=== multicycle_control_fsm_flat ===
**src/rtl/mc_ctrl_pkg.sv**
```systemverilog
// Shared types and encodings for the multi-cycle RV32I control unit:
// FSM state enum, opcode values, datapath mux selects and the control bundle.
package mc_ctrl_pkg;

   typedef enum logic [3:0] {
      S_FETCH   = 4'd0,
      S_DECODE  = 4'd1,
      S_MEM_ADR = 4'd2,
      S_MEM_RD  = 4'd3,
      S_MEM_WB  = 4'd4,
      S_MEM_WR  = 4'd5,
      S_EXEC_R  = 4'd6,
      S_EXEC_I  = 4'd7,
      S_ALU_WB  = 4'd8,
      S_BRANCH  = 4'd9,
      S_JAL     = 4'd10,
      S_JALR    = 4'd11,
      S_TRAP    = 4'd12
   } state_e;

   localparam logic [6:0] OP_LOAD   = 7'b0000011;
   localparam logic [6:0] OP_STORE  = 7'b0100011;
   localparam logic [6:0] OP_RTYPE  = 7'b0110011;
   localparam logic [6:0] OP_ITYPE  = 7'b0010011;
   localparam logic [6:0] OP_BRANCH = 7'b1100011;
   localparam logic [6:0] OP_JAL    = 7'b1101111;
   localparam logic [6:0] OP_JALR   = 7'b1100111;

   localparam logic [2:0] F3_BEQ = 3'b000;
   localparam logic [2:0] F3_BNE = 3'b001;

   localparam logic [1:0] SRCA_PC     = 2'b00;
   localparam logic [1:0] SRCA_OLDPC  = 2'b01;
   localparam logic [1:0] SRCA_RS1    = 2'b10;
   localparam logic [1:0] SRCB_RS2    = 2'b00;
   localparam logic [1:0] SRCB_IMM    = 2'b01;
   localparam logic [1:0] SRCB_FOUR   = 2'b10;
   localparam logic [1:0] ALUOP_ADD   = 2'b00;
   localparam logic [1:0] ALUOP_SUB   = 2'b01;
   localparam logic [1:0] ALUOP_FUNCT = 2'b10;
   localparam logic [1:0] RES_ALUOUT  = 2'b00;
   localparam logic [1:0] RES_MEMDATA = 2'b01;
   localparam logic [1:0] RES_ALU     = 2'b10;

   typedef struct packed {
      logic       mem_req;
      logic       mem_we;
      logic       adr_src;
      logic       ir_write;
      logic       pc_write;
      logic       reg_write;
      logic [1:0] alu_src_a;
      logic [1:0] alu_src_b;
      logic [1:0] alu_op;
      logic [1:0] result_src;
      logic       trap;
   } ctrl_t;

   localparam ctrl_t CTRL_IDLE = '0;

   function automatic logic is_mem_op(input logic [6:0] opc);
      return (opc == OP_LOAD) || (opc == OP_STORE);
   endfunction

endpackage

```
**src/rtl/multicycle_control_fsm_if.sv**
```systemverilog
// Unified memory port handshake between the control unit (master) and memory (slave).
interface multicycle_control_fsm_if;
   logic mem_req;
   logic mem_we;
   logic adr_src;
   logic mem_ready;

   modport master (output mem_req, output mem_we, output adr_src, input mem_ready);
   modport slave  (input mem_req, input mem_we, input adr_src, output mem_ready);
endinterface

```
**src/rtl/mc_branch_eval.sv**
```systemverilog
// Conditional-branch resolver: decides take/not-take from funct3 and the ALU
// zero flag, and flags funct3 encodings this core does not implement.
module mc_branch_eval
   import mc_ctrl_pkg::*;
(
   input  logic [2:0] i_funct3,
   input  logic       i_zero,
   output logic       o_take,
   output logic       o_legal
);

   // beq/bne resolution; anything else never takes and is reported illegal
   always_comb begin
      o_take  = 1'b0;
      o_legal = 1'b0;
      case (i_funct3)
         F3_BEQ: begin
            o_take  = i_zero;
            o_legal = 1'b1;
         end
         F3_BNE: begin
            o_take  = ~i_zero;
            o_legal = 1'b1;
         end
         default: begin
            o_take  = 1'b0;
            o_legal = 1'b0;
         end
      endcase
   end

endmodule

```
**src/rtl/multicycle_control_fsm.sv**
```systemverilog
// Multi-cycle RV32I control FSM driving a shared PC/IR/regfile/ALU/memory datapath.
// Define MC_ILLEGAL_TRAP_EN to halt in TRAP on illegal encodings instead of skipping them.
module multicycle_control_fsm
   import mc_ctrl_pkg::*;
#(
   parameter int OP_W      = 7,
   parameter int INSTRET_W = 32
)
(
   input  logic                      clk,
   input  logic                      rst,
   input  logic [OP_W-1:0]           op,
   input  logic [2:0]                funct3,
   input  logic                      zero,
   multicycle_control_fsm_if.master  mem,
   output logic                      ir_write,
   output logic                      pc_write,
   output logic                      reg_write,
   output logic [1:0]                alu_src_a,
   output logic [1:0]                alu_src_b,
   output logic [1:0]                alu_op,
   output logic [1:0]                result_src,
   output logic [INSTRET_W-1:0]      instret,
   output logic                      trap
);

`ifdef MC_ILLEGAL_TRAP_EN
   localparam bit     TRAP_EN      = 1'b1;
   localparam state_e ILLEGAL_NEXT = S_TRAP;
`else
   localparam bit     TRAP_EN      = 1'b0;
   localparam state_e ILLEGAL_NEXT = S_FETCH;
`endif

   localparam logic [OP_W-1:0] LP_LOAD   = OP_W'(OP_LOAD);
   localparam logic [OP_W-1:0] LP_STORE  = OP_W'(OP_STORE);
   localparam logic [OP_W-1:0] LP_RTYPE  = OP_W'(OP_RTYPE);
   localparam logic [OP_W-1:0] LP_ITYPE  = OP_W'(OP_ITYPE);
   localparam logic [OP_W-1:0] LP_BRANCH = OP_W'(OP_BRANCH);
   localparam logic [OP_W-1:0] LP_JAL    = OP_W'(OP_JAL);
   localparam logic [OP_W-1:0] LP_JALR   = OP_W'(OP_JALR);

   state_e               r_state;
   state_e               w_next;
   logic [INSTRET_W-1:0] r_instret;
   ctrl_t                w_ctrl;
   ctrl_t                w_out;
   logic                 w_retire;
   logic                 w_take;
   logic                 w_br_legal;

   mc_branch_eval u_branch_eval (
      .i_funct3 (funct3),
      .i_zero   (zero),
      .o_take   (w_take),
      .o_legal  (w_br_legal)
   );

   // State register
   always_ff @(posedge clk) begin
      if (rst) begin
         r_state <= S_FETCH;
      end else begin
         r_state <= w_next;
      end
   end

   // Retired-instruction counter, wraps naturally
   always_ff @(posedge clk) begin
      if (rst) begin
         r_instret <= '0;
      end else if (w_retire) begin
         r_instret <= r_instret + INSTRET_W'(1);
      end else begin
         r_instret <= r_instret;
      end
   end

   // Next-state and per-state Moore outputs (fetch/branch enables qualified by inputs)
   always_comb begin
      w_next   = r_state;
      w_ctrl   = CTRL_IDLE;
      w_retire = 1'b0;
      case (r_state)
         S_FETCH: begin
            w_ctrl.mem_req    = 1'b1;
            w_ctrl.alu_src_a  = SRCA_PC;
            w_ctrl.alu_src_b  = SRCB_FOUR;
            w_ctrl.alu_op     = ALUOP_ADD;
            w_ctrl.result_src = RES_ALU;
            if (mem.mem_ready) begin
               w_ctrl.ir_write = 1'b1;
               w_ctrl.pc_write = 1'b1;
               w_next          = S_DECODE;
            end else begin
               w_next = S_FETCH;
            end
         end
         S_DECODE: begin
            w_ctrl.alu_src_a = SRCA_OLDPC;
            w_ctrl.alu_src_b = SRCB_IMM;
            case (op)
               LP_LOAD, LP_STORE: w_next = S_MEM_ADR;
               LP_RTYPE:          w_next = S_EXEC_R;
               LP_ITYPE:          w_next = S_EXEC_I;
               LP_BRANCH:         w_next = S_BRANCH;
               LP_JAL:            w_next = S_JAL;
               LP_JALR:           w_next = S_JALR;
               default:           w_next = ILLEGAL_NEXT;
            endcase
         end
         S_MEM_ADR: begin
            w_ctrl.alu_src_a = SRCA_RS1;
            w_ctrl.alu_src_b = SRCB_IMM;
            if (op == LP_LOAD) begin
               w_next = S_MEM_RD;
            end else if (op == LP_STORE) begin
               w_next = S_MEM_WR;
            end else begin
               w_next = ILLEGAL_NEXT;
            end
         end
         S_MEM_RD: begin
            w_ctrl.mem_req = 1'b1;
            w_ctrl.adr_src = 1'b1;
            if (mem.mem_ready) begin
               w_next = S_MEM_WB;
            end else begin
               w_next = S_MEM_RD;
            end
         end
         S_MEM_WB: begin
            w_ctrl.reg_write  = 1'b1;
            w_ctrl.result_src = RES_MEMDATA;
            w_retire          = 1'b1;
            w_next            = S_FETCH;
         end
         S_MEM_WR: begin
            w_ctrl.mem_req = 1'b1;
            w_ctrl.mem_we  = 1'b1;
            w_ctrl.adr_src = 1'b1;
            if (mem.mem_ready) begin
               w_retire = 1'b1;
               w_next   = S_FETCH;
            end else begin
               w_next = S_MEM_WR;
            end
         end
         S_EXEC_R, S_EXEC_I: begin
            w_ctrl.alu_src_a = SRCA_RS1;
            w_ctrl.alu_src_b = (r_state == S_EXEC_I) ? SRCB_IMM : SRCB_RS2;
            w_ctrl.alu_op    = ALUOP_FUNCT;
            w_next           = S_ALU_WB;
         end
         S_ALU_WB: begin
            w_ctrl.reg_write  = 1'b1;
            w_ctrl.result_src = RES_ALUOUT;
            w_retire          = 1'b1;
            w_next            = S_FETCH;
         end
         S_BRANCH: begin
            w_ctrl.alu_src_a  = SRCA_RS1;
            w_ctrl.alu_src_b  = SRCB_RS2;
            w_ctrl.alu_op     = ALUOP_SUB;
            w_ctrl.result_src = RES_ALUOUT;
            w_ctrl.pc_write   = w_take;
            // Unsupported funct3 halts when trapping, otherwise retires as not-taken
            if (w_br_legal || !TRAP_EN) begin
               w_retire = 1'b1;
               w_next   = S_FETCH;
            end else begin
               w_next = ILLEGAL_NEXT;
            end
         end
         S_JAL: begin
            w_ctrl.alu_src_a  = SRCA_OLDPC;
            w_ctrl.alu_src_b  = SRCB_FOUR;
            w_ctrl.result_src = RES_ALUOUT;
            w_ctrl.pc_write   = 1'b1;
            w_next            = S_ALU_WB;
         end
         S_JALR: begin
            w_ctrl.alu_src_a  = SRCA_RS1;
            w_ctrl.alu_src_b  = SRCB_IMM;
            w_ctrl.alu_op     = ALUOP_ADD;
            w_ctrl.result_src = RES_ALU;
            w_ctrl.pc_write   = 1'b1;
            w_next            = S_ALU_WB;
         end
         S_TRAP: begin
`ifdef MC_ILLEGAL_TRAP_EN
            w_ctrl.trap = 1'b1;
            w_next      = S_TRAP;
`else
            w_next      = S_FETCH;
`endif
         end
         default: begin
            w_next = S_FETCH;
         end
      endcase
   end

   // Reset forces every output low in the same cycle, even mid memory wait
   always_comb begin
      if (rst) begin
         w_out = CTRL_IDLE;
      end else begin
         w_out = w_ctrl;
      end
   end

   assign mem.mem_req = w_out.mem_req;
   assign mem.mem_we  = w_out.mem_we;
   assign mem.adr_src = w_out.adr_src;
   assign ir_write    = w_out.ir_write;
   assign pc_write    = w_out.pc_write;
   assign reg_write   = w_out.reg_write;
   assign alu_src_a   = w_out.alu_src_a;
   assign alu_src_b   = w_out.alu_src_b;
   assign alu_op      = w_out.alu_op;
   assign result_src  = w_out.result_src;
   assign trap        = w_out.trap;
   assign instret     = rst ? '0 : r_instret;

endmodule
```
**src/flat_wrapper.sv**
```systemverilog
// flat-port wrapper written by rule: the top's interface ports become plain ports
module multicycle_control_fsm_flat import mc_ctrl_pkg::*;
#(
   parameter int OP_W      = 7,
   parameter int INSTRET_W = 32
)
  (clk, rst, op, funct3, zero, ir_write, pc_write, reg_write, alu_src_a, alu_src_b, alu_op, result_src, instret, trap, mem_mem_req, mem_mem_we, mem_adr_src, mem_mem_ready);
  multicycle_control_fsm_if mem_i ();
  input  logic clk;
  input  logic rst;
  input  logic [OP_W-1:0] op;
  input  logic [2:0] funct3;
  input  logic zero;
  output logic ir_write;
  output logic pc_write;
  output logic reg_write;
  output logic [1:0] alu_src_a;
  output logic [1:0] alu_src_b;
  output logic [1:0] alu_op;
  output logic [1:0] result_src;
  output logic [INSTRET_W-1:0] instret;
  output logic trap;
  output wire logic [$bits(mem_i.mem_req)-1:0] mem_mem_req;
  output wire logic [$bits(mem_i.mem_we)-1:0] mem_mem_we;
  output wire logic [$bits(mem_i.adr_src)-1:0] mem_adr_src;
  input wire logic [$bits(mem_i.mem_ready)-1:0] mem_mem_ready;
  assign mem_mem_req = mem_i.mem_req;
  assign mem_mem_we = mem_i.mem_we;
  assign mem_adr_src = mem_i.adr_src;
  assign mem_i.mem_ready = mem_mem_ready;
  multicycle_control_fsm #(.OP_W(OP_W), .INSTRET_W(INSTRET_W)) u_core (.clk(clk), .rst(rst), .op(op), .funct3(funct3), .zero(zero), .mem(mem_i), .ir_write(ir_write), .pc_write(pc_write), .reg_write(reg_write), .alu_src_a(alu_src_a), .alu_src_b(alu_src_b), .alu_op(alu_op), .result_src(result_src), .instret(instret), .trap(trap));
endmodule
```
**config.mk**
```make
export PLATFORM = sky130hd
export DESIGN_NAME = multicycle_control_fsm_flat
export DESIGN_NICKNAME = d
export VERILOG_FILES = /design/src/rtl/mc_ctrl_pkg.sv /design/src/rtl/multicycle_control_fsm_if.sv /design/src/rtl/mc_branch_eval.sv /design/src/rtl/multicycle_control_fsm.sv /design/src/flat_wrapper.sv
export SDC_FILE = /design/constraint.sdc
export NUM_CORES = 1
export LEC_CHECK = 0
export ABC_AREA = 1
export CORE_MARGIN = 2
export CORE_UTILIZATION = 27
export DETAILED_ROUTE_END_ITERATION = 8
export PLACE_DENSITY = 0.53
export SYNTH_ARGS = -nofsm -noshare
export SYNTH_HDL_FRONTEND = slang
export SYNTH_SLANG_ARGS = --single-unit
```
**constraint.sdc**
```tcl
create_clock -name clk -period 1.75 [get_ports clk]
set_clock_uncertainty 0.2 [all_clocks]
set_input_delay 0.525 -clock clk [delete_from_list [all_inputs] [get_ports clk]]
set_output_delay 0.525 -clock clk [all_outputs]
set_load 0.01 [all_outputs]
```
==> impl_metrics.py <==
# Physical implementation metrics
metrics = {
    "synthesis": {
        "area_leaders": "dfxtp_1, nor2_1, nand2_1",
        "synth_nets": 471,
        "adder_share_pct": 0.486,
        "simple_gate_share_pct": 49.6,
    },
    "power": {
        "pwr-share-comb_pct": 14.7,
    },
    "route": {
        "route.detailed.drc": 0,
        "antenna_left": 0,
    },
    "status": {
        "violations": "setup timing",
        "outcome": "finished, violations left",
    },
    "hold_path": {
        "hold_class": "in -> reg",
    },
    "setup_path": {
        "crit_family": "flip-flops",
    },
    "final_timing": {
        "finalSetupViolCount": 46,
        "setup_slack_ps": -395,
    },
    "layout": {
        "fin_util_pct": 52.9,
        "nonClockInverterCount": 72,
    },
    "clocking": {
        "post_cts_buffers": 6,
        "cts.path.max_buffers": 2,
    },
}
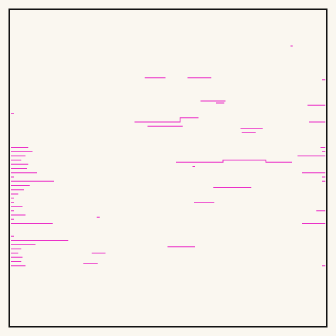
multicycle_control_fsm_flat: metal 3
nets with wire on the layer = 52
wire length on this layer = 314 um
main direction = horizontal
share of all routed wire = 3.5%

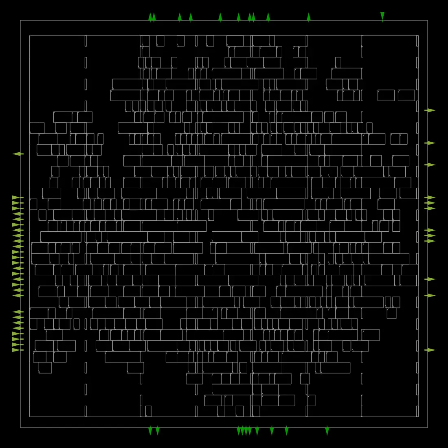
multicycle_control_fsm_flat: cell outlines without signal wires
standard-cell row count: 35
n_taps: 129
core box area: 0.00924 mm2
Final Instance Count excl. Fillers: 727


=== midi_uart_rx ===
midi_uart_rx, ports around the boundary:
Pins as bars across the die edge, other pins in grey.
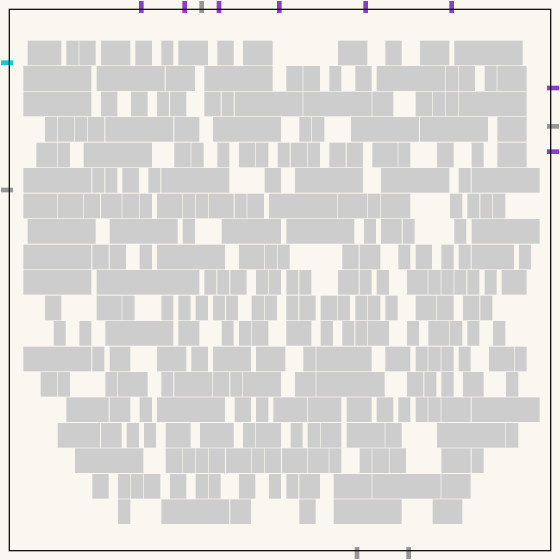
===== config.mk =====
export PLATFORM = sky130hd
export DESIGN_NAME = midi_uart_rx
export DESIGN_NICKNAME = d
export VERILOG_FILES = /design/src/rtl/midi_pkg.sv /design/src/rtl/midi_rx_sync.sv /design/src/rtl/midi_uart_rx.sv
export SDC_FILE = /design/constraint.sdc
export NUM_CORES = 1
export LEC_CHECK = 0
export ABC_AREA = 1
export CAP_MARGIN = 25
export CORE_MARGIN = 1
export CORE_UTILIZATION = 60
export CTS_BUF_LIST = sky130_fd_sc_hd__clkbuf_4 sky130_fd_sc_hd__clkbuf_8
export DETAILED_ROUTE_END_ITERATION = 10
export PLACE_DENSITY_LB_ADDON = 0.12
export SLEW_MARGIN = 30
export SYNTH_ARGS = -nofsm -noshare
export SYNTH_HDL_FRONTEND = slang
export SYNTH_SLANG_ARGS = --single-unit

===== constraint.sdc =====
create_clock -name clk -period 1.9 [get_ports clk]
set_input_delay 0.57 -clock clk [delete_from_list [all_inputs] [get_ports clk]]
set_output_delay 0.57 -clock clk [all_outputs]
set_load 0.03 [all_outputs]

===== src/rtl/midi_pkg.sv =====
// midi_pkg: constants and types shared by the MIDI receive path.
//   MIDI_BAUD / SYS_CLK_HZ : default line rate and system clock.
//   midi_rx_state_e        : receiver FSM states.
//   NOTE_ON / NOTE_OFF     : status-byte values, also used by the message parser.
package midi_pkg;

  localparam int unsigned MIDI_BAUD  = 31250;
  localparam int unsigned SYS_CLK_HZ = 25000000;

  typedef enum logic [2:0] {
    IDLE,
    START,
    DATA,
    STOP,
    BREAK
  } midi_rx_state_e;

  localparam logic [7:0] NOTE_OFF = 8'h80;
  localparam logic [7:0] NOTE_ON  = 8'h90;

endpackage


===== src/rtl/midi_rx_sync.sv =====
// midi_rx_sync: multi-flop synchronizer for the asynchronous MIDI input pin.
// Every stage resets to 1 (line idle level) so leaving reset never looks like a start bit.
//   clk_i : system clock
//   rst_i : synchronous, active-high reset
//   d_i   : raw asynchronous input
//   q_o   : synchronized output (last stage)
module midi_rx_sync
  import midi_pkg::*;
#(
  parameter int unsigned Stages = 2
) (
  input  logic clk_i,
  input  logic rst_i,
  input  logic d_i,
  output logic q_o
);

  logic [Stages-1:0] sync_q;

  always_ff @(posedge clk_i) begin
    if (rst_i) begin
      sync_q <= '1;
    end else begin
      sync_q <= {sync_q[Stages-2:0], d_i};
    end
  end

  assign q_o = sync_q[Stages-1];

endmodule


===== src/rtl/midi_uart_rx.sv =====
// midi_uart_rx: 8N1, LSB-first serial receiver for the MIDI input (31250 baud, idle high).
// Produces a one-cycle byte_valid strobe with byte_value, or a one-cycle framing_error
// strobe when the stop bit samples low. A held-low line (break) never re-arms as a start.
//   clk           : system clock
//   reset         : synchronous, active-high reset
//   midi_in       : raw MIDI line (idle = 1)
//   byte_valid    : one-cycle strobe, byte_value valid in that cycle
//   byte_value    : last correctly framed byte, held until the next valid byte
//   framing_error : one-cycle strobe when the stop bit samples 0
//   busy          : high whenever the receiver is not idle
// Build option: define MIDI_UART_RX_MAJORITY_EN to take every start-confirm, data and stop
// sample as the majority of rx at counts 2, 1 and 0 (same latency as the single-sample build).
module midi_uart_rx
  import midi_pkg::*;
#(
  parameter int unsigned CLK_HZ       = SYS_CLK_HZ,
  parameter int unsigned BAUD         = MIDI_BAUD,
  parameter int unsigned CLKS_PER_BIT = CLK_HZ / BAUD,
  parameter int unsigned SYNC_STAGES  = 2
) (
  input  logic       clk,
  input  logic       reset,
  input  logic       midi_in,
  output logic       byte_valid,
  output logic [7:0] byte_value,
  output logic       framing_error,
  output logic       busy
);

  localparam int unsigned CntW = $clog2(CLKS_PER_BIT);
  localparam logic [CntW-1:0] HalfM1 = CntW'(CLKS_PER_BIT / 2 - 1);
  localparam logic [CntW-1:0] BitM1  = CntW'(CLKS_PER_BIT - 1);

  if ((CLKS_PER_BIT < 8) || ((CLKS_PER_BIT % 2) != 0)) begin : gen_bad_clks_per_bit
    $error("midi_uart_rx: CLKS_PER_BIT must be an even integer of at least 8");
  end
  if (SYNC_STAGES < 2) begin : gen_bad_sync_stages
    $error("midi_uart_rx: SYNC_STAGES must be at least 2");
  end

  logic rx;      // synchronized line
  logic rx_bit;  // value used at a sample point

  midi_rx_sync #(
    .Stages(SYNC_STAGES)
  ) u_sync (
    .clk_i(clk),
    .rst_i(reset),
    .d_i  (midi_in),
    .q_o  (rx)
  );

`ifdef MIDI_UART_RX_MAJORITY_EN
  // hist_q[0] is rx one cycle ago (count 1), hist_q[1] two cycles ago (count 2).
  logic [1:0] hist_q;

  always_ff @(posedge clk) begin
    if (reset) begin
      hist_q <= 2'b11;
    end else begin
      hist_q <= {hist_q[0], rx};
    end
  end

  assign rx_bit = (rx & hist_q[0]) | (rx & hist_q[1]) | (hist_q[0] & hist_q[1]);
`else
  assign rx_bit = rx;
`endif

  midi_rx_state_e  state_q;
  logic [CntW-1:0] cnt_q;
  logic [2:0]      bit_idx_q;
  logic [7:0]      shift_q;

  always_ff @(posedge clk) begin
    if (reset) begin
      state_q       <= IDLE;
      cnt_q         <= '0;
      bit_idx_q     <= '0;
      shift_q       <= '0;
      byte_valid    <= 1'b0;
      framing_error <= 1'b0;
      byte_value    <= 8'h00;
    end else begin
      byte_valid    <= 1'b0;
      framing_error <= 1'b0;
      unique case (state_q)
        IDLE: begin
          if (!rx) begin
            state_q <= START;
            cnt_q   <= HalfM1;
          end
        end
        START: begin
          if (cnt_q == '0) begin
            if (!rx_bit) begin
              state_q   <= DATA;
              cnt_q     <= BitM1;
              bit_idx_q <= '0;
            end else begin
              // Line rose before mid start bit: glitch, not a frame.
              state_q <= IDLE;
            end
          end else begin
            cnt_q <= cnt_q - 1'b1;
          end
        end
        DATA: begin
          if (cnt_q == '0) begin
            shift_q   <= {rx_bit, shift_q[7:1]};
            bit_idx_q <= bit_idx_q + 3'd1;
            cnt_q     <= BitM1;
            if (bit_idx_q == 3'd7) begin
              state_q <= STOP;
            end
          end else begin
            cnt_q <= cnt_q - 1'b1;
          end
        end
        STOP: begin
          if (cnt_q == '0) begin
            if (rx_bit) begin
              byte_value <= shift_q;
              byte_valid <= 1'b1;
              state_q    <= IDLE;
            end else begin
              framing_error <= 1'b1;
              state_q       <= BREAK;
            end
          end else begin
            cnt_q <= cnt_q - 1'b1;
          end
        end
        BREAK: begin
          if (rx) begin
            state_q <= IDLE;
          end
        end
        default: state_q <= IDLE;
      endcase
    end
  end

  assign busy = (state_q != IDLE);

endmodule


==> impl_metrics.py <==
# Physical implementation metrics
metrics = {
    "global_route": {
        "grt_start_max_net_pins": 20,
        "grt.met2_usage_pct": 38.7,
        "busiest_layer": "met2",
        "grt_first_pass_wirelength_um": 6020,
        "met3_usage_pct": 5.36,
    },
    "floorplanning": {
        "fp_util_pct": 65.1,
        "placementRows": 19,
        "die_w_um": 57.6,
        "die.size.y_um": 57.6,
    },
    "synthesis": {
        "ys_chip_area_mm2": 0.00186,
        "synthDistinctLibCells": 31,
        "synth_nets": 266,
        "post-synth-top-count-cell": "nand2_1",
        "adder_share_pct": 2.02,
        "area_leaders": "dfxtp_1, nand2_1, nor2_1",
        "syn-mean-instance-area_um2": 7.14,
        "simple_gate_share_pct": 36.2,
        "common_cells": "nand2_1, dfxtp_1, nor2_1, inv_1, o21ai_0",
    },
    "setup_path": {
        "crit_family": "simple AND/OR/NAND/NOR gates",
        "cp.depth": 9,
        "cp.required_ps": 2170,
        "ff2ff_path_depth": 9,
        "worstSetupEndpoint": "shift_q[7]",
        "path_buffers": 2,
        "path_max_fanout": 9,
        "worstPathCellList": "inv_1, ha_1, nand2_2, nor2_8, nand2_4, nor2_4, buf_4, o21ai_0, a21oi_1",
    },
    "status": {
        "violations": "DRC",
        "outcome": "finished, violations left",
    },
    "hold_path": {
        "hold_class": "reg -> reg",
        "hold_end": "u_sync.sync_q[1]",
    },
    "layout": {
        "buffers": 21,
        "nonClockInverterCount": 29,
        "drive_gt1_share_pct": 17.4,
        "final-clk-cell-share_pct": 3.79,
        "fin_area_mm2": 0.00211,
        "n_antenna_cell": 0,
        "regArea_um2": 721,
        "nFillCells": 235,
        "final_common_cell": "nand2_1",
        "largest_register": "cnt_q",
    },
    "power": {
        "pwr-share-comb_pct": 51.0,
        "pg_clk_uw": 541,
        "power_frac_clock_pct": 17.0,
    },
    "route": {
        "drt-met1-wl_um": 1730,
        "drt_pass1_iterations": 7,
        "routed-via-count": 1658,
        "wl_per_cell_um": 11.5,
        "vias_per_cell": 5.30,
        "route.detailed.drc": 1,
        "wirelength_um": 3600,
    },
    "final_timing": {
        "hold_viol": 0,
        "tightest_slew_ps": 447,
        "fmax_mhz": 571,
        "tns_ps": 0,
        "rsz0062_at_grt": "no",
        "final_max_slew_viol_count": 0,
        "min_period_ps": 1750,
        "setup_slack_ps": 148,
        "finalSetupViolCount": 0,
        "whs_ps": 419,
    },
    "placement": {
        "io_buffers": 13,
    },
    "clocking": {
        "clock-sinks": 36,
        "post_cts_buffers": 0,
        "cts.path.max_buffers": 2,
        "cts_root_buf": "clkbuf_4",
    },
    "flow_run": {
        "warnings": 26,
    },
}
## Picture notes: 'ports around the boundary' of midi_uart_rx
`clk` -> cyan  # pins 1, direction input, edge west
`byte_value` -> purple  # pins 8, direction output, edge 6 north, 2 east


=== mil_txd_flat ===
mil_txd_flat, clock network drawn from the DEF:
Scale bar: 20 um.
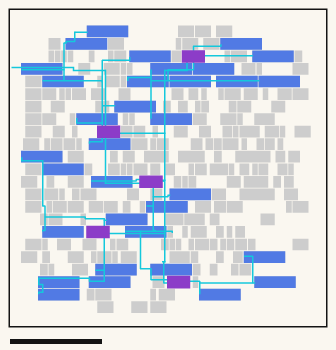
mil_txd_flat, ports around the boundary:
Pins as bars across the die edge, other pins in grey.
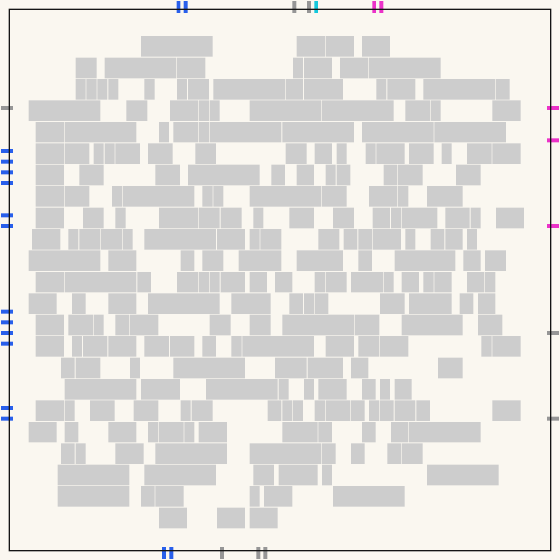
mil_txd_flat, cell outlines without signal wires:
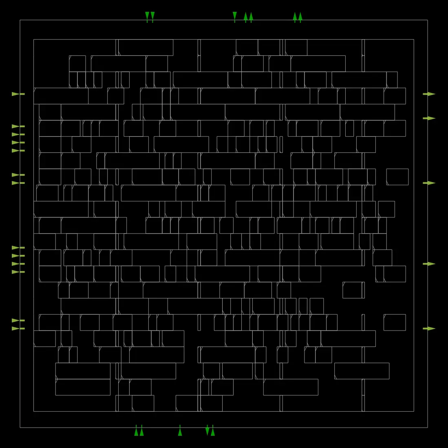
[src/rtl/mil_txd_if.sv]
// rtl/mil_txd_if.sv - start/data handshake and line-drive bundle for mil_txd
// Purpose: groups the request, status and line signals of the 1553 word transmitter.
// Signals:
//   st_i      start request, honoured when ready_o=1
//   dat_i     16-bit word, captured at the accepting edge
//   cw_dw_i   1=command/status sync, 0=data sync, captured with dat_i
//   ready_o   a start is legal this cycle
//   busy_o    frame in progress
//   done_o    one-clk pulse during the final clock of a frame
//   cb_bit_o  current bit-time index 0..19
//   out_p_o   positive line drive (registered)
//   out_n_o   negative line drive (registered)
interface mil_txd_if;
  logic        st_i;
  logic [15:0] dat_i;
  logic        cw_dw_i;
  logic        ready_o;
  logic        busy_o;
  logic        done_o;
  logic [4:0]  cb_bit_o;
  logic        out_p_o;
  logic        out_n_o;

  modport master (
    output st_i, dat_i, cw_dw_i,
    input  ready_o, busy_o, done_o, cb_bit_o, out_p_o, out_n_o
  );

  modport slave (
    input  st_i, dat_i, cw_dw_i,
    output ready_o, busy_o, done_o, cb_bit_o, out_p_o, out_n_o
  );
endinterface

[src/rtl/mil_txd.sv]
// rtl/mil_txd.sv - MIL-STD-1553 Manchester-II word transmitter
// Purpose: sends one 20-bit-time word (3-bit sync, 16 data bits MSB first, odd
// parity) as complementary line drives; words can be chained with no gap.
// Ports:
//   clk   system clock, all logic on posedge
//   rst   asynchronous active-high reset
//   bus   mil_txd_if.slave: st/dat/cw_dw in; ready/busy/done/cb_bit/out_p/out_n out
module mil_txd #(
  parameter int FCLK   = 50_000_000,
  parameter int TX_VEL = 1_000_000
) (
  input  logic     clk,
  input  logic     rst,
  mil_txd_if.slave bus
);

  localparam int HB  = FCLK / (2 * TX_VEL);
  localparam int HBW = (HB > 1) ? $clog2(HB) : 1;
  localparam logic [HBW-1:0] HB_LAST = HBW'(HB - 1);

  typedef enum logic [1:0] {S_IDLE, S_SYNC, S_DATA, S_PAR} state_t;

  state_t         state_q, state_d;
  logic [HBW-1:0] hb_q, hb_d;      // clock within the current half-bit
  logic [5:0]     half_q, half_d;  // half-bit index within the frame, 0..39
  logic [15:0]    sr_q, sr_d;
  logic           par_q, par_d;
  logic           cw_q, cw_d;
  logic           out_p_q, out_p_d;
  logic           out_n_q, out_n_d;

  logic       hb_end, frame_end, busy, start;
  logic [5:0] half_nxt;

  // Line level for a given half-bit: sync halves 0..5, then Manchester bits
  // where the even half carries the bit value and the odd half its complement.
  function automatic logic line_level(input logic [5:0] half, input logic bit_v,
                                      input logic cw);
    if (half < 6'd6) return cw ? (half < 6'd3) : (half >= 6'd3);
    else             return half[0] ? ~bit_v : bit_v;
  endfunction

  always_ff @(posedge clk or posedge rst) begin
    if (rst) begin
      state_q <= S_IDLE;
      hb_q    <= '0;
      half_q  <= '0;
      sr_q    <= '0;
      par_q   <= 1'b0;
      cw_q    <= 1'b0;
      out_p_q <= 1'b0;
      out_n_q <= 1'b0;
    end else begin
      state_q <= state_d;
      hb_q    <= hb_d;
      half_q  <= half_d;
      sr_q    <= sr_d;
      par_q   <= par_d;
      cw_q    <= cw_d;
      out_p_q <= out_p_d;
      out_n_q <= out_n_d;
    end
  end

  always_comb begin
    state_d  = state_q;
    hb_d     = hb_q;
    half_d   = half_q;
    sr_d     = sr_q;
    par_d    = par_q;
    cw_d     = cw_q;
    out_p_d  = 1'b0;
    out_n_d  = 1'b0;
    half_nxt = half_q + 6'd1;

    hb_end    = (hb_q == HB_LAST);
    frame_end = (state_q == S_PAR) && (half_q == 6'd39) && hb_end;
    busy      = (state_q != S_IDLE);
    start     = bus.st_i && (!busy || frame_end);

    if (start) begin
      // Also taken at frame_end, so the next sync follows with no idle clock.
      state_d = S_SYNC;
      hb_d    = '0;
      half_d  = '0;
      sr_d    = bus.dat_i;
      par_d   = ~^bus.dat_i;
      cw_d    = bus.cw_dw_i;
    end else if (frame_end) begin
      state_d = S_IDLE;
      hb_d    = '0;
      half_d  = '0;
    end else if (busy) begin
      if (hb_end) begin
        hb_d   = '0;
        half_d = half_nxt;
        // A data bit ends after its odd half; present the next bit at sr[15].
        if (state_q == S_DATA && half_q[0]) sr_d = {sr_q[14:0], 1'b0};
        if (half_nxt < 6'd6)       state_d = S_SYNC;
        else if (half_nxt < 6'd38) state_d = S_DATA;
        else                       state_d = S_PAR;
      end else begin
        hb_d = hb_q + HBW'(1);
      end
    end

    // Lines are registered from next-state so the first sync level appears
    // right after the accepting edge.
    if (state_d != S_IDLE) begin
      out_p_d = line_level(half_d, (state_d == S_PAR) ? par_d : sr_d[15], cw_d);
      out_n_d = ~out_p_d;
    end
  end

  assign bus.busy_o   = busy;
  assign bus.done_o   = frame_end;
  assign bus.ready_o  = !busy || frame_end;
  assign bus.cb_bit_o = half_q[5:1];
  assign bus.out_p_o  = out_p_q;
  assign bus.out_n_o  = out_n_q;

endmodule

[src/flat_wrapper.sv]
// flat-port wrapper written by rule: the top's interface ports become plain ports
module mil_txd_flat 
#(
  parameter int FCLK   = 50_000_000,
  parameter int TX_VEL = 1_000_000
)
  (clk, rst, bus_st_i, bus_dat_i, bus_cw_dw_i, bus_ready_o, bus_busy_o, bus_done_o, bus_cb_bit_o, bus_out_p_o, bus_out_n_o);
  mil_txd_if bus_i ();
  input  logic clk;
  input  logic rst;
  input wire logic [$bits(bus_i.st_i)-1:0] bus_st_i;
  input wire logic [$bits(bus_i.dat_i)-1:0] bus_dat_i;
  input wire logic [$bits(bus_i.cw_dw_i)-1:0] bus_cw_dw_i;
  output wire logic [$bits(bus_i.ready_o)-1:0] bus_ready_o;
  output wire logic [$bits(bus_i.busy_o)-1:0] bus_busy_o;
  output wire logic [$bits(bus_i.done_o)-1:0] bus_done_o;
  output wire logic [$bits(bus_i.cb_bit_o)-1:0] bus_cb_bit_o;
  output wire logic [$bits(bus_i.out_p_o)-1:0] bus_out_p_o;
  output wire logic [$bits(bus_i.out_n_o)-1:0] bus_out_n_o;
  assign bus_i.st_i = bus_st_i;
  assign bus_i.dat_i = bus_dat_i;
  assign bus_i.cw_dw_i = bus_cw_dw_i;
  assign bus_ready_o = bus_i.ready_o;
  assign bus_busy_o = bus_i.busy_o;
  assign bus_done_o = bus_i.done_o;
  assign bus_cb_bit_o = bus_i.cb_bit_o;
  assign bus_out_p_o = bus_i.out_p_o;
  assign bus_out_n_o = bus_i.out_n_o;
  mil_txd #(.FCLK(FCLK), .TX_VEL(TX_VEL)) u_core (.clk(clk), .rst(rst), .bus(bus_i));
endmodule
[config.mk]
export PLATFORM = sky130hd
export DESIGN_NAME = mil_txd_flat
export DESIGN_NICKNAME = d
export VERILOG_FILES = /design/src/rtl/mil_txd_if.sv /design/src/rtl/mil_txd.sv /design/src/flat_wrapper.sv
export SDC_FILE = /design/constraint.sdc
export NUM_CORES = 1
export LEC_CHECK = 0
export CORE_MARGIN = 2
export CORE_UTILIZATION = 50
export DETAILED_ROUTE_END_ITERATION = 10
export HOLD_SLACK_MARGIN = 0.1
export MAX_ROUTING_LAYER = met4
export PLACE_DENSITY = 0.74
export SETUP_SLACK_MARGIN = 0.05
export SLEW_MARGIN = 15
export SYNTH_ARGS = -nofsm -noshare
export SYNTH_HDL_FRONTEND = slang
export SYNTH_SLANG_ARGS = --single-unit
[constraint.sdc]
create_clock -name clk -period 3.3 [get_ports clk]
set_clock_uncertainty 0.05 [all_clocks]
set_input_delay 0.33 -clock clk [delete_from_list [all_inputs] [get_ports clk]]
set_output_delay 0.33 -clock clk [all_outputs]
set_load 0.01 [all_outputs]
==> impl_metrics.py <==
# Physical implementation metrics
metrics = {
    "clocking": {
        "h-tree-depth": 2,
        "cts_resized": 0,
    },
    "synthesis": {
        "ys_ff": 33,
        "synthDistinctLibCells": 51,
        "netlist.area_leader.share_pct": 39.6,
        "yosysWarnings": 0,
        "adder_share_pct": 1.80,
        "yosys_most_used_dff": "dfrtp_1",
        "simple_gate_share_pct": 22.5,
    },
    "route": {
        "routed-via-count": 1680,
        "drt_pass1_iterations": 4,
        "drt_iter0_drc": 125,
    },
    "layout": {
        "drive_gt1_share_pct": 8.43,
        "buffers": 34,
        "n_clock_buffer": 8,
        "comb_cells": 164,
    },
    "status": {
        "outcome": "finished, final reports clean",
    },
    "setup_path": {
        "startpoint": "u_core.hb_q[0]",
        "rr_startpoint": "u_core.hb_q[0]",
        "cp.depth": 9,
    },
    "global_route": {
        "grt_start_max_net_pins": 34,
        "antenna_found_initial": 0,
    },
    "floorplanning": {
        "placementRows": 23,
    },
    "power": {
        "p_seq_share_pct": 52.6,
        "p_sw_share_pct": 23.2,
        "pwr-share-comb_pct": 12.5,
        "top_power_group": "registers",
    },
}
Notes on 'clock network drawn from the DEF' of mil_txd_flat above:
flip-flops -> blue  # count 33
cells driving clock nets -> purple  # count 5
clock wires -> cyan  # length 449 um
routed clock nets = 6

Notes on 'ports around the boundary' of mil_txd_flat above:
`bus_dat_i` -> blue  # pins 16, direction input, edge 12 west, 2 south, 2 north
`bus_out_n_o` -> cyan  # pins 1, direction output, edge north
`bus_cb_bit_o` -> magenta  # pins 5, direction output, edge 3 east, 2 north

Notes on 'cell outlines without signal wires' of mil_txd_flat above:
n_taps: 50
core box area: 0.00400 mm2
fillcell total: 366
final core utilization: 61.4%
seq_cells: 33


=== ad5541_dac_sched ===
### src/rtl/ad5541_dac_sched_pkg.sv
// Shared definitions for the AD5541 DAC update scheduler: FSM states, DAC word width
// and the index-width helper used to size the grant id.
package ad5541_pkg;

  localparam int DAC_W = 16;

  typedef enum logic [2:0] {
    S_IDLE,
    S_LAUNCH,
    S_WAIT_START,
    S_WAIT_END,
    S_STROBE,
    S_GAP
  } state_t;

  // Bits needed to index n items; never narrower than one bit.
  function automatic int clog2_w(input int n);
    int w;
    w = 1;
    while ((1 << w) < n) w = w + 1;
    return w;
  endfunction

endpackage

### src/rtl/ad5541_dac_sched_rr_arbiter.sv
// Combinational round-robin select: picks the first asserted request at or after rr_ptr,
// wrapping modulo NUM_REQ, and reports it both one-hot and as an index.
module rr_arbiter
  import ad5541_pkg::*;
#(
  parameter int  NUM_REQ = 4,
  localparam int GW      = clog2_w(NUM_REQ)
) (
  input  logic [NUM_REQ-1:0] req,
  input  logic [GW-1:0]      rr_ptr,
  output logic [NUM_REQ-1:0] grant,
  output logic [GW-1:0]      grant_idx
);

  logic [GW:0]   probe;
  logic [GW-1:0] idx;
  logic          found;

  // probe is one bit wider so rr_ptr + k never overflows before the wrap.
  always_comb begin
    grant     = '0;
    grant_idx = '0;
    probe     = '0;
    idx       = '0;
    found     = 1'b0;
    for (int k = 0; k < NUM_REQ; k++) begin
      probe = {1'b0, rr_ptr} + (GW+1)'(k);
      if (probe >= (GW+1)'(NUM_REQ)) probe = probe - (GW+1)'(NUM_REQ);
      idx = probe[GW-1:0];
      if (!found && req[idx]) begin
        found      = 1'b1;
        grant[idx] = 1'b1;
        grant_idx  = idx;
      end
    end
  end

endmodule

### src/rtl/ad5541_dac_sched.sv
// Round-robin update scheduler for the AD5541 DAC: grants a requester, launches its word into
// the SPI shifter, strobes LDAC and acks. Define AD5541_DAC_SCHED_RATE_LIMIT_EN for a MIN_GAP idle.
module ad5541_dac_sched
  import ad5541_pkg::*;
#(
  parameter int  NUM_REQ       = 4,
  parameter int  LDAC_WIDTH    = 4,
  parameter int  START_TIMEOUT = 64,
  parameter int  MIN_GAP       = 32,
  localparam int GW            = clog2_w(NUM_REQ)
) (
  input  logic                     clk,
  input  logic                     reset_n,
  input  logic [NUM_REQ-1:0]       req,
  input  logic [DAC_W*NUM_REQ-1:0] req_data,
  output logic [NUM_REQ-1:0]       ack,
  output logic                     spi_dv,
  output logic [DAC_W-1:0]         spi_data,
  input  logic                     spi_csn,
  output logic                     ldac_n,
  output logic [GW-1:0]            grant_id,
  output logic                     busy,
  output logic                     timeout_err
);

  // A single phase counter times the launch window, the LDAC pulse and the optional gap.
  localparam int CNT_A   = (START_TIMEOUT > LDAC_WIDTH) ? START_TIMEOUT : LDAC_WIDTH;
  localparam int CNT_MAX = (CNT_A > MIN_GAP) ? CNT_A : MIN_GAP;
  localparam int CW      = clog2_w(CNT_MAX) + 1;

  state_t             state, state_nxt;
  logic [CW-1:0]      cnt;
  logic [GW-1:0]      rr_ptr;
  logic [GW-1:0]      arb_idx;
  logic [NUM_REQ-1:0] arb_grant;
  logic [DAC_W-1:0]   data_q;
  logic [DAC_W-1:0]   data_sel;
  logic               grant_now;
  logic               strobe_last;
  logic               start_expired;

  rr_arbiter #(.NUM_REQ(NUM_REQ)) u_arb (
    .req       (req),
    .rr_ptr    (rr_ptr),
    .grant     (arb_grant),
    .grant_idx (arb_idx)
  );

  always_comb begin
    data_sel = '0;
    for (int i = 0; i < NUM_REQ; i++)
      if (arb_grant[i]) data_sel = data_sel | req_data[i*DAC_W +: DAC_W];
  end

  // Launch only with the shifter idle, so a transfer left running across reset is never overrun.
  assign grant_now     = (state == S_IDLE) && (|req) && spi_csn;
  assign strobe_last   = (state == S_STROBE) && (cnt == CW'(LDAC_WIDTH - 1));
  assign start_expired = (state == S_WAIT_START) && spi_csn && (cnt == CW'(START_TIMEOUT - 1));

  always_comb begin
    state_nxt   = state;
    ack         = '0;
    spi_dv      = 1'b0;
    spi_data    = data_q;
    ldac_n      = 1'b1;
    busy        = (state != S_IDLE);
    timeout_err = start_expired;
    case (state)
      S_IDLE:       if (grant_now) state_nxt = S_LAUNCH;
      S_LAUNCH: begin
        spi_dv    = 1'b1;
        state_nxt = S_WAIT_START;
      end
      S_WAIT_START: begin
        if (!spi_csn)           state_nxt = S_WAIT_END;
        else if (start_expired) state_nxt = S_IDLE;
      end
      S_WAIT_END:   if (spi_csn) state_nxt = S_STROBE;
      S_STROBE: begin
        // Reset releases LDAC combinationally instead of waiting for the next edge.
        ldac_n = !reset_n;
        if (strobe_last) begin
          if (reset_n) ack[grant_id] = 1'b1;
`ifdef AD5541_DAC_SCHED_RATE_LIMIT_EN
          state_nxt = S_GAP;
`else
          state_nxt = S_IDLE;
`endif
        end
      end
`ifdef AD5541_DAC_SCHED_RATE_LIMIT_EN
      S_GAP:        if (cnt == CW'(MIN_GAP - 1)) state_nxt = S_IDLE;
`endif
      default:      state_nxt = S_IDLE;
    endcase
  end

  always_ff @(posedge clk) begin
    if (!reset_n) begin
      state    <= S_IDLE;
      cnt      <= '0;
      rr_ptr   <= '0;
      data_q   <= '0;
      grant_id <= '0;
    end else begin
      state <= state_nxt;
      cnt   <= ((state_nxt != state) || (state == S_IDLE)) ? '0 : cnt + 1'b1;
      if (grant_now) begin
        data_q   <= data_sel;
        grant_id <= arb_idx;
      end
      if (strobe_last)
        rr_ptr <= (grant_id == GW'(NUM_REQ - 1)) ? '0 : grant_id + 1'b1;
    end
  end

endmodule

### config.mk
export PLATFORM = sky130hd
export DESIGN_NAME = ad5541_dac_sched
export DESIGN_NICKNAME = d
export VERILOG_FILES = /design/src/rtl/ad5541_dac_sched_pkg.sv /design/src/rtl/ad5541_dac_sched_rr_arbiter.sv /design/src/rtl/ad5541_dac_sched.sv
export SDC_FILE = /design/constraint.sdc
export NUM_CORES = 1
export LEC_CHECK = 0
export CAP_MARGIN = 20
export CORE_MARGIN = 2
export CORE_UTILIZATION = 46
export DETAILED_ROUTE_END_ITERATION = 7
export GPL_TIMING_DRIVEN = 1
export HOLD_SLACK_MARGIN = 0.1
export PLACE_DENSITY = 0.87
export SETUP_SLACK_MARGIN = 0.3
export SLEW_MARGIN = 20
export SYNTH_ARGS = -nofsm -noshare
export SYNTH_HDL_FRONTEND = slang
export SYNTH_SLANG_ARGS = --single-unit
### constraint.sdc
create_clock -name clk -period 3.8 [get_ports clk]
set_input_delay 0.57 -clock clk [delete_from_list [all_inputs] [get_ports clk]]
set_output_delay 0.57 -clock clk [all_outputs]
set_load 0.05 [all_outputs]
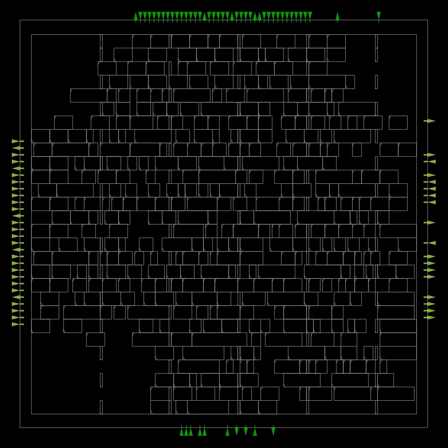
ad5541_dac_sched: cell outlines without signal wires
Seq area share: 15.5%
n_taps: 75

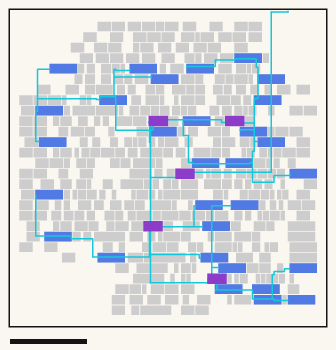
ad5541_dac_sched: clock network drawn from the DEF
Scale bar: 20 um.
cells driving clock nets -> purple  # count 5
flip-flops -> blue  # count 30
clock wires -> cyan  # length 516 um
flops lie = widely spread

==> impl_metrics.py <==
# Physical implementation metrics
metrics = {
    "status": {
        "outcome": "finished, final reports clean",
    },
    "global_route": {
        "grt.met2_usage_pct": 45.4,
        "first_global_vias": 3159,
        "grt_first_pass_wirelength_um": 15200,
        "busiest_layer": "met2",
    },
    "placement": {
        "place_area_mm2": 0.00378,
        "dp.final_hpwl_um": 6480,
        "io_buffers": 96,
    },
    "route": {
        "antenna_left": 0,
        "routed-via-count": 3378,
    },
    "synthesis": {
        "synthDistinctLibCells": 49,
        "ys_cells": 346,
        "synth_nets": 430,
    },
    "floorplanning": {
        "ios": 97,
        "die_w_um": 81.8,
        "die.size.y_um": 81.8,
    },
    "power": {
        "switchingPower_uw": 383,
        "internal_power_uw": 701,
        "power_frac_clock_pct": 30.6,
        "top_power_group": "combinational cells",
    },
    "final_timing": {
        "min_period_ps": 3240,
        "fin_skew_ps": 10.5,
        "slew_headroom_pct": 40.7,
        "finalSetupViolCount": 0,
        "rsz0062_at_grt": "no",
    },
    "layout": {
        "largestClassByArea": "multi-input combinational cells",
        "buffers": 103,
        "area_growth_pct": 39.6,
        "buffer_area_share_pct": 27.1,
        "final_common_cell": "clkdlybuf4s50_1",
        "nonClockInverterCount": 8,
        "fin_cells": 497,
        "fin_area_mm2": 0.00389,
        "sh_comb_area_pct": 51.4,
    },
    "setup_path": {
        "rr_startpoint": "rr_ptr[1]",
        "path_max_fanout": 12,
        "crit_path_end_kind": "flip-flop",
        "slowest_stage": "o32ai_2",
        "ff2ff_path_depth": 8,
        "worstSetupEndpoint": "spi_data[0]",
        "rrSetupSlack_ps": 560,
        "critPathLaunchType": "flip-flop",
    },
    "clocking": {
        "cts_tree": "done",
        "cts_resized": 0,
        "h-tree-depth": 2,
        "clock_latency_ps": 300,
        "post_cts_buffers": 0,
    },
    "hold_path": {
        "min_path_cells": 1,
    },
}

=== mem_stage ===
==> src/rtl/cpu_pkg.sv <==
// Shared definitions for the memory stage: datapath width, default register
// address width and the memory-access FSM state encoding.
package cpu_pkg;

   localparam int DATA_W         = 16;
   localparam int DEF_REG_ADDR_W = 3;

   typedef enum logic [1:0] {
      IDLE   = 2'd0,
      ACCESS = 2'd1,
      DONE   = 2'd2
   } mem_state_t;

endpackage

==> src/rtl/mem_access_fsm.sv <==
// Runs one data-memory access over the req/ack handshake, with a bounded wait
// that forces completion (load data 0, sticky MemFault) when no ack arrives.
module mem_access_fsm
   import cpu_pkg::*;
#(
   parameter int TIMEOUT = 15
) (
   input  logic              clk,
   input  logic              rst,
   input  logic              memop,
   input  logic              memread,
   input  logic              memwrite,
   input  logic              MemAck,
   input  logic [DATA_W-1:0] MemRData,
   output logic              MemReq,
   output logic              MemWe,
   output logic              done,
   output logic [DATA_W-1:0] ldata,
   output logic              MemFault
);

   localparam int CNT_W = (TIMEOUT < 1) ? 1 : $clog2(TIMEOUT + 1);
   localparam logic [CNT_W-1:0] CNT_MAX = CNT_W'(TIMEOUT);

   mem_state_t        state, state_nxt;
   logic [CNT_W-1:0]  cnt, cnt_nxt;
   logic [DATA_W-1:0] ldata_nxt;
   logic              fault_nxt;

   function automatic logic [CNT_W-1:0] sat_inc(input logic [CNT_W-1:0] v);
      return (v >= CNT_MAX) ? CNT_MAX : v + 1'b1;
   endfunction

   always_ff @(posedge clk or posedge rst) begin
      if (rst) begin
         state    <= IDLE;
         cnt      <= '0;
         ldata    <= '0;
         MemFault <= 1'b0;
      end else begin
         state    <= state_nxt;
         cnt      <= cnt_nxt;
         ldata    <= ldata_nxt;
         MemFault <= fault_nxt;
      end
   end

   always_comb begin
      state_nxt = state;
      cnt_nxt   = cnt;
      ldata_nxt = ldata;
      fault_nxt = MemFault;
      MemReq    = 1'b0;
      MemWe     = 1'b0;
      unique case (state)
         IDLE: begin
            cnt_nxt = '0;
            if (memop) state_nxt = ACCESS;
         end
         ACCESS: begin
            MemReq = 1'b1;
            // a load wins when both op bits are latched
            MemWe  = memwrite & ~memread;
            if (MemAck) begin
               ldata_nxt = MemRData;
               state_nxt = DONE;
            end else if (cnt == CNT_MAX) begin
               ldata_nxt = '0;
               fault_nxt = 1'b1;
               state_nxt = DONE;
            end else begin
               cnt_nxt = sat_inc(cnt);
            end
         end
         DONE:    state_nxt = IDLE;
         default: state_nxt = IDLE;
      endcase
   end

   assign done = (state == DONE);

endmodule

==> src/rtl/mem_stage.sv <==
// MEM pipeline stage: EX/MEM register, memory access control, writeback
// selection into the WB register and the forwarding path back to execute.
module mem_stage
   import cpu_pkg::*;
#(
   parameter int REG_ADDR_W = DEF_REG_ADDR_W,
   parameter int TIMEOUT    = 15
) (
   input  logic                  clk,
   input  logic                  rst,
   input  logic                  DivStall,
   input  logic [DATA_W-1:0]     ALUOut,
   input  logic [DATA_W-1:0]     Remainder,
   input  logic [DATA_W-1:0]     DataOut1Out,
   input  logic                  MemRead,
   input  logic                  MemWrite,
   input  logic                  RegWrite,
   input  logic                  SelRem,
   input  logic [REG_ADDR_W-1:0] WriteReg,
   output logic                  MemReq,
   output logic                  MemWe,
   output logic [DATA_W-1:0]     MemAddr,
   output logic [DATA_W-1:0]     MemWData,
   input  logic [DATA_W-1:0]     MemRData,
   input  logic                  MemAck,
   output logic                  MemStall,
   output logic [DATA_W-1:0]     FwdData,
   output logic                  FwdValid,
   output logic [DATA_W-1:0]     WBData,
   output logic [REG_ADDR_W-1:0] WBReg,
   output logic                  WBRegWrite,
   output logic                  MemFault
);

   logic signed [DATA_W-1:0] alu_p0, rem_p0, sdata_p0;
   logic                     rd_p0, wr_p0, rw_p0, selrem_p0;
   logic [REG_ADDR_W-1:0]    wreg_p0;
   logic [DATA_W-1:0]        ldata;
   logic                     memop, done;

   // ---- EX/MEM register ----
   always_ff @(posedge clk or posedge rst) begin
      if (rst) begin
         alu_p0    <= '0;
         rem_p0    <= '0;
         sdata_p0  <= '0;
         rd_p0     <= 1'b0;
         wr_p0     <= 1'b0;
         rw_p0     <= 1'b0;
         selrem_p0 <= 1'b0;
         wreg_p0   <= '0;
      end else if (!MemStall) begin
         if (DivStall) begin
            rd_p0 <= 1'b0;
            wr_p0 <= 1'b0;
            rw_p0 <= 1'b0;
         end else begin
            alu_p0    <= ALUOut;
            rem_p0    <= Remainder;
            sdata_p0  <= DataOut1Out;
            rd_p0     <= MemRead;
            wr_p0     <= MemWrite;
            rw_p0     <= RegWrite;
            selrem_p0 <= SelRem;
            wreg_p0   <= WriteReg;
         end
      end
   end

   assign memop    = rd_p0 | wr_p0;
   assign MemStall = memop & ~done;
   assign MemAddr  = alu_p0;
   assign MemWData = sdata_p0;
   assign FwdData  = selrem_p0 ? rem_p0 : alu_p0;
   assign FwdValid = rw_p0 & ~rd_p0;

   mem_access_fsm #(
      .TIMEOUT (TIMEOUT)
   ) u_fsm (
      .clk      (clk),
      .rst      (rst),
      .memop    (memop),
      .memread  (rd_p0),
      .memwrite (wr_p0),
      .MemAck   (MemAck),
      .MemRData (MemRData),
      .MemReq   (MemReq),
      .MemWe    (MemWe),
      .done     (done),
      .ldata    (ldata),
      .MemFault (MemFault)
   );

   // ---- WB register ----
   always_ff @(posedge clk or posedge rst) begin
      if (rst) begin
         WBData     <= '0;
         WBReg      <= '0;
         WBRegWrite <= 1'b0;
      end else if (MemStall) begin
         WBRegWrite <= 1'b0;
      end else begin
         WBRegWrite <= rw_p0;
         WBReg      <= wreg_p0;
         WBData     <= rd_p0 ? ldata : (selrem_p0 ? rem_p0 : alu_p0);
      end
   end

endmodule

==> config.mk <==
export PLATFORM = sky130hd
export DESIGN_NAME = mem_stage
export DESIGN_NICKNAME = d
export VERILOG_FILES = /design/src/rtl/cpu_pkg.sv /design/src/rtl/mem_access_fsm.sv /design/src/rtl/mem_stage.sv
export SDC_FILE = /design/constraint.sdc
export NUM_CORES = 1
export LEC_CHECK = 0
export CORE_ASPECT_RATIO = 0.5
export CORE_MARGIN = 3
export CORE_UTILIZATION = 40
export CTS_CLUSTER_SIZE = 24
export DETAILED_ROUTE_END_ITERATION = 10
export GPL_ROUTABILITY_DRIVEN = 0
export PLACE_DENSITY = 0.86
export SYNTH_ARGS = -nofsm -noshare
export SYNTH_HDL_FRONTEND = slang
export SYNTH_HIERARCHICAL = 1
export SYNTH_SLANG_ARGS = --single-unit
==> constraint.sdc <==
create_clock -name clk -period 2.3 [get_ports clk]
set_input_delay 0.46 -clock clk [delete_from_list [all_inputs] [get_ports clk]]
set_output_delay 0.46 -clock clk [all_outputs]
set_load 0.02 [all_outputs]
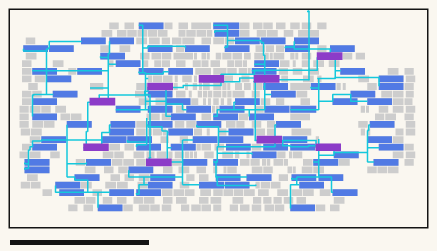
mem_stage: clock network drawn from the DEF
Scale bar: 50 um.
cells driving clock nets -> purple  # count 9
flip-flops -> blue  # count 98
clock wires -> cyan  # length 1,110 um
flops lie = widely spread
routed clock nets = 10

==> impl_metrics.py <==
# Physical implementation metrics
metrics = {
    "synthesis": {
        "async_reset_ff_share_pct": 100,
        "edf_count": 0,
        "syn-mean-instance-area_um2": 14.0,
        "synthDistinctLibCells": 33,
        "simple_gate_share_pct": 4.77,
        "ys_chip_area_mm2": 0.00412,
        "ys_ff": 98,
        "ys_sh_mux_pct": 23.6,
        "netlist_instances": 294,
        "ys_cells": 294,
        "common_cells": "dfrtp_1, mux2_1, mux2_2, nand2_1, a22o_1",
        "synth_area_leader_cell": "dfrtp_1",
    },
    "status": {
        "outcome": "finished, final reports clean",
    },
    "global_route": {
        "grt.met2_usage_pct": 32.7,
        "met3_usage_pct": 4.55,
    },
    "layout": {
        "n_antenna_cell": 0,
        "logic_area_mm2": 0.00152,
        "comb_cells": 174,
        "largestClassByArea": "registers",
        "fin_cells": 587,
        "area_growth_pct": 46.7,
        "nNetsFinal": 524,
        "final-clk-cell-share_pct": 4.49,
        "nFillCells": 738,
    },
    "clocking": {
        "cts.path.max_buffers": 2,
        "cts_root_buf": "clkbuf_16",
        "cts_resized": 16,
        "numCtsBuffers": 9,
        "post_cts_buffers": 0,
    },
    "setup_path": {
        "cp.required_ps": 1840,
        "startpoint": "selrem_p0",
        "crit_path_end_kind": "primary output",
        "rr_startpoint": "u_fsm/state[1]",
        "worstReg2RegEnd": "rem_p0[2]",
    },
    "final_timing": {
        "min_period_ps": 2140,
        "setup_slack_ps": 160,
        "fin_skew_ps": 2.99,
        "tightest_slew_ps": 565,
        "min_period_over_period_pct": 93.1,
        "fmax_mhz": 467,
    },
    "floorplanning": {
        "fp_util_pct": 42.3,
        "die.size.y_um": 77.7,
    },
    "route": {
        "wirelength_um": 10400,
        "route.detailed.drc": 0,
        "vias_per_cell": 5.04,
    },
    "power": {
        "top_power_group": "combinational cells",
        "p_sw_share_pct": 37.7,
        "pwr-share-comb_pct": 50.3,
    },
    "flow_run": {
        "maxCapViolCount": 0,
    },
}
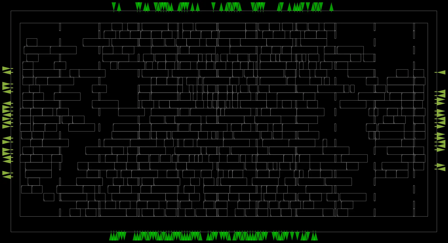
mem_stage: cell outlines without signal wires
core box area: 0.00973 mm2
seq_cells: 98
n_taps: 135
Seq area share: 40.6%
standard-cell row count: 25


=== snell_refract ===
<file path="config.mk">
export PLATFORM = sky130hd
export DESIGN_NAME = snell_refract
export DESIGN_NICKNAME = d
export VERILOG_FILES = /design/src/rtl/snell_refract.sv
export SDC_FILE = /design/constraint.sdc
export NUM_CORES = 1
export LEC_CHECK = 0
export CAP_MARGIN = 20
export CORE_MARGIN = 2
export CORE_UTILIZATION = 23
export CTS_BUF_LIST = sky130_fd_sc_hd__clkbuf_8
export DETAILED_ROUTE_END_ITERATION = 16
export GPL_TIMING_DRIVEN = 0
export SLEW_MARGIN = 20
export SYNTH_ARGS = -nofsm -noshare
export SYNTH_HDL_FRONTEND = slang
export SYNTH_SLANG_ARGS = --single-unit
</file>
<file path="constraint.sdc">
create_clock -name clk -period 15.9 [get_ports clk]
set_input_delay 2.385 -clock clk [delete_from_list [all_inputs] [get_ports clk]]
set_output_delay 2.385 -clock clk [all_outputs]
set_load 0.02 [all_outputs]
</file>
<file path="src/rtl/snell_refract.sv">
// Refraction-angle solver: finds the smallest integer angle theeta2 with
// n2*sin(theeta2) >= n1*sin(theeta1) by a linear search over a sine ROM.
module snell_refract #(
    parameter int unsigned N_W   = 4,
    parameter int unsigned ANG_W = 7,
    parameter int unsigned SIN_W = 16
) (
    input  logic             clk,
    input  logic             rst,
    input  logic             start,
    input  logic [N_W-1:0]   n1,
    input  logic [N_W-1:0]   n2,
    input  logic [ANG_W-1:0] theeta1,
    output logic [ANG_W-1:0] theeta2,
    output logic             tir,
    output logic             err,
    output logic             busy,
    output logic             done
);

    localparam int unsigned P_W     = N_W + SIN_W;
    localparam int unsigned ANG_MAX = 90;

    typedef enum logic [1:0] {
        S_IDLE,
        S_MUL,
        S_SEARCH,
        S_DONE
    } state_t;

    state_t             state, state_d;
    logic [N_W-1:0]     n1_q, n1_d;
    logic [N_W-1:0]     n2_q, n2_d;
    logic [ANG_W-1:0]   t1_q, t1_d;
    logic [ANG_W-1:0]   idx_q, idx_d;
    logic [P_W-1:0]     p_q, p_d;
    logic [ANG_W-1:0]   theeta2_d;
    logic               tir_d, err_d, busy_d, done_d;
    logic [ANG_W-1:0]   rom_addr_c;
    logic [SIN_W-1:0]   rom_val_c;
    logic [P_W-1:0]     q_c;

    // round(sin(a) * 65535) for a = 0..90 degrees
    function automatic logic [15:0] sin_rom(input logic [6:0] a);
        logic [15:0] v;
        v = 16'd0;
        case (a)
            7'd0:  v = 16'd0;     7'd1:  v = 16'd1144;  7'd2:  v = 16'd2287;  7'd3:  v = 16'd3430;
            7'd4:  v = 16'd4571;  7'd5:  v = 16'd5712;  7'd6:  v = 16'd6850;  7'd7:  v = 16'd7987;
            7'd8:  v = 16'd9121;  7'd9:  v = 16'd10252; 7'd10: v = 16'd11380; 7'd11: v = 16'd12505;
            7'd12: v = 16'd13625; 7'd13: v = 16'd14742; 7'd14: v = 16'd15854; 7'd15: v = 16'd16962;
            7'd16: v = 16'd18064; 7'd17: v = 16'd19161; 7'd18: v = 16'd20251; 7'd19: v = 16'd21336;
            7'd20: v = 16'd22414; 7'd21: v = 16'd23486; 7'd22: v = 16'd24550; 7'd23: v = 16'd25607;
            7'd24: v = 16'd26655; 7'd25: v = 16'd27696; 7'd26: v = 16'd28729; 7'd27: v = 16'd29752;
            7'd28: v = 16'd30767; 7'd29: v = 16'd31772; 7'd30: v = 16'd32768; 7'd31: v = 16'd33753;
            7'd32: v = 16'd34728; 7'd33: v = 16'd35693; 7'd34: v = 16'd36647; 7'd35: v = 16'd37589;
            7'd36: v = 16'd38521; 7'd37: v = 16'd39440; 7'd38: v = 16'd40347; 7'd39: v = 16'd41243;
            7'd40: v = 16'd42125; 7'd41: v = 16'd42995; 7'd42: v = 16'd43851; 7'd43: v = 16'd44695;
            7'd44: v = 16'd45524; 7'd45: v = 16'd46340; 7'd46: v = 16'd47142; 7'd47: v = 16'd47929;
            7'd48: v = 16'd48702; 7'd49: v = 16'd49460; 7'd50: v = 16'd50203; 7'd51: v = 16'd50930;
            7'd52: v = 16'd51642; 7'd53: v = 16'd52339; 7'd54: v = 16'd53019; 7'd55: v = 16'd53683;
            7'd56: v = 16'd54331; 7'd57: v = 16'd54962; 7'd58: v = 16'd55577; 7'd59: v = 16'd56174;
            7'd60: v = 16'd56755; 7'd61: v = 16'd57318; 7'd62: v = 16'd57864; 7'd63: v = 16'd58392;
            7'd64: v = 16'd58902; 7'd65: v = 16'd59395; 7'd66: v = 16'd59869; 7'd67: v = 16'd60325;
            7'd68: v = 16'd60763; 7'd69: v = 16'd61182; 7'd70: v = 16'd61583; 7'd71: v = 16'd61965;
            7'd72: v = 16'd62327; 7'd73: v = 16'd62671; 7'd74: v = 16'd62996; 7'd75: v = 16'd63302;
            7'd76: v = 16'd63588; 7'd77: v = 16'd63855; 7'd78: v = 16'd64103; 7'd79: v = 16'd64331;
            7'd80: v = 16'd64539; 7'd81: v = 16'd64728; 7'd82: v = 16'd64897; 7'd83: v = 16'd65047;
            7'd84: v = 16'd65176; 7'd85: v = 16'd65286; 7'd86: v = 16'd65375; 7'd87: v = 16'd65445;
            7'd88: v = 16'd65495; 7'd89: v = 16'd65525; 7'd90: v = 16'd65535;
            default: v = 16'd0;
        endcase
        return v;
    endfunction

    // One ROM shared between the MUL lookup (theeta1) and the search (idx)
    always_comb begin
        rom_addr_c = (state == S_MUL) ? t1_q : idx_q;
        rom_val_c  = SIN_W'(sin_rom(7'(rom_addr_c)));
        q_c        = P_W'(n2_q) * P_W'(rom_val_c);
    end

    // Next-state and registered-output logic
    always_comb begin
        state_d   = state;
        n1_d      = n1_q;
        n2_d      = n2_q;
        t1_d      = t1_q;
        idx_d     = idx_q;
        p_d       = p_q;
        theeta2_d = theeta2;
        tir_d     = tir;
        err_d     = err;
        busy_d    = 1'b0;
        done_d    = 1'b0;

        case (state)
            S_IDLE: begin
                if (start) begin
                    n1_d      = n1;
                    n2_d      = n2;
                    t1_d      = theeta1;
                    theeta2_d = '0;
                    tir_d     = 1'b0;
                    err_d     = 1'b0;
                    if ((n2 == '0) || (theeta1 > ANG_W'(ANG_MAX))) begin
                        err_d   = 1'b1;
                        state_d = S_DONE;
                        done_d  = 1'b1;
                    end else begin
                        state_d = S_MUL;
                        busy_d  = 1'b1;
                    end
                end
            end
            S_MUL: begin
                p_d     = P_W'(n1_q) * P_W'(rom_val_c);
                idx_d   = '0;
                state_d = S_SEARCH;
                busy_d  = 1'b1;
            end
            S_SEARCH: begin
                busy_d = 1'b1;
                if (q_c >= p_q) begin
                    theeta2_d = idx_q;
                    state_d   = S_DONE;
                    busy_d    = 1'b0;
                    done_d    = 1'b1;
                end else if (idx_q == ANG_W'(ANG_MAX)) begin
                    tir_d     = 1'b1;
                    theeta2_d = '0;
                    state_d   = S_DONE;
                    busy_d    = 1'b0;
                    done_d    = 1'b1;
                end else begin
                    idx_d = idx_q + ANG_W'(1);
                end
            end
            S_DONE: begin
                state_d = S_IDLE;
            end
            default: begin
                state_d = S_IDLE;
            end
        endcase
    end

    always_ff @(posedge clk or negedge rst) begin
        if (!rst) begin
            state   <= S_IDLE;
            n1_q    <= '0;
            n2_q    <= '0;
            t1_q    <= '0;
            idx_q   <= '0;
            p_q     <= '0;
            theeta2 <= '0;
            tir     <= 1'b0;
            err     <= 1'b0;
            busy    <= 1'b0;
            done    <= 1'b0;
        end else begin
            state   <= state_d;
            n1_q    <= n1_d;
            n2_q    <= n2_d;
            t1_q    <= t1_d;
            idx_q   <= idx_d;
            p_q     <= p_d;
            theeta2 <= theeta2_d;
            tir     <= tir_d;
            err     <= err_d;
            busy    <= busy_d;
            done    <= done_d;
        end
    end

endmodule

</file>
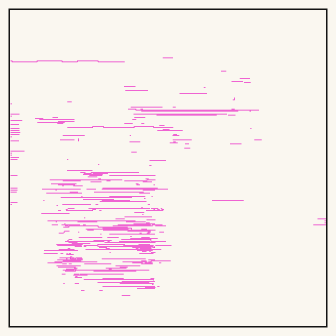
snell_refract: metal 3
longest straight run = 81.4 um
nets with wire on the layer = 164
main direction = horizontal
share of all routed wire = 8.3%

==> impl_metrics.py <==
# Physical implementation metrics
metrics = {
    "layout": {
        "n_clock_buffer": 6,
        "logic_area_mm2": 0.00744,
        "largest_register": "p_q",
        "largestClassByArea": "multi-input combinational cells",
        "nFillCells": 4609,
        "sh_comb_area_pct": 68.8,
        "fin_util_pct": 25.8,
        "area_growth_pct": 11.3,
        "nNetsFinal": 1451,
        "nonClockInverterCount": 137,
        "ff_count": 55,
    },
    "placement": {
        "dpl.cell_count": 1822,
        "place_ws_ps": 4750,
        "routabilityCongestion": 0.992,
        "place_area_mm2": 0.0107,
    },
    "global_route": {
        "met3_usage_pct": 2.99,
        "track_usage_pct": 16.9,
        "busiest_layer": "met2",
        "grt_first_pass_wirelength_um": 57600,
        "grt_start_max_net_pins": 52,
        "grt_overflow": 0,
    },
    "synthesis": {
        "ys_sh_mux_pct": 5.93,
        "synth_nets": 1413,
        "yosys_most_used_dff": "dfrtp_1",
        "syn-mean-instance-area_um2": 7.76,
        "ys_seq_share_pct": 14.2,
        "xor_share_pct": 1.98,
    },
    "flow_run": {
        "warnings": 39,
    },
    "route": {
        "wl_met2_um": 16300,
        "wirelength_um": 36900,
        "drt_iter0_drc": 1040,
        "route.met3.wl_um": 3070,
    },
    "clocking": {
        "cts_resized": 0,
        "cts_tree": "done",
        "numCtsBuffers": 5,
        "h-tree-depth": 2,
        "clk_pin_slew_ps": 110,
    },
    "final_timing": {
        "fmax_mhz": 87.4,
        "min_period_over_period_pct": 71.9,
    },
    "hold_path": {
        "min_path_cells": 2,
    },
    "status": {
        "outcome": "finished, final reports clean",
    },
    "setup_path": {
        "rrSetupSlack_ps": 4460,
        "ff2ff_path_depth": 36,
        "worstSetupEndpoint": "theeta2[3]",
        "path_buffers": 11,
    },
    "floorplanning": {
        "core_area_mm2": 0.0419,
        "n_tap_cell": 539,
    },
}
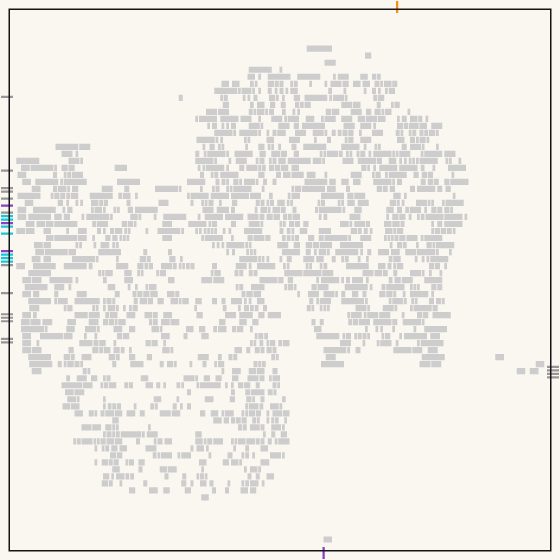
snell_refract: ports around the boundary
Pins as bars across the die edge, other pins in grey.
`rst` -> orange  # pins 1, direction input, edge north
`n1` -> purple  # pins 4, direction input, edge 3 west, 1 south
`theeta2` -> cyan  # pins 7, direction output, edge west


=== wasm_fetch_decode ===
wasm_fetch_decode, ports around the boundary:
Pins as bars across the die edge, other pins in grey.
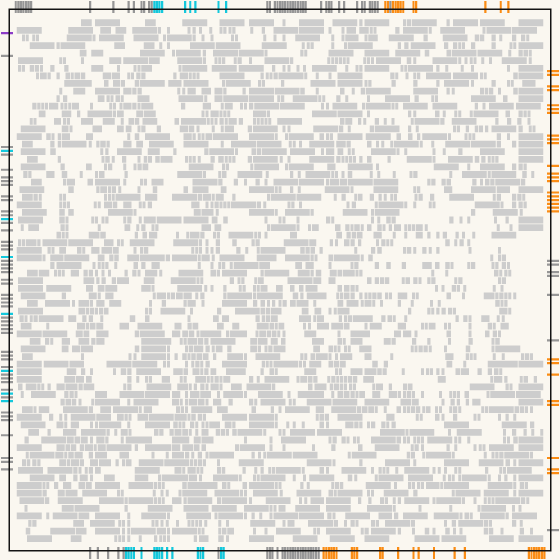
wasm_fetch_decode, clock network drawn from the DEF:
Scale bar: 50 um.
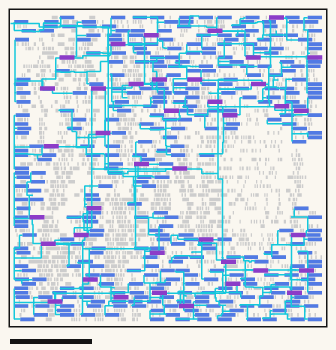
wasm_fetch_decode, metal 3:
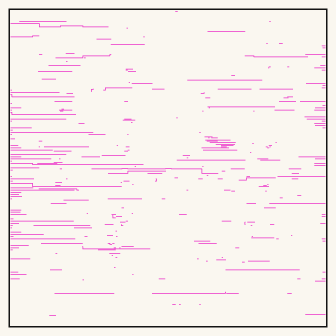
### src/rtl/wasm_pkg.sv
// Shared definitions for the WebAssembly front end and execute stage.
// Opcodes, fault codes, immediate classes, FSM states, opcode->class decode.
package wasm_pkg;

    localparam logic [7:0] OP_UNREACHABLE = 8'h00;
    localparam logic [7:0] OP_BR          = 8'h0C;
    localparam logic [7:0] OP_BR_IF       = 8'h0D;
    localparam logic [7:0] OP_CALL        = 8'h10;
    localparam logic [7:0] OP_LOCAL_GET   = 8'h20;
    localparam logic [7:0] OP_LOCAL_SET   = 8'h21;
    localparam logic [7:0] OP_LOCAL_TEE   = 8'h22;
    localparam logic [7:0] OP_I32_CONST   = 8'h41;
    localparam logic [7:0] OP_I64_CONST   = 8'h42;

    localparam logic [1:0] FAULT_NONE      = 2'd0;
    localparam logic [1:0] FAULT_LEB_LONG  = 2'd1;
    localparam logic [1:0] FAULT_I64_NARROW = 2'd2;

    localparam logic [3:0] LEB_MAX_32 = 4'd5;
    localparam logic [3:0] LEB_MAX_64 = 4'd10;

    typedef enum logic [1:0] {
        IMM_NONE,
        IMM_U32,
        IMM_S32,
        IMM_S64
    } imm_class_e;

    typedef enum logic [2:0] {
        S_IDLE,
        S_FETCH_OP,
        S_GAP,
        S_IMM,
        S_EMIT,
        S_FAULT
    } fd_state_e;

    function automatic imm_class_e imm_class(input logic [7:0] op);
        imm_class_e c;
        unique case (1'b1)
            (op == OP_BR), (op == OP_BR_IF), (op == OP_CALL),
            (op == OP_LOCAL_GET), (op == OP_LOCAL_SET),
            (op == OP_LOCAL_TEE):   c = IMM_U32;
            (op == OP_I32_CONST):   c = IMM_S32;
            (op == OP_I64_CONST):   c = IMM_S64;
            default:                c = IMM_NONE;
        endcase
        return c;
    endfunction

    function automatic logic [3:0] leb_max(input imm_class_e c);
        return (c == IMM_S64) ? LEB_MAX_64 : LEB_MAX_32;
    endfunction

endpackage

### src/rtl/leb128_accum.sv
// Sequential LEB128 accumulator: one byte per byte_valid, with sign fill.
// Ports: clear, byte_valid, in_byte, cls in; value, done, overflow, count out.
module leb128_accum
    import wasm_pkg::*;
(
    input  logic        clk,
    input  logic        rst_n,
    input  logic        clear,
    input  logic        byte_valid,
    input  logic [7:0]  in_byte,
    input  imm_class_e  cls,
    output logic [63:0] value,
    output logic        done,
    output logic        overflow,
    output logic [3:0]  count
);

    logic [6:0]  shamt;
    logic [63:0] part;
    logic [63:0] fill;
    logic        is_signed;
    logic        last;
    logic [63:0] value_n;

    always_comb begin
        shamt     = 7'(count) * 7'd7;
        part      = {57'b0, in_byte[6:0]} << shamt;
        // ones from bit 7(k+1) upward; shifts past 63 leave nothing
        fill      = ~64'b0 << (shamt + 7'd7);
        is_signed = (cls == IMM_S32) || (cls == IMM_S64);
        last      = !in_byte[7];
        value_n   = value | part;
        if (is_signed && last && in_byte[6]) begin
            value_n = value_n | fill;
        end
        overflow  = byte_valid && (count >= leb_max(cls));
    end

    always_ff @(posedge clk or negedge rst_n) begin
        if (!rst_n) begin
            value <= '0;
            done  <= 1'b0;
            count <= '0;
        end else if (clear) begin
            value <= '0;
            done  <= 1'b0;
            count <= '0;
        end else if (byte_valid && !overflow) begin
            value <= value_n;
            done  <= last;
            count <= count + 4'd1;
        end
    end

endmodule

### src/rtl/wasm_fetch_decode.sv
// Fetch/decode front end: opcode fetch, LEB128 immediates, redirect, faults.
// Ports: code_base/start/redirect in; addr/memory_read_en/data_out/memory_ready
// memory handshake; instr_* valid/ready to execute; fault/fault_code sticky.
module wasm_fetch_decode
    import wasm_pkg::*;
#(
    parameter int                 ADDR_W   = 32,
    parameter int                 IMM_W    = 64,
    parameter logic [ADDR_W-1:0]  PC_RESET = '0
) (
    input  logic              clk,
    input  logic              rst_n,
    input  logic [ADDR_W-1:0] code_base,
    input  logic              start,
    input  logic              redirect_valid,
    input  logic [ADDR_W-1:0] redirect_pc,
    output logic [ADDR_W-1:0] addr,
    output logic              memory_read_en,
    input  logic [7:0]        data_out,
    input  logic              memory_ready,
    output logic              instr_valid,
    input  logic              instr_ready,
    output logic [7:0]        instr_opcode,
    output logic [IMM_W-1:0]  instr_imm,
    output logic              instr_has_imm,
    output logic [ADDR_W-1:0] instr_pc,
    output logic              fault,
    output logic [1:0]        fault_code
);

    localparam bit NARROW = (IMM_W == 32);

    fd_state_e         state_q, state_d;
    logic [ADDR_W-1:0] pc_q, pc_d;
    logic [ADDR_W-1:0] base_q, base_d;
    logic [ADDR_W-1:0] rpc_q, rpc_sel;
    logic              pend_q;
    logic [7:0]        op_q;
    logic [ADDR_W-1:0] op_pc_q;
    imm_class_e        cls_q, op_cls;

    logic              apply;
    logic              op_cap, imm_cap, load_out;
    logic              rd_en_d;
    logic [ADDR_W-1:0] addr_d;
    logic              fault_d;
    logic [1:0]        code_d;
    logic              gap_more;
    logic [63:0]       imm_fmt;

    logic [63:0]       acc_value;
    logic              acc_done, acc_overflow;
    logic [3:0]        acc_count;

    // A pending redirect waits out an in-flight read so its byte is dropped.
    assign apply   = (pend_q || redirect_valid) &&
                     (!memory_read_en || memory_ready);
    assign rpc_sel = redirect_valid ? redirect_pc : rpc_q;
    assign op_cls  = imm_class(data_out);
    // Another immediate byte is due if none arrived yet or the last continued.
    assign gap_more = (cls_q != IMM_NONE) &&
                      ((acc_count == 4'd0) || !acc_done);

    leb128_accum u_leb (
        .clk        (clk),
        .rst_n      (rst_n),
        .clear      (op_cap || apply),
        .byte_valid (imm_cap),
        .in_byte    (data_out),
        .cls        (cls_q),
        .value      (acc_value),
        .done       (acc_done),
        .overflow   (acc_overflow),
        .count      (acc_count)
    );

    always_ff @(posedge clk or negedge rst_n) begin
        if (!rst_n) begin
            state_q <= S_IDLE;
        end else begin
            state_q <= state_d;
        end
    end

    always_comb begin
        state_d = state_q;
        if (apply) begin
            state_d = S_FETCH_OP;
        end else begin
            unique case (state_q)
                S_IDLE: begin
                    if (start) state_d = S_FETCH_OP;
                end
                S_FETCH_OP: begin
                    if (memory_ready) begin
                        state_d = (NARROW && op_cls == IMM_S64) ?
                                  S_FAULT : S_GAP;
                    end
                end
                S_GAP: begin
                    if (!memory_ready) begin
                        state_d = gap_more ? S_IMM : S_EMIT;
                    end
                end
                S_IMM: begin
                    if (memory_ready) begin
                        state_d = acc_overflow ? S_FAULT : S_GAP;
                    end
                end
                S_EMIT: begin
                    if (instr_ready) state_d = S_FETCH_OP;
                end
                S_FAULT: state_d = S_FAULT;
                default: state_d = S_IDLE;
            endcase
        end
    end

    always_comb begin
        op_cap   = !apply && (state_q == S_FETCH_OP) && memory_ready;
        imm_cap  = !apply && (state_q == S_IMM) && memory_ready;
        load_out = (state_q == S_GAP) && (state_d == S_EMIT);

        pc_d = pc_q;
        if (apply) begin
            pc_d = rpc_sel;
        end else if (op_cap || imm_cap) begin
            pc_d = pc_q + ADDR_W'(1);
        end

        base_d = base_q;
        if (apply || (state_q == S_IDLE && start)) begin
            base_d = code_base;
        end

        rd_en_d = (state_d == S_FETCH_OP) || (state_d == S_IMM);
        addr_d  = rd_en_d ? (base_d + pc_d) : addr;

        fault_d = (state_d == S_FAULT);
        code_d  = FAULT_NONE;
        if (state_d == S_FAULT) begin
            unique case (state_q)
                S_FETCH_OP: code_d = FAULT_I64_NARROW;
                S_IMM:      code_d = FAULT_LEB_LONG;
                default:    code_d = fault_code;
            endcase
        end

        unique case (cls_q)
            IMM_U32: imm_fmt = {32'b0, acc_value[31:0]};
            IMM_S32: imm_fmt = {{32{acc_value[31]}}, acc_value[31:0]};
            IMM_S64: imm_fmt = acc_value;
            default: imm_fmt = '0;
        endcase
    end

    always_ff @(posedge clk or negedge rst_n) begin
        if (!rst_n) begin
            pc_q           <= PC_RESET;
            base_q         <= '0;
            rpc_q          <= '0;
            pend_q         <= 1'b0;
            op_q           <= '0;
            op_pc_q        <= '0;
            cls_q          <= IMM_NONE;
            addr           <= '0;
            memory_read_en <= 1'b0;
            instr_valid    <= 1'b0;
            instr_opcode   <= '0;
            instr_imm      <= '0;
            instr_has_imm  <= 1'b0;
            instr_pc       <= '0;
            fault          <= 1'b0;
            fault_code     <= FAULT_NONE;
        end else begin
            pc_q           <= pc_d;
            base_q         <= base_d;
            pend_q         <= (pend_q || redirect_valid) && !apply;
            if (redirect_valid) rpc_q <= redirect_pc;
            if (op_cap) begin
                op_q    <= data_out;
                op_pc_q <= pc_q;
                cls_q   <= op_cls;
            end
            addr           <= addr_d;
            memory_read_en <= rd_en_d;
            instr_valid    <= (state_d == S_EMIT);
            if (load_out) begin
                instr_opcode  <= op_q;
                instr_imm     <= imm_fmt[IMM_W-1:0];
                instr_has_imm <= (cls_q != IMM_NONE);
                instr_pc      <= op_pc_q;
            end
            fault          <= fault_d;
            fault_code     <= code_d;
        end
    end

endmodule

### config.mk
export PLATFORM = sky130hd
export DESIGN_NAME = wasm_fetch_decode
export DESIGN_NICKNAME = d
export VERILOG_FILES = /design/src/rtl/wasm_pkg.sv /design/src/rtl/leb128_accum.sv /design/src/rtl/wasm_fetch_decode.sv
export SDC_FILE = /design/constraint.sdc
export NUM_CORES = 1
export LEC_CHECK = 0
export ABC_AREA = 1
export CORE_MARGIN = 2
export CORE_UTILIZATION = 50
export DETAILED_ROUTE_END_ITERATION = 6
export DONT_BUFFER_PORTS = 1
export MAX_ROUTING_LAYER = met4
export SETUP_SLACK_MARGIN = 0.5
export SYNTH_ARGS = -nofsm -noshare
export SYNTH_HDL_FRONTEND = slang
export SYNTH_HIERARCHICAL = 1
export SYNTH_SLANG_ARGS = --single-unit
### constraint.sdc
create_clock -name clk -period 4.2 [get_ports clk]
set_input_delay 0.42 -clock clk [delete_from_list [all_inputs] [get_ports clk]]
set_output_delay 0.42 -clock clk [all_outputs]
set_load 0.02 [all_outputs]
==> impl_metrics.py <==
# Physical implementation metrics
metrics = {
    "power": {
        "internal_power_uw": 8220,
        "p_total_uw": 13600,
        "ir_drop_mv": 0.473,
        "pg_clk_uw": 3530,
        "switchingPower_uw": 5390,
        "p_sw_share_pct": 39.6,
        "p_leak_uw": 0.0101,
        "pg_comb_uw": 5170,
    },
    "layout": {
        "final-clk-cell-share_pct": 6.53,
        "regArea_mm2": 0.00884,
        "nNetsFinal": 2392,
        "largestRegisters": "instr_imm (64), u_leb/value (64)",
        "sh_comb_area_pct": 40.6,
        "seq_share_pct": 43.1,
        "drive_gt1_share_pct": 13.5,
        "ff_count": 353,
        "nonClockInverterCount": 192,
    },
    "setup_path": {
        "rr_startpoint": "pc_q[6]",
        "worstReg2RegEnd": "addr[31]",
        "critPathLaunchType": "flip-flop",
        "cp.required_ps": 4640,
        "worstSetupEndpoint": "addr[31]",
        "rrSetupSlack_ps": 680,
        "slowest_stage": "dfrtp_1",
        "path_max_fanout": 6,
        "crit_family": "simple AND/OR/NAND/NOR gates",
    },
    "placement": {
        "dpl.cell_count": 2637,
        "place_area_mm2": 0.0184,
        "place_ws_ps": -100,
        "dp.final_hpwl_um": 38100,
    },
    "floorplanning": {
        "ios": 220,
        "core_area_mm2": 0.0355,
    },
    "route": {
        "vias_per_cell": 5.46,
        "wirelength_um": 53300,
    },
    "global_route": {
        "first_global_vias": 15171,
        "antenna_found_initial": 5,
        "met3_usage_pct": 5.08,
        "grt_first_pass_wirelength_um": 84100,
    },
    "synthesis": {
        "synth_area_leader_cell": "dfrtp_1",
        "post-synth-top-count-cell": "nand2_1",
        "top_logic_kind": "simple AND/OR/NAND/NOR gates",
        "synthDistinctLibCells": 57,
        "simple_gate_share_pct": 26.2,
        "ys_sh_aoi_pct": 10.4,
        "yosysWarnings": 6,
        "edf_count": 0,
    },
    "final_timing": {
        "fin_skew_ps": 18.3,
        "min_period_ps": 3520,
        "whs_ps": -429,
        "fmax_mhz": 284,
        "final_max_slew_viol_count": 0,
        "hold_viol": 353,
    },
    "clocking": {
        "h-tree-depth": 2,
        "clock_latency_ps": 550,
        "numCtsBuffers": 39,
        "cts_tree": "done",
    },
    "status": {
        "outcome": "finished, violations left",
        "violations": "hold timing",
    },
}
## Picture notes: 'ports around the boundary' of wasm_fetch_decode
`redirect_pc` -> cyan  # pins 32, direction input, edge 16 south, 9 north, 7 west
`instr_imm` -> orange  # pins 64, direction output, edge 28 east, 24 south, 12 north
`clk` -> purple  # pins 1, direction input, edge west
all pins by edge = 65 north, 65 south, 55 west, 35 east

## Picture notes: 'clock network drawn from the DEF' of wasm_fetch_decode
clock wires -> cyan  # length 4,470 um
flip-flops -> blue  # count 353
cells driving clock nets -> purple  # count 39
flops lie = widely spread
routed clock nets = 40

## Picture notes: 'metal 3' of wasm_fetch_decode
nets with wire on the layer = 189
main direction = horizontal
longest straight run = 67.9 um
wire length on this layer = 2,550 um


=== pwm_audio_out ===
pwm_audio_out, metal 3:
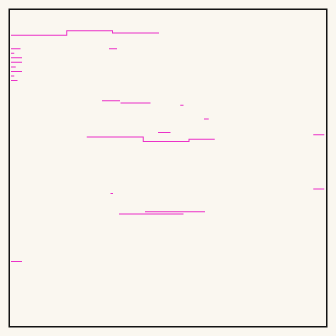
pwm_audio_out, clock network drawn from the DEF:
Scale bar: 20 um.
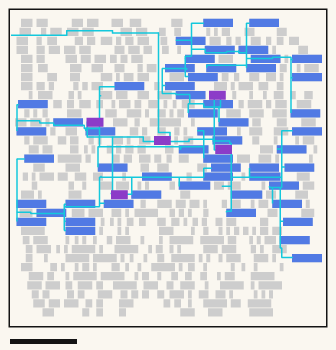
## config.mk

```make
export PLATFORM = sky130hd
export DESIGN_NAME = pwm_audio_out
export DESIGN_NICKNAME = d
export VERILOG_FILES = /design/src/rtl/pwm_audio_out.sv
export SDC_FILE = /design/constraint.sdc
export NUM_CORES = 1
export LEC_CHECK = 0
export CELL_PAD_IN_SITES_DETAIL_PLACEMENT = 1
export CELL_PAD_IN_SITES_GLOBAL_PLACEMENT = 1
export CORE_UTILIZATION = 48
export CTS_CLUSTER_DIAMETER = 30
export CTS_CLUSTER_SIZE = 24
export DETAILED_ROUTE_END_ITERATION = 16
export HOLD_SLACK_MARGIN = 0.03
export PLACE_DENSITY_LB_ADDON = 0.1
export SETUP_SLACK_MARGIN = 0.02
export SKIP_CTS_REPAIR_TIMING = 1
export SLEW_MARGIN = 20
export SYNTH_ARGS = -nofsm -noshare
export SYNTH_HDL_FRONTEND = slang
export SYNTH_SLANG_ARGS = --single-unit
```

## constraint.sdc

```tcl
create_clock -name clk -period 5.6 [get_ports clk]
set_clock_uncertainty 0.05 [all_clocks]
set_input_delay 0.56 -clock clk [delete_from_list [all_inputs] [get_ports clk]]
set_output_delay 0.56 -clock clk [all_outputs]
set_load 0.01 [all_outputs]
```

## src/rtl/pwm_audio_out.sv

```systemverilog
// Four-voice time-multiplexed mixer with master volume feeding a 10-bit PWM audio pin.
// The duty register reloads only when the PWM counter wraps, so each period is glitch-free.
module pwm_audio_out (
  input  logic       clk,
  input  logic       rst,
  input  logic [7:0] sample1,
  input  logic [7:0] sample2,
  input  logic [7:0] sample3,
  input  logic [7:0] sample4,
  input  logic [3:0] voice_en,
  input  logic [3:0] volume,
  output logic       pwm_out,
  output logic       frame_tick
);

  logic [1:0]        phase_q, phase_d;
  logic [9:0]        acc_q, acc_d;
  logic [9:0]        mix_q, mix_d;
  logic [9:0]        duty_next_q, duty_next_d;
  logic [9:0]        duty_q, duty_d;
  logic [9:0]        pwm_cnt_q, pwm_cnt_d;
  logic              pwm_out_q, pwm_out_d;
  logic              frame_tick_q, frame_tick_d;

  logic [7:0]        samples [4];
  logic [7:0]        contrib [4];
  logic [7:0]        voice_c;
  logic signed [10:0] centered;
  logic signed [14:0] prod;
  logic signed [14:0] scaled;
  logic              cnt_wrap;

  assign samples[0] = sample1;
  assign samples[1] = sample2;
  assign samples[2] = sample3;
  assign samples[3] = sample4;

  // A disabled voice sits at mid-scale so it adds nothing audible to the mix.
  for (genvar gi = 0; gi < 4; gi++) begin : g_contrib
    assign contrib[gi] = voice_en[gi] ? samples[gi] : 8'd128;
  end

  assign voice_c  = contrib[phase_q];
  assign cnt_wrap = (pwm_cnt_q == 10'd1023);

  // Mix is re-centred on zero, scaled by volume/16 with floor rounding, then shifted back.
  assign centered = $signed({1'b0, mix_q}) - 11'sd512;
  assign prod     = 15'(centered) * $signed({11'd0, volume});
  assign scaled   = prod >>> 4;

  always_comb begin
    phase_d      = phase_q + 2'd1;
    acc_d        = acc_q;
    mix_d        = mix_q;
    duty_next_d  = scaled[9:0] + 10'd512;
    duty_d       = duty_q;
    pwm_cnt_d    = pwm_cnt_q + 10'd1;
    pwm_out_d    = (pwm_cnt_q < duty_q);
    frame_tick_d = cnt_wrap;
    case (phase_q)
      2'd0:       acc_d = {2'b00, voice_c};
      2'd1, 2'd2: acc_d = acc_q + {2'b00, voice_c};
      default:    mix_d = acc_q + {2'b00, voice_c};
    endcase
    if (cnt_wrap) begin
      duty_d = duty_next_q;
    end
  end

  always_ff @(posedge clk or posedge rst) begin
    if (rst) begin
      phase_q      <= 2'd0;
      acc_q        <= 10'd0;
      mix_q        <= 10'd512;
      duty_next_q  <= 10'd512;
      duty_q       <= 10'd512;
      pwm_cnt_q    <= 10'd0;
      pwm_out_q    <= 1'b0;
      frame_tick_q <= 1'b0;
    end else begin
      phase_q      <= phase_d;
      acc_q        <= acc_d;
      mix_q        <= mix_d;
      duty_next_q  <= duty_next_d;
      duty_q       <= duty_d;
      pwm_cnt_q    <= pwm_cnt_d;
      pwm_out_q    <= pwm_out_d;
      frame_tick_q <= frame_tick_d;
    end
  end

  assign pwm_out    = pwm_out_q;
  assign frame_tick = frame_tick_q;

endmodule

```

==> impl_metrics.py <==
# Physical implementation metrics
metrics = {
    "status": {
        "outcome": "finished, final reports clean",
    },
    "synthesis": {
        "area_leaders": "dfrtp_1, ha_1, fa_1",
        "netlist_instances": 424,
        "ys_ff": 54,
        "ys_sh_aoi_pct": 15.1,
        "syn-mean-instance-area_um2": 9.78,
        "ys_chip_area_mm2": 0.00415,
        "synth_nets": 528,
        "synthDistinctLibCells": 50,
        "adder_share_pct": 22.3,
        "synth_area_leader_cell": "dfrtp_1",
        "edf_count": 0,
        "top_logic_kind": "adder cells",
        "ys_sh_mux_pct": 5.55,
        "simple_gate_share_pct": 12.8,
        "yosys_most_used_dff": "dfrtp_1",
    },
    "clocking": {
        "h-tree-depth": 2,
        "numCtsBuffers": 5,
        "cts_root_buf": "clkbuf_8",
    },
    "power": {
        "p_seq_share_pct": 26.4,
        "pwr-share-comb_pct": 62.2,
        "p_leak_uw": 0.00227,
        "ir_drop_mv": 0.223,
        "pg_comb_uw": 1260,
        "p_sw_share_pct": 43.6,
    },
    "layout": {
        "n_antenna_cell": 0,
        "n_clock_buffer": 5,
        "seq_share_pct": 28.4,
        "final_cell_mix": "inv_1, dfrtp_1, clkdlybuf4s50_1",
        "final_common_cell": "inv_1",
        "fin_area_mm2": 0.00477,
        "buffers": 44,
        "nFillCells": 930,
        "logic_area_mm2": 0.00252,
        "area_growth_pct": 15.0,
    },
    "floorplanning": {
        "n_tap_cell": 105,
        "die.size.y_um": 95.0,
        "die_area_mm2": 0.00902,
        "placementRows": 33,
        "ios": 44,
    },
    "route": {
        "wl_met2_um": 4800,
        "vias_per_cell": 5.49,
        "drt-met1-wl_um": 4000,
        "antenna_left": 0,
        "drt_pass1_iterations": 4,
        "route.met3.wl_um": 169,
        "wl_per_cell_um": 15.9,
    },
    "global_route": {
        "antenna_found_initial": 0,
        "grt_overflow": 0,
        "grt.met1_usage_pct": 27.3,
    },
    "setup_path": {
        "path_max_fanout": 10,
        "critPathLaunchType": "input pin",
        "path_class": "in -> reg",
        "worstSetupEndpoint": "duty_next_q[9]",
        "rr_startpoint": "mix_q[3]",
        "slowest_stage": "clkdlybuf4s50_1",
        "worstPathArrival_ps": 4250,
    },
    "placement": {
        "dp.final_hpwl_um": 7490,
        "place_ws_ps": 1220,
    },
    "hold_path": {
        "hold_start": "duty_next_q[6]",
        "hold_class": "reg -> reg",
    },
    "final_timing": {
        "rsz0062_at_grt": "no",
        "final_max_slew_viol_count": 0,
        "min_period_over_period_pct": 72.6,
        "slew_headroom_pct": 33.7,
    },
    "flow_run": {
        "warnings": 26,
    },
}
About 'metal 3' of pwm_audio_out:
share of all routed wire = 1.9%
longest straight run = 19.1 um
wire length on this layer = 169 um

About 'clock network drawn from the DEF' of pwm_audio_out:
cells driving clock nets -> purple  # count 5
flip-flops -> blue  # count 54
clock wires -> cyan  # length 649 um
routed clock nets = 6


=== fetcher_flat ===
fetcher_flat, clock network drawn from the DEF:
Scale bar: 20 um.
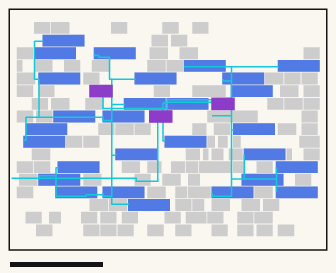
fetcher_flat, metal 3:
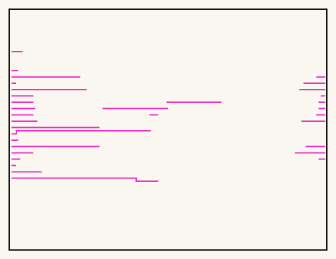
fetcher_flat, cell area per tile:
7 x 5 tiles, from white (low) to dark blue (high), 0 to 100% covered.
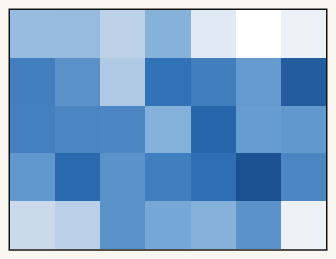
==> src/rtl/fetcher_if.sv <==
// Program-memory read channel between the fetcher (master) and instruction memory (slave).
interface fetcher_if #(
    parameter int ADDR_BITS = 8,
    parameter int DATA_BITS = 16
);
    logic                 mem_read_valid;
    logic [ADDR_BITS-1:0] mem_read_address;
    logic                 mem_read_ready;
    logic [DATA_BITS-1:0] mem_read_data;

    modport master (
        output mem_read_valid,
        output mem_read_address,
        input  mem_read_ready,
        input  mem_read_data
    );

    modport slave (
        input  mem_read_valid,
        input  mem_read_address,
        output mem_read_ready,
        output mem_read_data
    );
endinterface

==> src/rtl/fetcher.sv <==
// Per-core instruction fetcher answering the scheduler's FETCH/DECODE handshake.
// Optional per-warp single-entry instruction buffer enabled by defining FETCHER_IBUF_EN.
module fetcher #(
    parameter int MAX_WARPS_PER_CORE    = 2,
    parameter int WARP_ID_BITS          = (MAX_WARPS_PER_CORE > 1) ? $clog2(MAX_WARPS_PER_CORE) : 1,
    parameter int PROGRAM_MEM_ADDR_BITS = 8,
    parameter int PROGRAM_MEM_DATA_BITS = 16
) (
    input  logic                             clk,
    input  logic                             reset,
    input  logic [2:0]                       core_state,
    input  logic [WARP_ID_BITS-1:0]          current_warp_id,
    input  logic [PROGRAM_MEM_ADDR_BITS-1:0] warp_pc,
    input  logic                             ibuf_flush,
    fetcher_if.master                        mem,
    output logic [2:0]                       fetcher_state,
    output logic [PROGRAM_MEM_DATA_BITS-1:0] instruction
);
    localparam logic [2:0] CORE_FETCH  = 3'b001;
    localparam logic [2:0] CORE_DECODE = 3'b010;

    typedef enum logic [2:0] {
        S_IDLE     = 3'b000,
        S_FETCHING = 3'b001,
        S_FETCHED  = 3'b010
    } state_t;

    state_t                           r_state;
    logic                             r_valid;
    logic [PROGRAM_MEM_ADDR_BITS-1:0] r_addr;
    logic [PROGRAM_MEM_DATA_BITS-1:0] r_instr;
    logic [WARP_ID_BITS-1:0]          r_fetch_warp;

    logic                             w_hit;
    logic [PROGRAM_MEM_DATA_BITS-1:0] w_hit_data;

`ifdef FETCHER_IBUF_EN
    logic [MAX_WARPS_PER_CORE-1:0]    r_ibuf_vld;
    logic [PROGRAM_MEM_ADDR_BITS-1:0] r_ibuf_tag  [MAX_WARPS_PER_CORE];
    logic [PROGRAM_MEM_DATA_BITS-1:0] r_ibuf_data [MAX_WARPS_PER_CORE];
    logic                             w_fill;

    assign w_fill     = (r_state == S_FETCHING) && mem.mem_read_ready;
    assign w_hit      = r_ibuf_vld[current_warp_id] && (r_ibuf_tag[current_warp_id] == warp_pc);
    assign w_hit_data = r_ibuf_data[current_warp_id];

    // Flush wins over a same-edge fill; the in-flight request itself is untouched.
    always_ff @(posedge clk or negedge reset) begin
        if (!reset) begin
            r_ibuf_vld <= '0;
        end else if (ibuf_flush) begin
            r_ibuf_vld <= '0;
        end else if (w_fill) begin
            r_ibuf_vld[r_fetch_warp] <= 1'b1;
        end
    end

    always_ff @(posedge clk) begin
        if (w_fill) begin
            r_ibuf_tag[r_fetch_warp]  <= r_addr;
            r_ibuf_data[r_fetch_warp] <= mem.mem_read_data;
        end
    end
`else
    logic w_unused_flush;

    assign w_hit          = 1'b0;
    assign w_hit_data     = '0;
    assign w_unused_flush = ibuf_flush;
`endif

    always_ff @(posedge clk or negedge reset) begin
        if (!reset) begin
            r_state      <= S_IDLE;
            r_valid      <= 1'b0;
            r_addr       <= '0;
            r_instr      <= '0;
            r_fetch_warp <= '0;
        end else begin
            case (r_state)
                S_IDLE: begin
                    if (core_state == CORE_FETCH) begin
                        r_fetch_warp <= current_warp_id;
                        if (w_hit) begin
                            r_instr <= w_hit_data;
                            r_state <= S_FETCHED;
                        end else begin
                            r_valid <= 1'b1;
                            r_addr  <= warp_pc;
                            r_state <= S_FETCHING;
                        end
                    end
                end
                // Once issued, the request stays up until memory answers.
                S_FETCHING: begin
                    if (mem.mem_read_ready) begin
                        r_instr <= mem.mem_read_data;
                        r_valid <= 1'b0;
                        r_state <= S_FETCHED;
                    end
                end
                S_FETCHED: begin
                    if (core_state == CORE_DECODE) begin
                        r_state <= S_IDLE;
                    end else if ((core_state == CORE_FETCH) && (current_warp_id != r_fetch_warp)) begin
                        r_state <= S_IDLE;
                    end
                end
                default: begin
                    r_state <= S_IDLE;
                    r_valid <= 1'b0;
                end
            endcase
        end
    end

    assign mem.mem_read_valid   = r_valid;
    assign mem.mem_read_address = r_addr;
    assign fetcher_state        = r_state;
    assign instruction          = r_instr;
endmodule

==> src/flat_wrapper.sv <==
// flat-port wrapper written by rule: the top's interface ports become plain ports
module fetcher_flat 
#(
    parameter int MAX_WARPS_PER_CORE    = 2,
    parameter int WARP_ID_BITS          = (MAX_WARPS_PER_CORE > 1) ? $clog2(MAX_WARPS_PER_CORE) : 1,
    parameter int PROGRAM_MEM_ADDR_BITS = 8,
    parameter int PROGRAM_MEM_DATA_BITS = 16
)
  (clk, reset, core_state, current_warp_id, warp_pc, ibuf_flush, fetcher_state, instruction, mem_mem_read_valid, mem_mem_read_address, mem_mem_read_ready, mem_mem_read_data);
  fetcher_if #(.ADDR_BITS(8), .DATA_BITS(16)) mem_i ();
  input  logic clk;
  input  logic reset;
  input  logic [2:0] core_state;
  input  logic [WARP_ID_BITS-1:0] current_warp_id;
  input  logic [PROGRAM_MEM_ADDR_BITS-1:0] warp_pc;
  input  logic ibuf_flush;
  output logic [2:0] fetcher_state;
  output logic [PROGRAM_MEM_DATA_BITS-1:0] instruction;
  output wire logic [$bits(mem_i.mem_read_valid)-1:0] mem_mem_read_valid;
  output wire logic [$bits(mem_i.mem_read_address)-1:0] mem_mem_read_address;
  input wire logic [$bits(mem_i.mem_read_ready)-1:0] mem_mem_read_ready;
  input wire logic [$bits(mem_i.mem_read_data)-1:0] mem_mem_read_data;
  assign mem_mem_read_valid = mem_i.mem_read_valid;
  assign mem_mem_read_address = mem_i.mem_read_address;
  assign mem_i.mem_read_ready = mem_mem_read_ready;
  assign mem_i.mem_read_data = mem_mem_read_data;
  fetcher #(.MAX_WARPS_PER_CORE(MAX_WARPS_PER_CORE), .WARP_ID_BITS(WARP_ID_BITS), .PROGRAM_MEM_ADDR_BITS(PROGRAM_MEM_ADDR_BITS), .PROGRAM_MEM_DATA_BITS(PROGRAM_MEM_DATA_BITS)) u_core (.clk(clk), .reset(reset), .core_state(core_state), .current_warp_id(current_warp_id), .warp_pc(warp_pc), .ibuf_flush(ibuf_flush), .mem(mem_i), .fetcher_state(fetcher_state), .instruction(instruction));
endmodule
==> config.mk <==
export PLATFORM = sky130hd
export DESIGN_NAME = fetcher_flat
export DESIGN_NICKNAME = d
export VERILOG_FILES = /design/src/rtl/fetcher_if.sv /design/src/rtl/fetcher.sv /design/src/flat_wrapper.sv
export SDC_FILE = /design/constraint.sdc
export NUM_CORES = 1
export LEC_CHECK = 0
export ABC_CLOCK_PERIOD_IN_PS = 1800
export CORE_ASPECT_RATIO = 0.75
export CORE_UTILIZATION = 34
export CTS_CLUSTER_SIZE = 25
export DETAILED_ROUTE_END_ITERATION = 10
export PLACE_DENSITY = 0.74
export SLEW_MARGIN = 15
export SYNTH_ARGS = -nofsm -noshare
export SYNTH_HDL_FRONTEND = slang
export SYNTH_SLANG_ARGS = --single-unit
==> constraint.sdc <==
create_clock -name clk -period 1.8 [get_ports clk]
set_clock_uncertainty 0.1 [all_clocks]
set_input_delay 0.27 -clock clk [delete_from_list [all_inputs] [get_ports clk]]
set_output_delay 0.27 -clock clk [all_outputs]
set_load 0.02 [all_outputs]
==> impl_metrics.py <==
# Physical implementation metrics
metrics = {
    "synthesis": {
        "top_logic_kind": "multiplexers",
        "ys_sh_aoi_pct": 2.48,
        "post-synth-top-count-cell": "dfrtp_1",
        "ys_sh_mux_pct": 25.4,
        "edf_count": 0,
        "ys_chip_area_mm2": 0.00111,
        "netlist_instances": 69,
        "area_leaders": "dfrtp_1, mux2_2, nor2_8",
        "simple_gate_share_pct": 5.98,
        "adder_share_pct": 0,
    },
    "clocking": {
        "clock-sinks": 28,
        "cts_resized": 1,
        "cts_tree": "done",
        "cts_root_buf": "clkbuf_8",
        "h-tree-depth": 1,
        "post_cts_buffers": 0,
        "postCtsHoldBufs": 0,
    },
    "power": {
        "pg_clk_uw": 482,
        "internal_power_uw": 1980,
        "pwr-share-comb_pct": 46.7,
        "switchingPower_uw": 953,
        "ir_drop_mv": 0.907,
        "power_frac_clock_pct": 16.4,
        "top_power_group": "combinational cells",
        "p_total_uw": 2930,
    },
    "floorplanning": {
        "ios": 60,
        "core_area_mm2": 0.00302,
        "die_w_um": 67.9,
        "n_tap_cell": 38,
    },
    "final_timing": {
        "tns_ps": 0,
        "fmax_mhz": 565,
        "setup_slack_ps": 28.9,
    },
    "placement": {
        "io_buffers": 57,
        "routabilityCongestion": 0.695,
    },
    "global_route": {
        "grt_first_pass_wirelength_um": 3550,
        "first_global_vias": 844,
    },
    "setup_path": {
        "path_max_fanout": 5,
        "rr_startpoint": "u_core.fetcher_state[0]",
        "critPathLaunchType": "input pin",
        "max_stage_delay_ps": 610,
        "path_buffers": 1,
        "path_class": "in -> reg",
        "startpoint": "core_state[1]",
    },
    "layout": {
        "nNetsFinal": 169,
        "regArea_um2": 701,
        "ff_count": 28,
        "n_antenna_cell": 0,
        "fin_cells": 174,
        "seq_share_pct": 37.6,
        "nonClockInverterCount": 2,
        "final_common_cell": "clkdlybuf4s50_1",
    },
    "route": {
        "antenna_left": 0,
        "route.met3.wl_um": 229,
        "wl_met2_um": 1050,
    },
    "flow_run": {
        "warnings": 27,
    },
    "status": {
        "outcome": "finished, final reports clean",
    },
    "hold_path": {
        "hold_class": "in -> async",
    },
}
Notes on 'clock network drawn from the DEF' of fetcher_flat above:
cells driving clock nets -> purple  # count 3
clock wires -> cyan  # length 305 um
flip-flops -> blue  # count 28
routed clock nets = 4

Notes on 'metal 3' of fetcher_flat above:
main direction = horizontal
share of all routed wire = 10%
longest straight run = 28.7 um
wire length on this layer = 230 um
nets with wire on the layer = 31

Notes on 'cell area per tile' of fetcher_flat above:
tiles over 75% full = 14%
mean over tiles = 52%
fullest tile = 87%
emptiest ninth of the die = north-east
nearly empty tiles = 2.9%


=== serial_add_seq ===
serial_add_seq, metal 3:
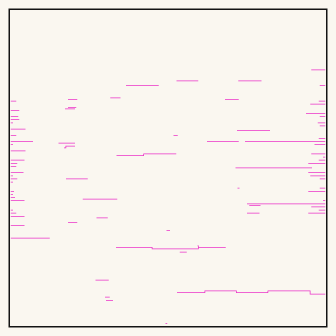
serial_add_seq, cell outlines without signal wires:
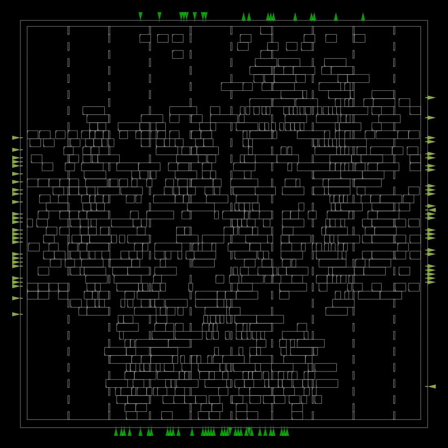
**src/rtl/serial_add_seq.sv**
```systemverilog
// serial_add_seq: bit-serial adder/subtractor that reuses a single 2-bit
// full-adder slice once per clock, LSB pair first. A WIDTH-bit operation
// takes WIDTH/2 RUN cycles. The result becomes visible only on completion.
// Optional feature: define SERIAL_ADD_OVF_EN to add the signed-overflow
// output ovf, which is captured together with sum.

// 2-bit ripple full-adder slice used by the serial datapath.
module _FULL_ADDER_2b (
  input  logic [1:0] a,
  input  logic [1:0] b,
  input  logic       c_in,
  output logic [1:0] s,
  output logic       c_out
);
  logic c_mid;

  // Two chained single-bit full adders
  always_comb begin
    s[0]  = a[0] ^ b[0] ^ c_in;
    c_mid = (a[0] & b[0]) | (c_in & (a[0] ^ b[0]));
    s[1]  = a[1] ^ b[1] ^ c_mid;
    c_out = (a[1] & b[1]) | (c_mid & (a[1] ^ b[1]));
  end
endmodule

module serial_add_seq #(
  parameter int WIDTH = 32
) (
  input  logic             clk,
  input  logic             rst_n,
  input  logic             start,
  input  logic             sub,
  input  logic [WIDTH-1:0] a,
  input  logic [WIDTH-1:0] b,
  output logic             ready,
  output logic             busy,
  output logic             done,
  output logic [WIDTH-1:0] sum,
  output logic             c_out
`ifdef SERIAL_ADD_OVF_EN
  ,
  output logic             ovf
`endif
);

  localparam int HALF = WIDTH / 2;
  localparam int CW   = (HALF > 1) ? $clog2(HALF) : 1;
  localparam logic [CW-1:0] LAST_SLICE = CW'(HALF - 1);

  // The slice consumes two bits per cycle, so the width must split evenly.
  generate
    if (WIDTH < 2 || (WIDTH % 2) != 0) begin : g_width_check
      $error("serial_add_seq: WIDTH must be even and >= 2");
    end
  endgenerate

  typedef enum logic [1:0] {
    IDLE = 2'd0,
    RUN  = 2'd1,
    DONE = 2'd2
  } state_t;

  state_t           state_reg, state_next;
  logic             accept, last;
  logic [WIDTH-1:0] opa_reg, opb_reg, acc_reg;
  logic             carry_reg;
  logic [CW-1:0]    count_reg;

  logic [1:0]       slice_sum;
  logic             slice_cout;
  logic [WIDTH+1:0] acc_cat;
  logic [WIDTH-1:0] acc_shift;

  _FULL_ADDER_2b u_slice (
    .a     (opa_reg[1:0]),
    .b     (opb_reg[1:0]),
    .c_in  (carry_reg),
    .s     (slice_sum),
    .c_out (slice_cout)
  );

  // New slice sum enters from the MSB end; after HALF shifts the
  // accumulator holds the full result with slice 0 at the bottom.
  always_comb begin
    acc_cat   = {slice_sum, acc_reg};
    acc_shift = acc_cat[WIDTH+1:2];
  end

  // State register
  always_ff @(posedge clk) begin
    if (!rst_n) state_reg <= IDLE;
    else        state_reg <= state_next;
  end

  // Next-state and control decode; DONE accepts a start like IDLE
  always_comb begin
    state_next = state_reg;
    accept     = 1'b0;
    last       = 1'b0;
    case (state_reg)
      IDLE: begin
        if (start) begin
          accept     = 1'b1;
          state_next = RUN;
        end
      end
      RUN: begin
        if (count_reg == LAST_SLICE) begin
          last       = 1'b1;
          state_next = DONE;
        end
      end
      DONE: begin
        if (start) begin
          accept     = 1'b1;
          state_next = RUN;
        end else begin
          state_next = IDLE;
        end
      end
      default: state_next = IDLE;
    endcase
  end

  assign ready = (state_reg == IDLE) || (state_reg == DONE);
  assign busy  = (state_reg == RUN);
  assign done  = (state_reg == DONE);

  // Operand capture, per-slice shifting and result commit on the final slice
  always_ff @(posedge clk) begin
    if (!rst_n) begin
      opa_reg   <= '0;
      opb_reg   <= '0;
      acc_reg   <= '0;
      carry_reg <= 1'b0;
      count_reg <= '0;
      sum       <= '0;
      c_out     <= 1'b0;
    end else if (accept) begin
      // Subtraction is a + ~b + 1: invert b and seed the carry with 1.
      opa_reg   <= a;
      opb_reg   <= sub ? ~b : b;
      acc_reg   <= '0;
      carry_reg <= sub;
      count_reg <= '0;
    end else if (state_reg == RUN) begin
      acc_reg   <= acc_shift;
      carry_reg <= slice_cout;
      opa_reg   <= opa_reg >> 2;
      opb_reg   <= opb_reg >> 2;
      count_reg <= count_reg + 1'b1;
      if (last) begin
        sum   <= acc_shift;
        c_out <= slice_cout;
      end
    end
  end

`ifdef SERIAL_ADD_OVF_EN
  logic a_msb_reg, b_msb_reg;

  // Keep operand sign bits; overflow is judged when the final slice lands
  always_ff @(posedge clk) begin
    if (!rst_n) begin
      a_msb_reg <= 1'b0;
      b_msb_reg <= 1'b0;
      ovf       <= 1'b0;
    end else if (accept) begin
      a_msb_reg <= a[WIDTH-1];
      b_msb_reg <= sub ? ~b[WIDTH-1] : b[WIDTH-1];
    end else if (last) begin
      ovf <= (a_msb_reg == b_msb_reg) && (acc_shift[WIDTH-1] != a_msb_reg);
    end
  end
`endif

endmodule

```
**config.mk**
```make
export PLATFORM = sky130hd
export DESIGN_NAME = serial_add_seq
export DESIGN_NICKNAME = d
export VERILOG_FILES = /design/src/rtl/serial_add_seq.sv
export SDC_FILE = /design/constraint.sdc
export NUM_CORES = 1
export LEC_CHECK = 0
export ABC_CLOCK_PERIOD_IN_PS = 2230
export CAP_MARGIN = 20
export CORE_MARGIN = 2
export CORE_UTILIZATION = 30
export DETAILED_ROUTE_END_ITERATION = 10
export SLEW_MARGIN = 5
export SYNTH_ARGS = -nofsm -noshare
export SYNTH_HDL_FRONTEND = slang
export SYNTH_SLANG_ARGS = --single-unit
```
**constraint.sdc**
```tcl
create_clock -name clk -period 2.23 [get_ports clk]
set_input_delay 0.446 -clock clk [delete_from_list [all_inputs] [get_ports clk]]
set_output_delay 0.446 -clock clk [all_outputs]
set_load 0.02 [all_outputs]
```
==> impl_metrics.py <==
# Physical implementation metrics
metrics = {
    "placement": {
        "place_area_mm2": 0.00654,
    },
    "final_timing": {
        "min_period_ps": 2120,
        "whs_ps": 454,
        "hold_viol": 0,
        "fmax_mhz": 471,
        "final_max_slew_viol_count": 0,
        "fin_skew_ps": 6.98,
        "min_period_over_period_pct": 95.2,
    },
    "layout": {
        "regArea_mm2": 0.00268,
        "drive_gt1_share_pct": 7.39,
        "n_antenna_cell": 0,
        "sh_comb_area_pct": 33.9,
        "logic_area_mm2": 0.00242,
        "final_common_cell": "dfxtp_1",
        "comb_cells": 390,
        "final-clk-cell-share_pct": 8.25,
        "area_growth_pct": 32.3,
        "fin_area_mm2": 0.00713,
    },
    "global_route": {
        "grt_start_max_net_pins": 97,
        "first_global_vias": 4227,
        "track_usage_pct": 13.5,
        "grt.met1_usage_pct": 17.8,
    },
    "synthesis": {
        "post-synth-top-count-cell": "dfxtp_1",
        "syn_area_mm2": 0.00539,
        "ys_seq_share_pct": 49.8,
        "syn-mean-instance-area_um2": 9.15,
        "common_cells": "dfxtp_1, nand2_1, nand3_1, a21boi_0, a21oi_1",
        "yosysWarnings": 0,
        "ys_chip_area_mm2": 0.00539,
        "adder_share_pct": 0.975,
        "ys_cells": 589,
        "netlist.area_leader.share_pct": 49.8,
        "simple_gate_share_pct": 14.4,
        "area_leaders": "dfxtp_1, nand2_1, xor2_1",
        "ys_sh_mux_pct": 0.371,
        "synth_nets": 660,
        "synthDistinctLibCells": 34,
        "top_logic_kind": "AND-OR/OR-AND gates",
    },
    "power": {
        "power_frac_clock_pct": 46.4,
        "pg_clk_uw": 2750,
        "switchingPower_uw": 1460,
        "pwr-share-comb_pct": 10.3,
        "top_power_group": "clock",
        "pg_comb_uw": 611,
        "seq-power_uw": 2570,
    },
    "route": {
        "vias_per_cell": 4.91,
        "route.met3.wl_um": 589,
        "antenna_left": 0,
        "route.detailed.drc": 0,
        "routed-via-count": 4446,
        "drt-met1-wl_um": 5870,
        "wl_per_cell_um": 13.9,
        "highest_layer": "met4",
    },
    "setup_path": {
        "slowest_stage": "clkdlybuf4s50_1",
        "path_max_fanout": 6,
        "path_class": "reg -> out",
        "worstPathCellList": "nand2b_4, inv_2, clkdlybuf4s50_1",
        "critPathLaunchType": "flip-flop",
        "ff2ff_path_depth": 5,
        "path_buffers": 2,
    },
    "floorplanning": {
        "n_tap_cell": 229,
    },
    "clocking": {
        "numCtsBuffers": 17,
        "clk_pin_slew_ps": 60,
        "h-tree-depth": 4,
    },
    "hold_path": {
        "hold_end": "acc_reg[3]",
    },
    "flow_run": {
        "warnings": 26,
    },
    "status": {
        "outcome": "finished, final reports clean",
    },
}
About 'metal 3' of serial_add_seq:
wire length on this layer = 590 um
nets with wire on the layer = 62
longest straight run = 34.7 um
main direction = horizontal

About 'cell outlines without signal wires' of serial_add_seq:
Seq area share: 37.6%
Final Instance Count excl. Fillers: 906
core box area: 0.0178 mm2
final core utilization: 40.1%
standard-cell row count: 49


=== uart_frac_baud_gen ===
uart_frac_baud_gen, cell area per tile:
11 x 11 tiles, from white (low) to dark blue (high), 0 to 100% covered.
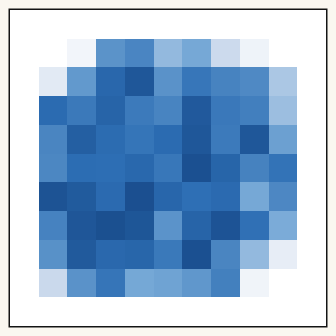
File: src/rtl/uart_frac_baud_gen_pkg.sv
// Shared rate codes, table rates and the fixed-point divisor calculation
// used by the fractional UART baud/sample tick generator.
package uart_pkg;

  typedef enum logic [3:0] {
    BAUD_9600    = 4'd0,
    BAUD_19200   = 4'd1,
    BAUD_38400   = 4'd2,
    BAUD_57600   = 4'd3,
    BAUD_115200  = 4'd4,
    BAUD_230400  = 4'd5,
    BAUD_460800  = 4'd6,
    BAUD_921600  = 4'd7,
    BAUD_1843200 = 4'd8,
    BAUD_CUSTOM  = 4'd15
  } baud_sel_e;

  localparam int unsigned NUM_RATES = 9;

  localparam int unsigned BAUD_RATES [NUM_RATES] = '{
    9600, 19200, 38400, 57600, 115200, 230400, 460800, 921600, 1843200
  };

  // Round-to-nearest of clk_freq * 2^frac_bits / (baud * os).
  function automatic longint unsigned baud_divisor(
    input longint unsigned clk_freq,
    input longint unsigned baud,
    input longint unsigned os,
    input longint unsigned frac_bits
  );
    longint unsigned den;
    den = baud * os;
    return ((clk_freq << frac_bits) + den / 2) / den;
  endfunction

endpackage

File: src/rtl/uart_frac_baud_gen_divider.sv
// Period counter with fractional accumulator: emits one sample_tick every
// I or I+1 cycles so that the long-run period equals the fixed-point divisor.
module frac_tick_divider #(
  parameter int unsigned      DIV_W     = 18,
  parameter int unsigned      FRAC_BITS = 8,
  parameter logic [DIV_W-1:0] RST_DIV   = '0
) (
  input  logic             clk,
  input  logic             rst,
  input  logic             enable,
  input  logic             load,
  input  logic [DIV_W-1:0] load_div,
  output logic             sample_tick
);

  localparam int unsigned INT_W = DIV_W - FRAC_BITS;
  localparam logic [INT_W-1:0] RST_INT = RST_DIV[DIV_W-1:FRAC_BITS];

  logic [DIV_W-1:0]     div;
  logic [INT_W-1:0]     cnt;
  logic [FRAC_BITS-1:0] acc;
  logic [INT_W-1:0]     int_cur;
  logic [INT_W-1:0]     int_new;
  logic [FRAC_BITS:0]   acc_sum;

  assign int_cur     = div[DIV_W-1:FRAC_BITS];
  assign int_new     = load_div[DIV_W-1:FRAC_BITS];
  assign acc_sum     = {1'b0, acc} + {1'b0, div[FRAC_BITS-1:0]};
  assign sample_tick = enable && (cnt == '0);

  // A newly loaded divisor restarts the period from a clean accumulator.
  always_ff @(posedge clk) begin
    if (rst) begin
      div <= RST_DIV;
      cnt <= RST_INT - INT_W'(1);
      acc <= '0;
    end else if (load) begin
      div <= load_div;
      cnt <= int_new - INT_W'(1);
      acc <= '0;
    end else if (!enable) begin
      cnt <= int_cur - INT_W'(1);
      acc <= '0;
    end else if (cnt == '0) begin
      acc <= acc_sum[FRAC_BITS-1:0];
      cnt <= acc_sum[FRAC_BITS] ? int_cur : int_cur - INT_W'(1);
    end else begin
      cnt <= cnt - INT_W'(1);
    end
  end

endmodule

File: src/rtl/uart_frac_baud_gen.sv
// Fractional-N UART tick generator: validates rate requests, applies them at
// baud boundaries and derives mid-bit and end-of-bit strobes from sample ticks.
module uart_frac_baud_gen
  import uart_pkg::*;
#(
  parameter int unsigned CLK_FREQ     = 100000000,
  parameter int unsigned OVERSAMPLING = 16,
  parameter int unsigned FRAC_BITS    = 8,
  parameter int unsigned DIV_W        = FRAC_BITS + $clog2(CLK_FREQ / (9600 * OVERSAMPLING) + 1)
) (
  input  logic             clk,
  input  logic             rst,
  input  logic             enable,
  input  logic [3:0]       baud_rate_select,
  input  logic [DIV_W-1:0] custom_divisor,
  input  logic             update_baud_rate,
  output logic             update_ack,
  output logic             cfg_error,
  output logic             update_pending,
  output logic [3:0]       active_select,
  output logic             sample_tick,
  output logic             mid_tick,
  output logic             baud_tick
);

  localparam int unsigned OS_W  = $clog2(OVERSAMPLING);
  localparam int unsigned INT_W = DIV_W - FRAC_BITS;
  localparam logic [DIV_W-1:0] DIV_9600 =
    DIV_W'(baud_divisor(CLK_FREQ, BAUD_RATES[0], OVERSAMPLING, FRAC_BITS));

  logic [DIV_W-1:0] div_table [NUM_RATES];

  for (genvar g = 0; g < NUM_RATES; g++) begin : g_rate
    localparam logic [DIV_W-1:0] DIV =
      DIV_W'(baud_divisor(CLK_FREQ, BAUD_RATES[g], OVERSAMPLING, FRAC_BITS));
    assign div_table[g] = DIV;
  end

  logic             req_valid;
  logic [DIV_W-1:0] req_div;
  logic             vld_p1;
  logic [DIV_W-1:0] pend_div_p1;
  logic [3:0]       pend_sel_p1;
  logic [OS_W-1:0]  os_cnt;
  logic             apply;

  always_comb begin
    req_valid = 1'b0;
    req_div   = custom_divisor;
    if (baud_rate_select < 4'(NUM_RATES)) begin
      req_valid = 1'b1;
      req_div   = div_table[baud_rate_select];
    end else if (baud_rate_select == BAUD_CUSTOM) begin
      req_valid = custom_divisor[DIV_W-1:FRAC_BITS] >= INT_W'(2);
    end
  end

  // ---- request stage -> pending (p1) ----
  always_ff @(posedge clk) begin
    if (update_baud_rate && req_valid) begin
      pend_div_p1 <= req_div;
      pend_sel_p1 <= baud_rate_select;
    end
  end

  // Disabled generators take a new rate immediately; running ones wait for the bit edge.
  assign apply          = vld_p1 && (!enable || baud_tick);
  assign update_ack     = apply;
  assign update_pending = vld_p1;

  always_ff @(posedge clk) begin
    if (rst) begin
      vld_p1        <= 1'b0;
      cfg_error     <= 1'b0;
      active_select <= 4'd0;
      os_cnt        <= '0;
    end else begin
      cfg_error <= update_baud_rate && !req_valid;
      if (apply) begin
        vld_p1        <= 1'b0;
        active_select <= pend_sel_p1;
      end
      if (update_baud_rate && req_valid) begin
        vld_p1 <= 1'b1;
      end
      if (!enable) begin
        os_cnt <= '0;
      end else if (sample_tick) begin
        os_cnt <= os_cnt + OS_W'(1);
      end
    end
  end

  // ---- pending (p1) -> active divisor ----
  frac_tick_divider #(
    .DIV_W     (DIV_W),
    .FRAC_BITS (FRAC_BITS),
    .RST_DIV   (DIV_9600)
  ) u_div (
    .clk         (clk),
    .rst         (rst),
    .enable      (enable),
    .load        (apply),
    .load_div    (pend_div_p1),
    .sample_tick (sample_tick)
  );

  assign mid_tick  = sample_tick && (os_cnt == OS_W'(OVERSAMPLING / 2 - 1));
  assign baud_tick = sample_tick && (os_cnt == OS_W'(OVERSAMPLING - 1));

endmodule

File: config.mk
export PLATFORM = sky130hd
export DESIGN_NAME = uart_frac_baud_gen
export DESIGN_NICKNAME = d
export VERILOG_FILES = /design/src/rtl/uart_frac_baud_gen_pkg.sv /design/src/rtl/uart_frac_baud_gen_divider.sv /design/src/rtl/uart_frac_baud_gen.sv
export SDC_FILE = /design/constraint.sdc
export NUM_CORES = 1
export LEC_CHECK = 0
export ABC_AREA = 1
export CORE_MARGIN = 10
export CORE_UTILIZATION = 55
export CTS_CLUSTER_SIZE = 14
export DETAILED_ROUTE_END_ITERATION = 6
export GPL_ROUTABILITY_DRIVEN = 0
export PLACE_DENSITY = 0.77
export SKIP_CTS_REPAIR_TIMING = 1
export SLEW_MARGIN = 20
export SYNTH_ARGS = -nofsm -noshare
export SYNTH_HDL_FRONTEND = slang
export SYNTH_SLANG_ARGS = --single-unit
File: constraint.sdc
create_clock -name clk -period 2.3 [get_ports clk]
set_input_delay 0.23 -clock clk [delete_from_list [all_inputs] [get_ports clk]]
set_output_delay 0.23 -clock clk [all_outputs]
set_load 0.02 [all_outputs]
==> impl_metrics.py <==
# Physical implementation metrics
metrics = {
    "power": {
        "p_seq_share_pct": 49.1,
        "p_per_area_mw_per_mm2": 577,
        "p_total_uw": 2820,
    },
    "setup_path": {
        "cp.required_ps": 2520,
        "worstPathCellList": "ha_1, fa_1, nand3_1, nand2_1, nand2_1, nand2_1, o21ai_2, nand2_1, o21ai_0, a21oi_1",
        "crit_family": "adder cells",
    },
    "layout": {
        "n_clock_buffer": 10,
        "buffers": 53,
        "nFillCells": 663,
        "fin_util_pct": 66.9,
        "final_cell_mix": "nand2_1, nor2_1, inv_1",
        "regArea_mm2": 0.00158,
    },
    "flow_run": {
        "warnings": 34,
    },
    "global_route": {
        "grt_first_pass_wirelength_um": 17000,
    },
    "clocking": {
        "clock_latency_ps": 350,
        "h-tree-depth": 3,
        "clock-sinks": 68,
    },
    "synthesis": {
        "synth_area_leader_cell": "dfxtp_1",
        "ys_cells": 584,
        "ys_chip_area_mm2": 0.00413,
    },
    "hold_path": {
        "hold_start": "pend_div_p1[1]",
        "hold_end": "u_div.div[1]",
    },
    "final_timing": {
        "min_period_ps": 2130,
        "finalSetupViolCount": 0,
    },
    "floorplanning": {
        "die_area_mm2": 0.0114,
        "core_area_mm2": 0.00729,
        "ios": 36,
    },
    "status": {
        "outcome": "finished, final reports clean",
    },
    "route": {
        "drt_pass1_iterations": 5,
    },
}
## Picture notes: 'cell area per tile' of uart_frac_baud_gen
nearly empty tiles = 36%
tiles over 75% full = 25%
mean over tiles = 42%
fullest tile = 87%
densest ninth of the die = centre



## Gallery

Clock network drawn from the DEF.
shot_01.png
Scale bar: 20 um.
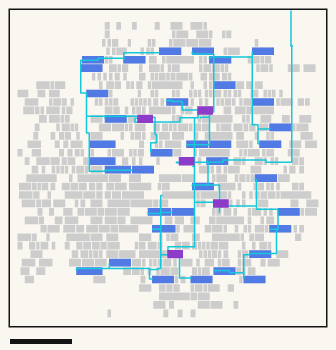
shot_02.png
Scale bar: 50 um.
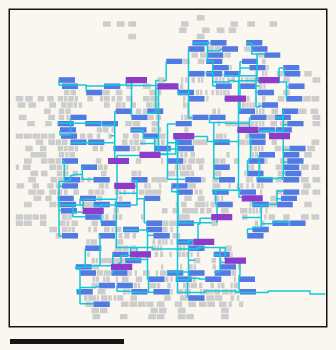
shot_03.png
Scale bar: 20 um.
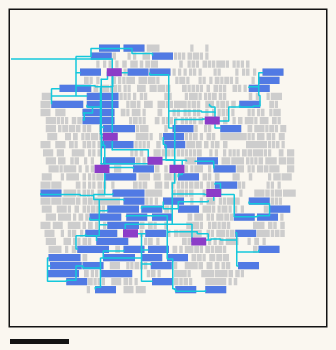
shot_04.png
Scale bar: 20 um.
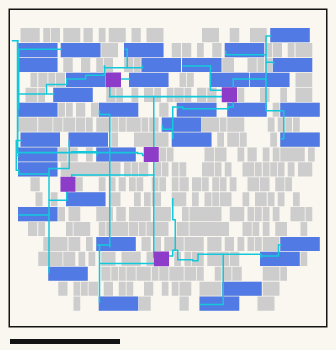
shot_05.png
Scale bar: 50 um.
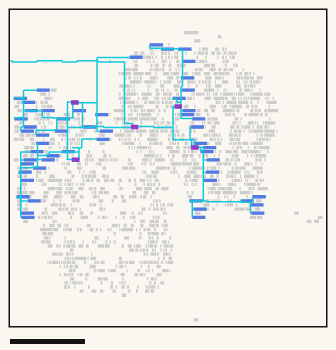
The one with the most sequential cells is shot_02.png.
The one with the smallest die is shot_04.png.
uart_frac_baud_gen: shot_03.png
serial_add_seq: shot_02.png
multicycle_control_fsm_flat: shot_01.png
midi_uart_rx: shot_04.png
snell_refract: shot_05.png

Key to shot_03.png:
clock wires -> cyan  # length 874 um
cells driving clock nets -> purple  # count 9
flip-flops -> blue  # count 68
routed clock nets = 10


==> layout pictures side by side <==
Ports around the boundary.
Pins as bars across the die edge, other pins in grey.
picture 1
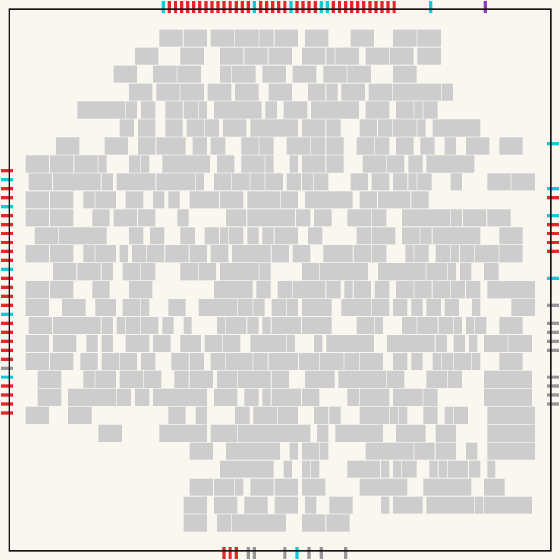
picture 2
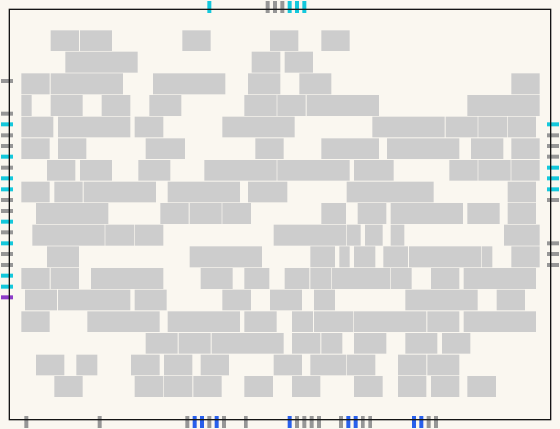
picture 3
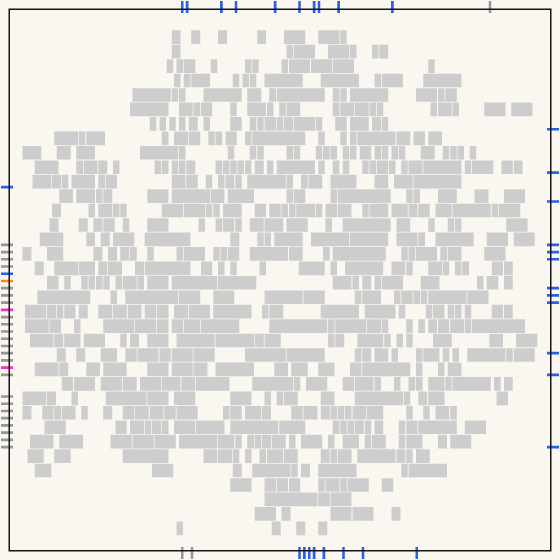
picture 4
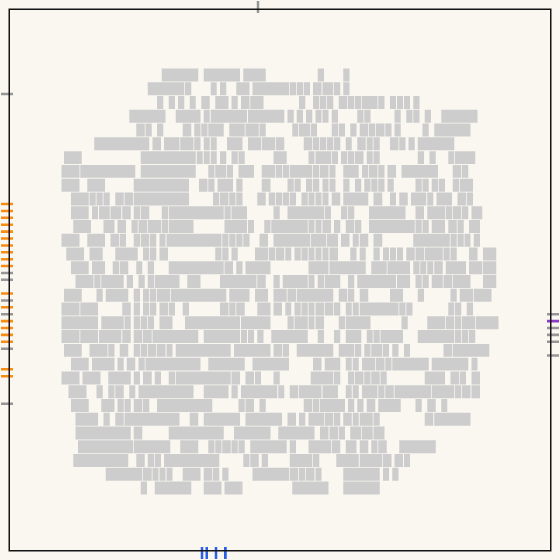
picture 5
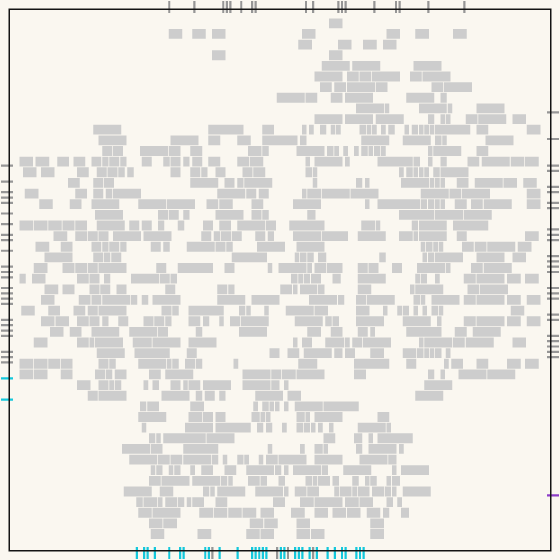
picture 6
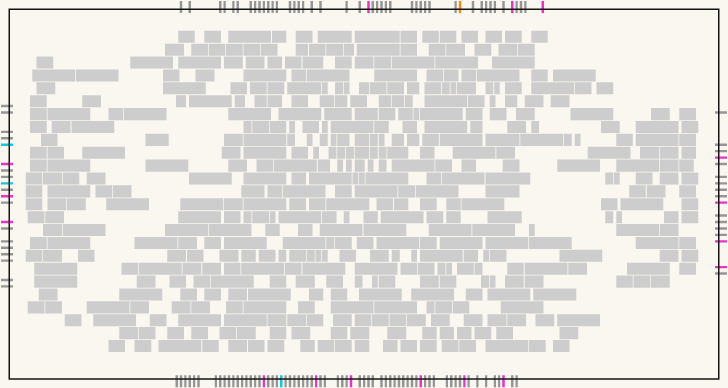
picture 4 -> uart_frac_baud_gen
picture 3 -> multicycle_control_fsm_flat
picture 5 -> serial_add_seq
picture 2 -> fetcher_flat
picture 6 -> mem_stage
picture 1 -> ad5541_dac_sched

Key to picture 6:
`rst` -> orange  # pins 1, direction input, edge north
`MemAddr` -> magenta  # pins 16, direction output, edge 6 south, 4 east, 3 north, 3 west
`WBReg` -> cyan  # pins 3, direction output, edge 2 west, 1 south
all pins by edge = 66 south, 45 north, 20 west, 17 east

Power figures rest on the tool's default switching activity, not on a simulated workload.
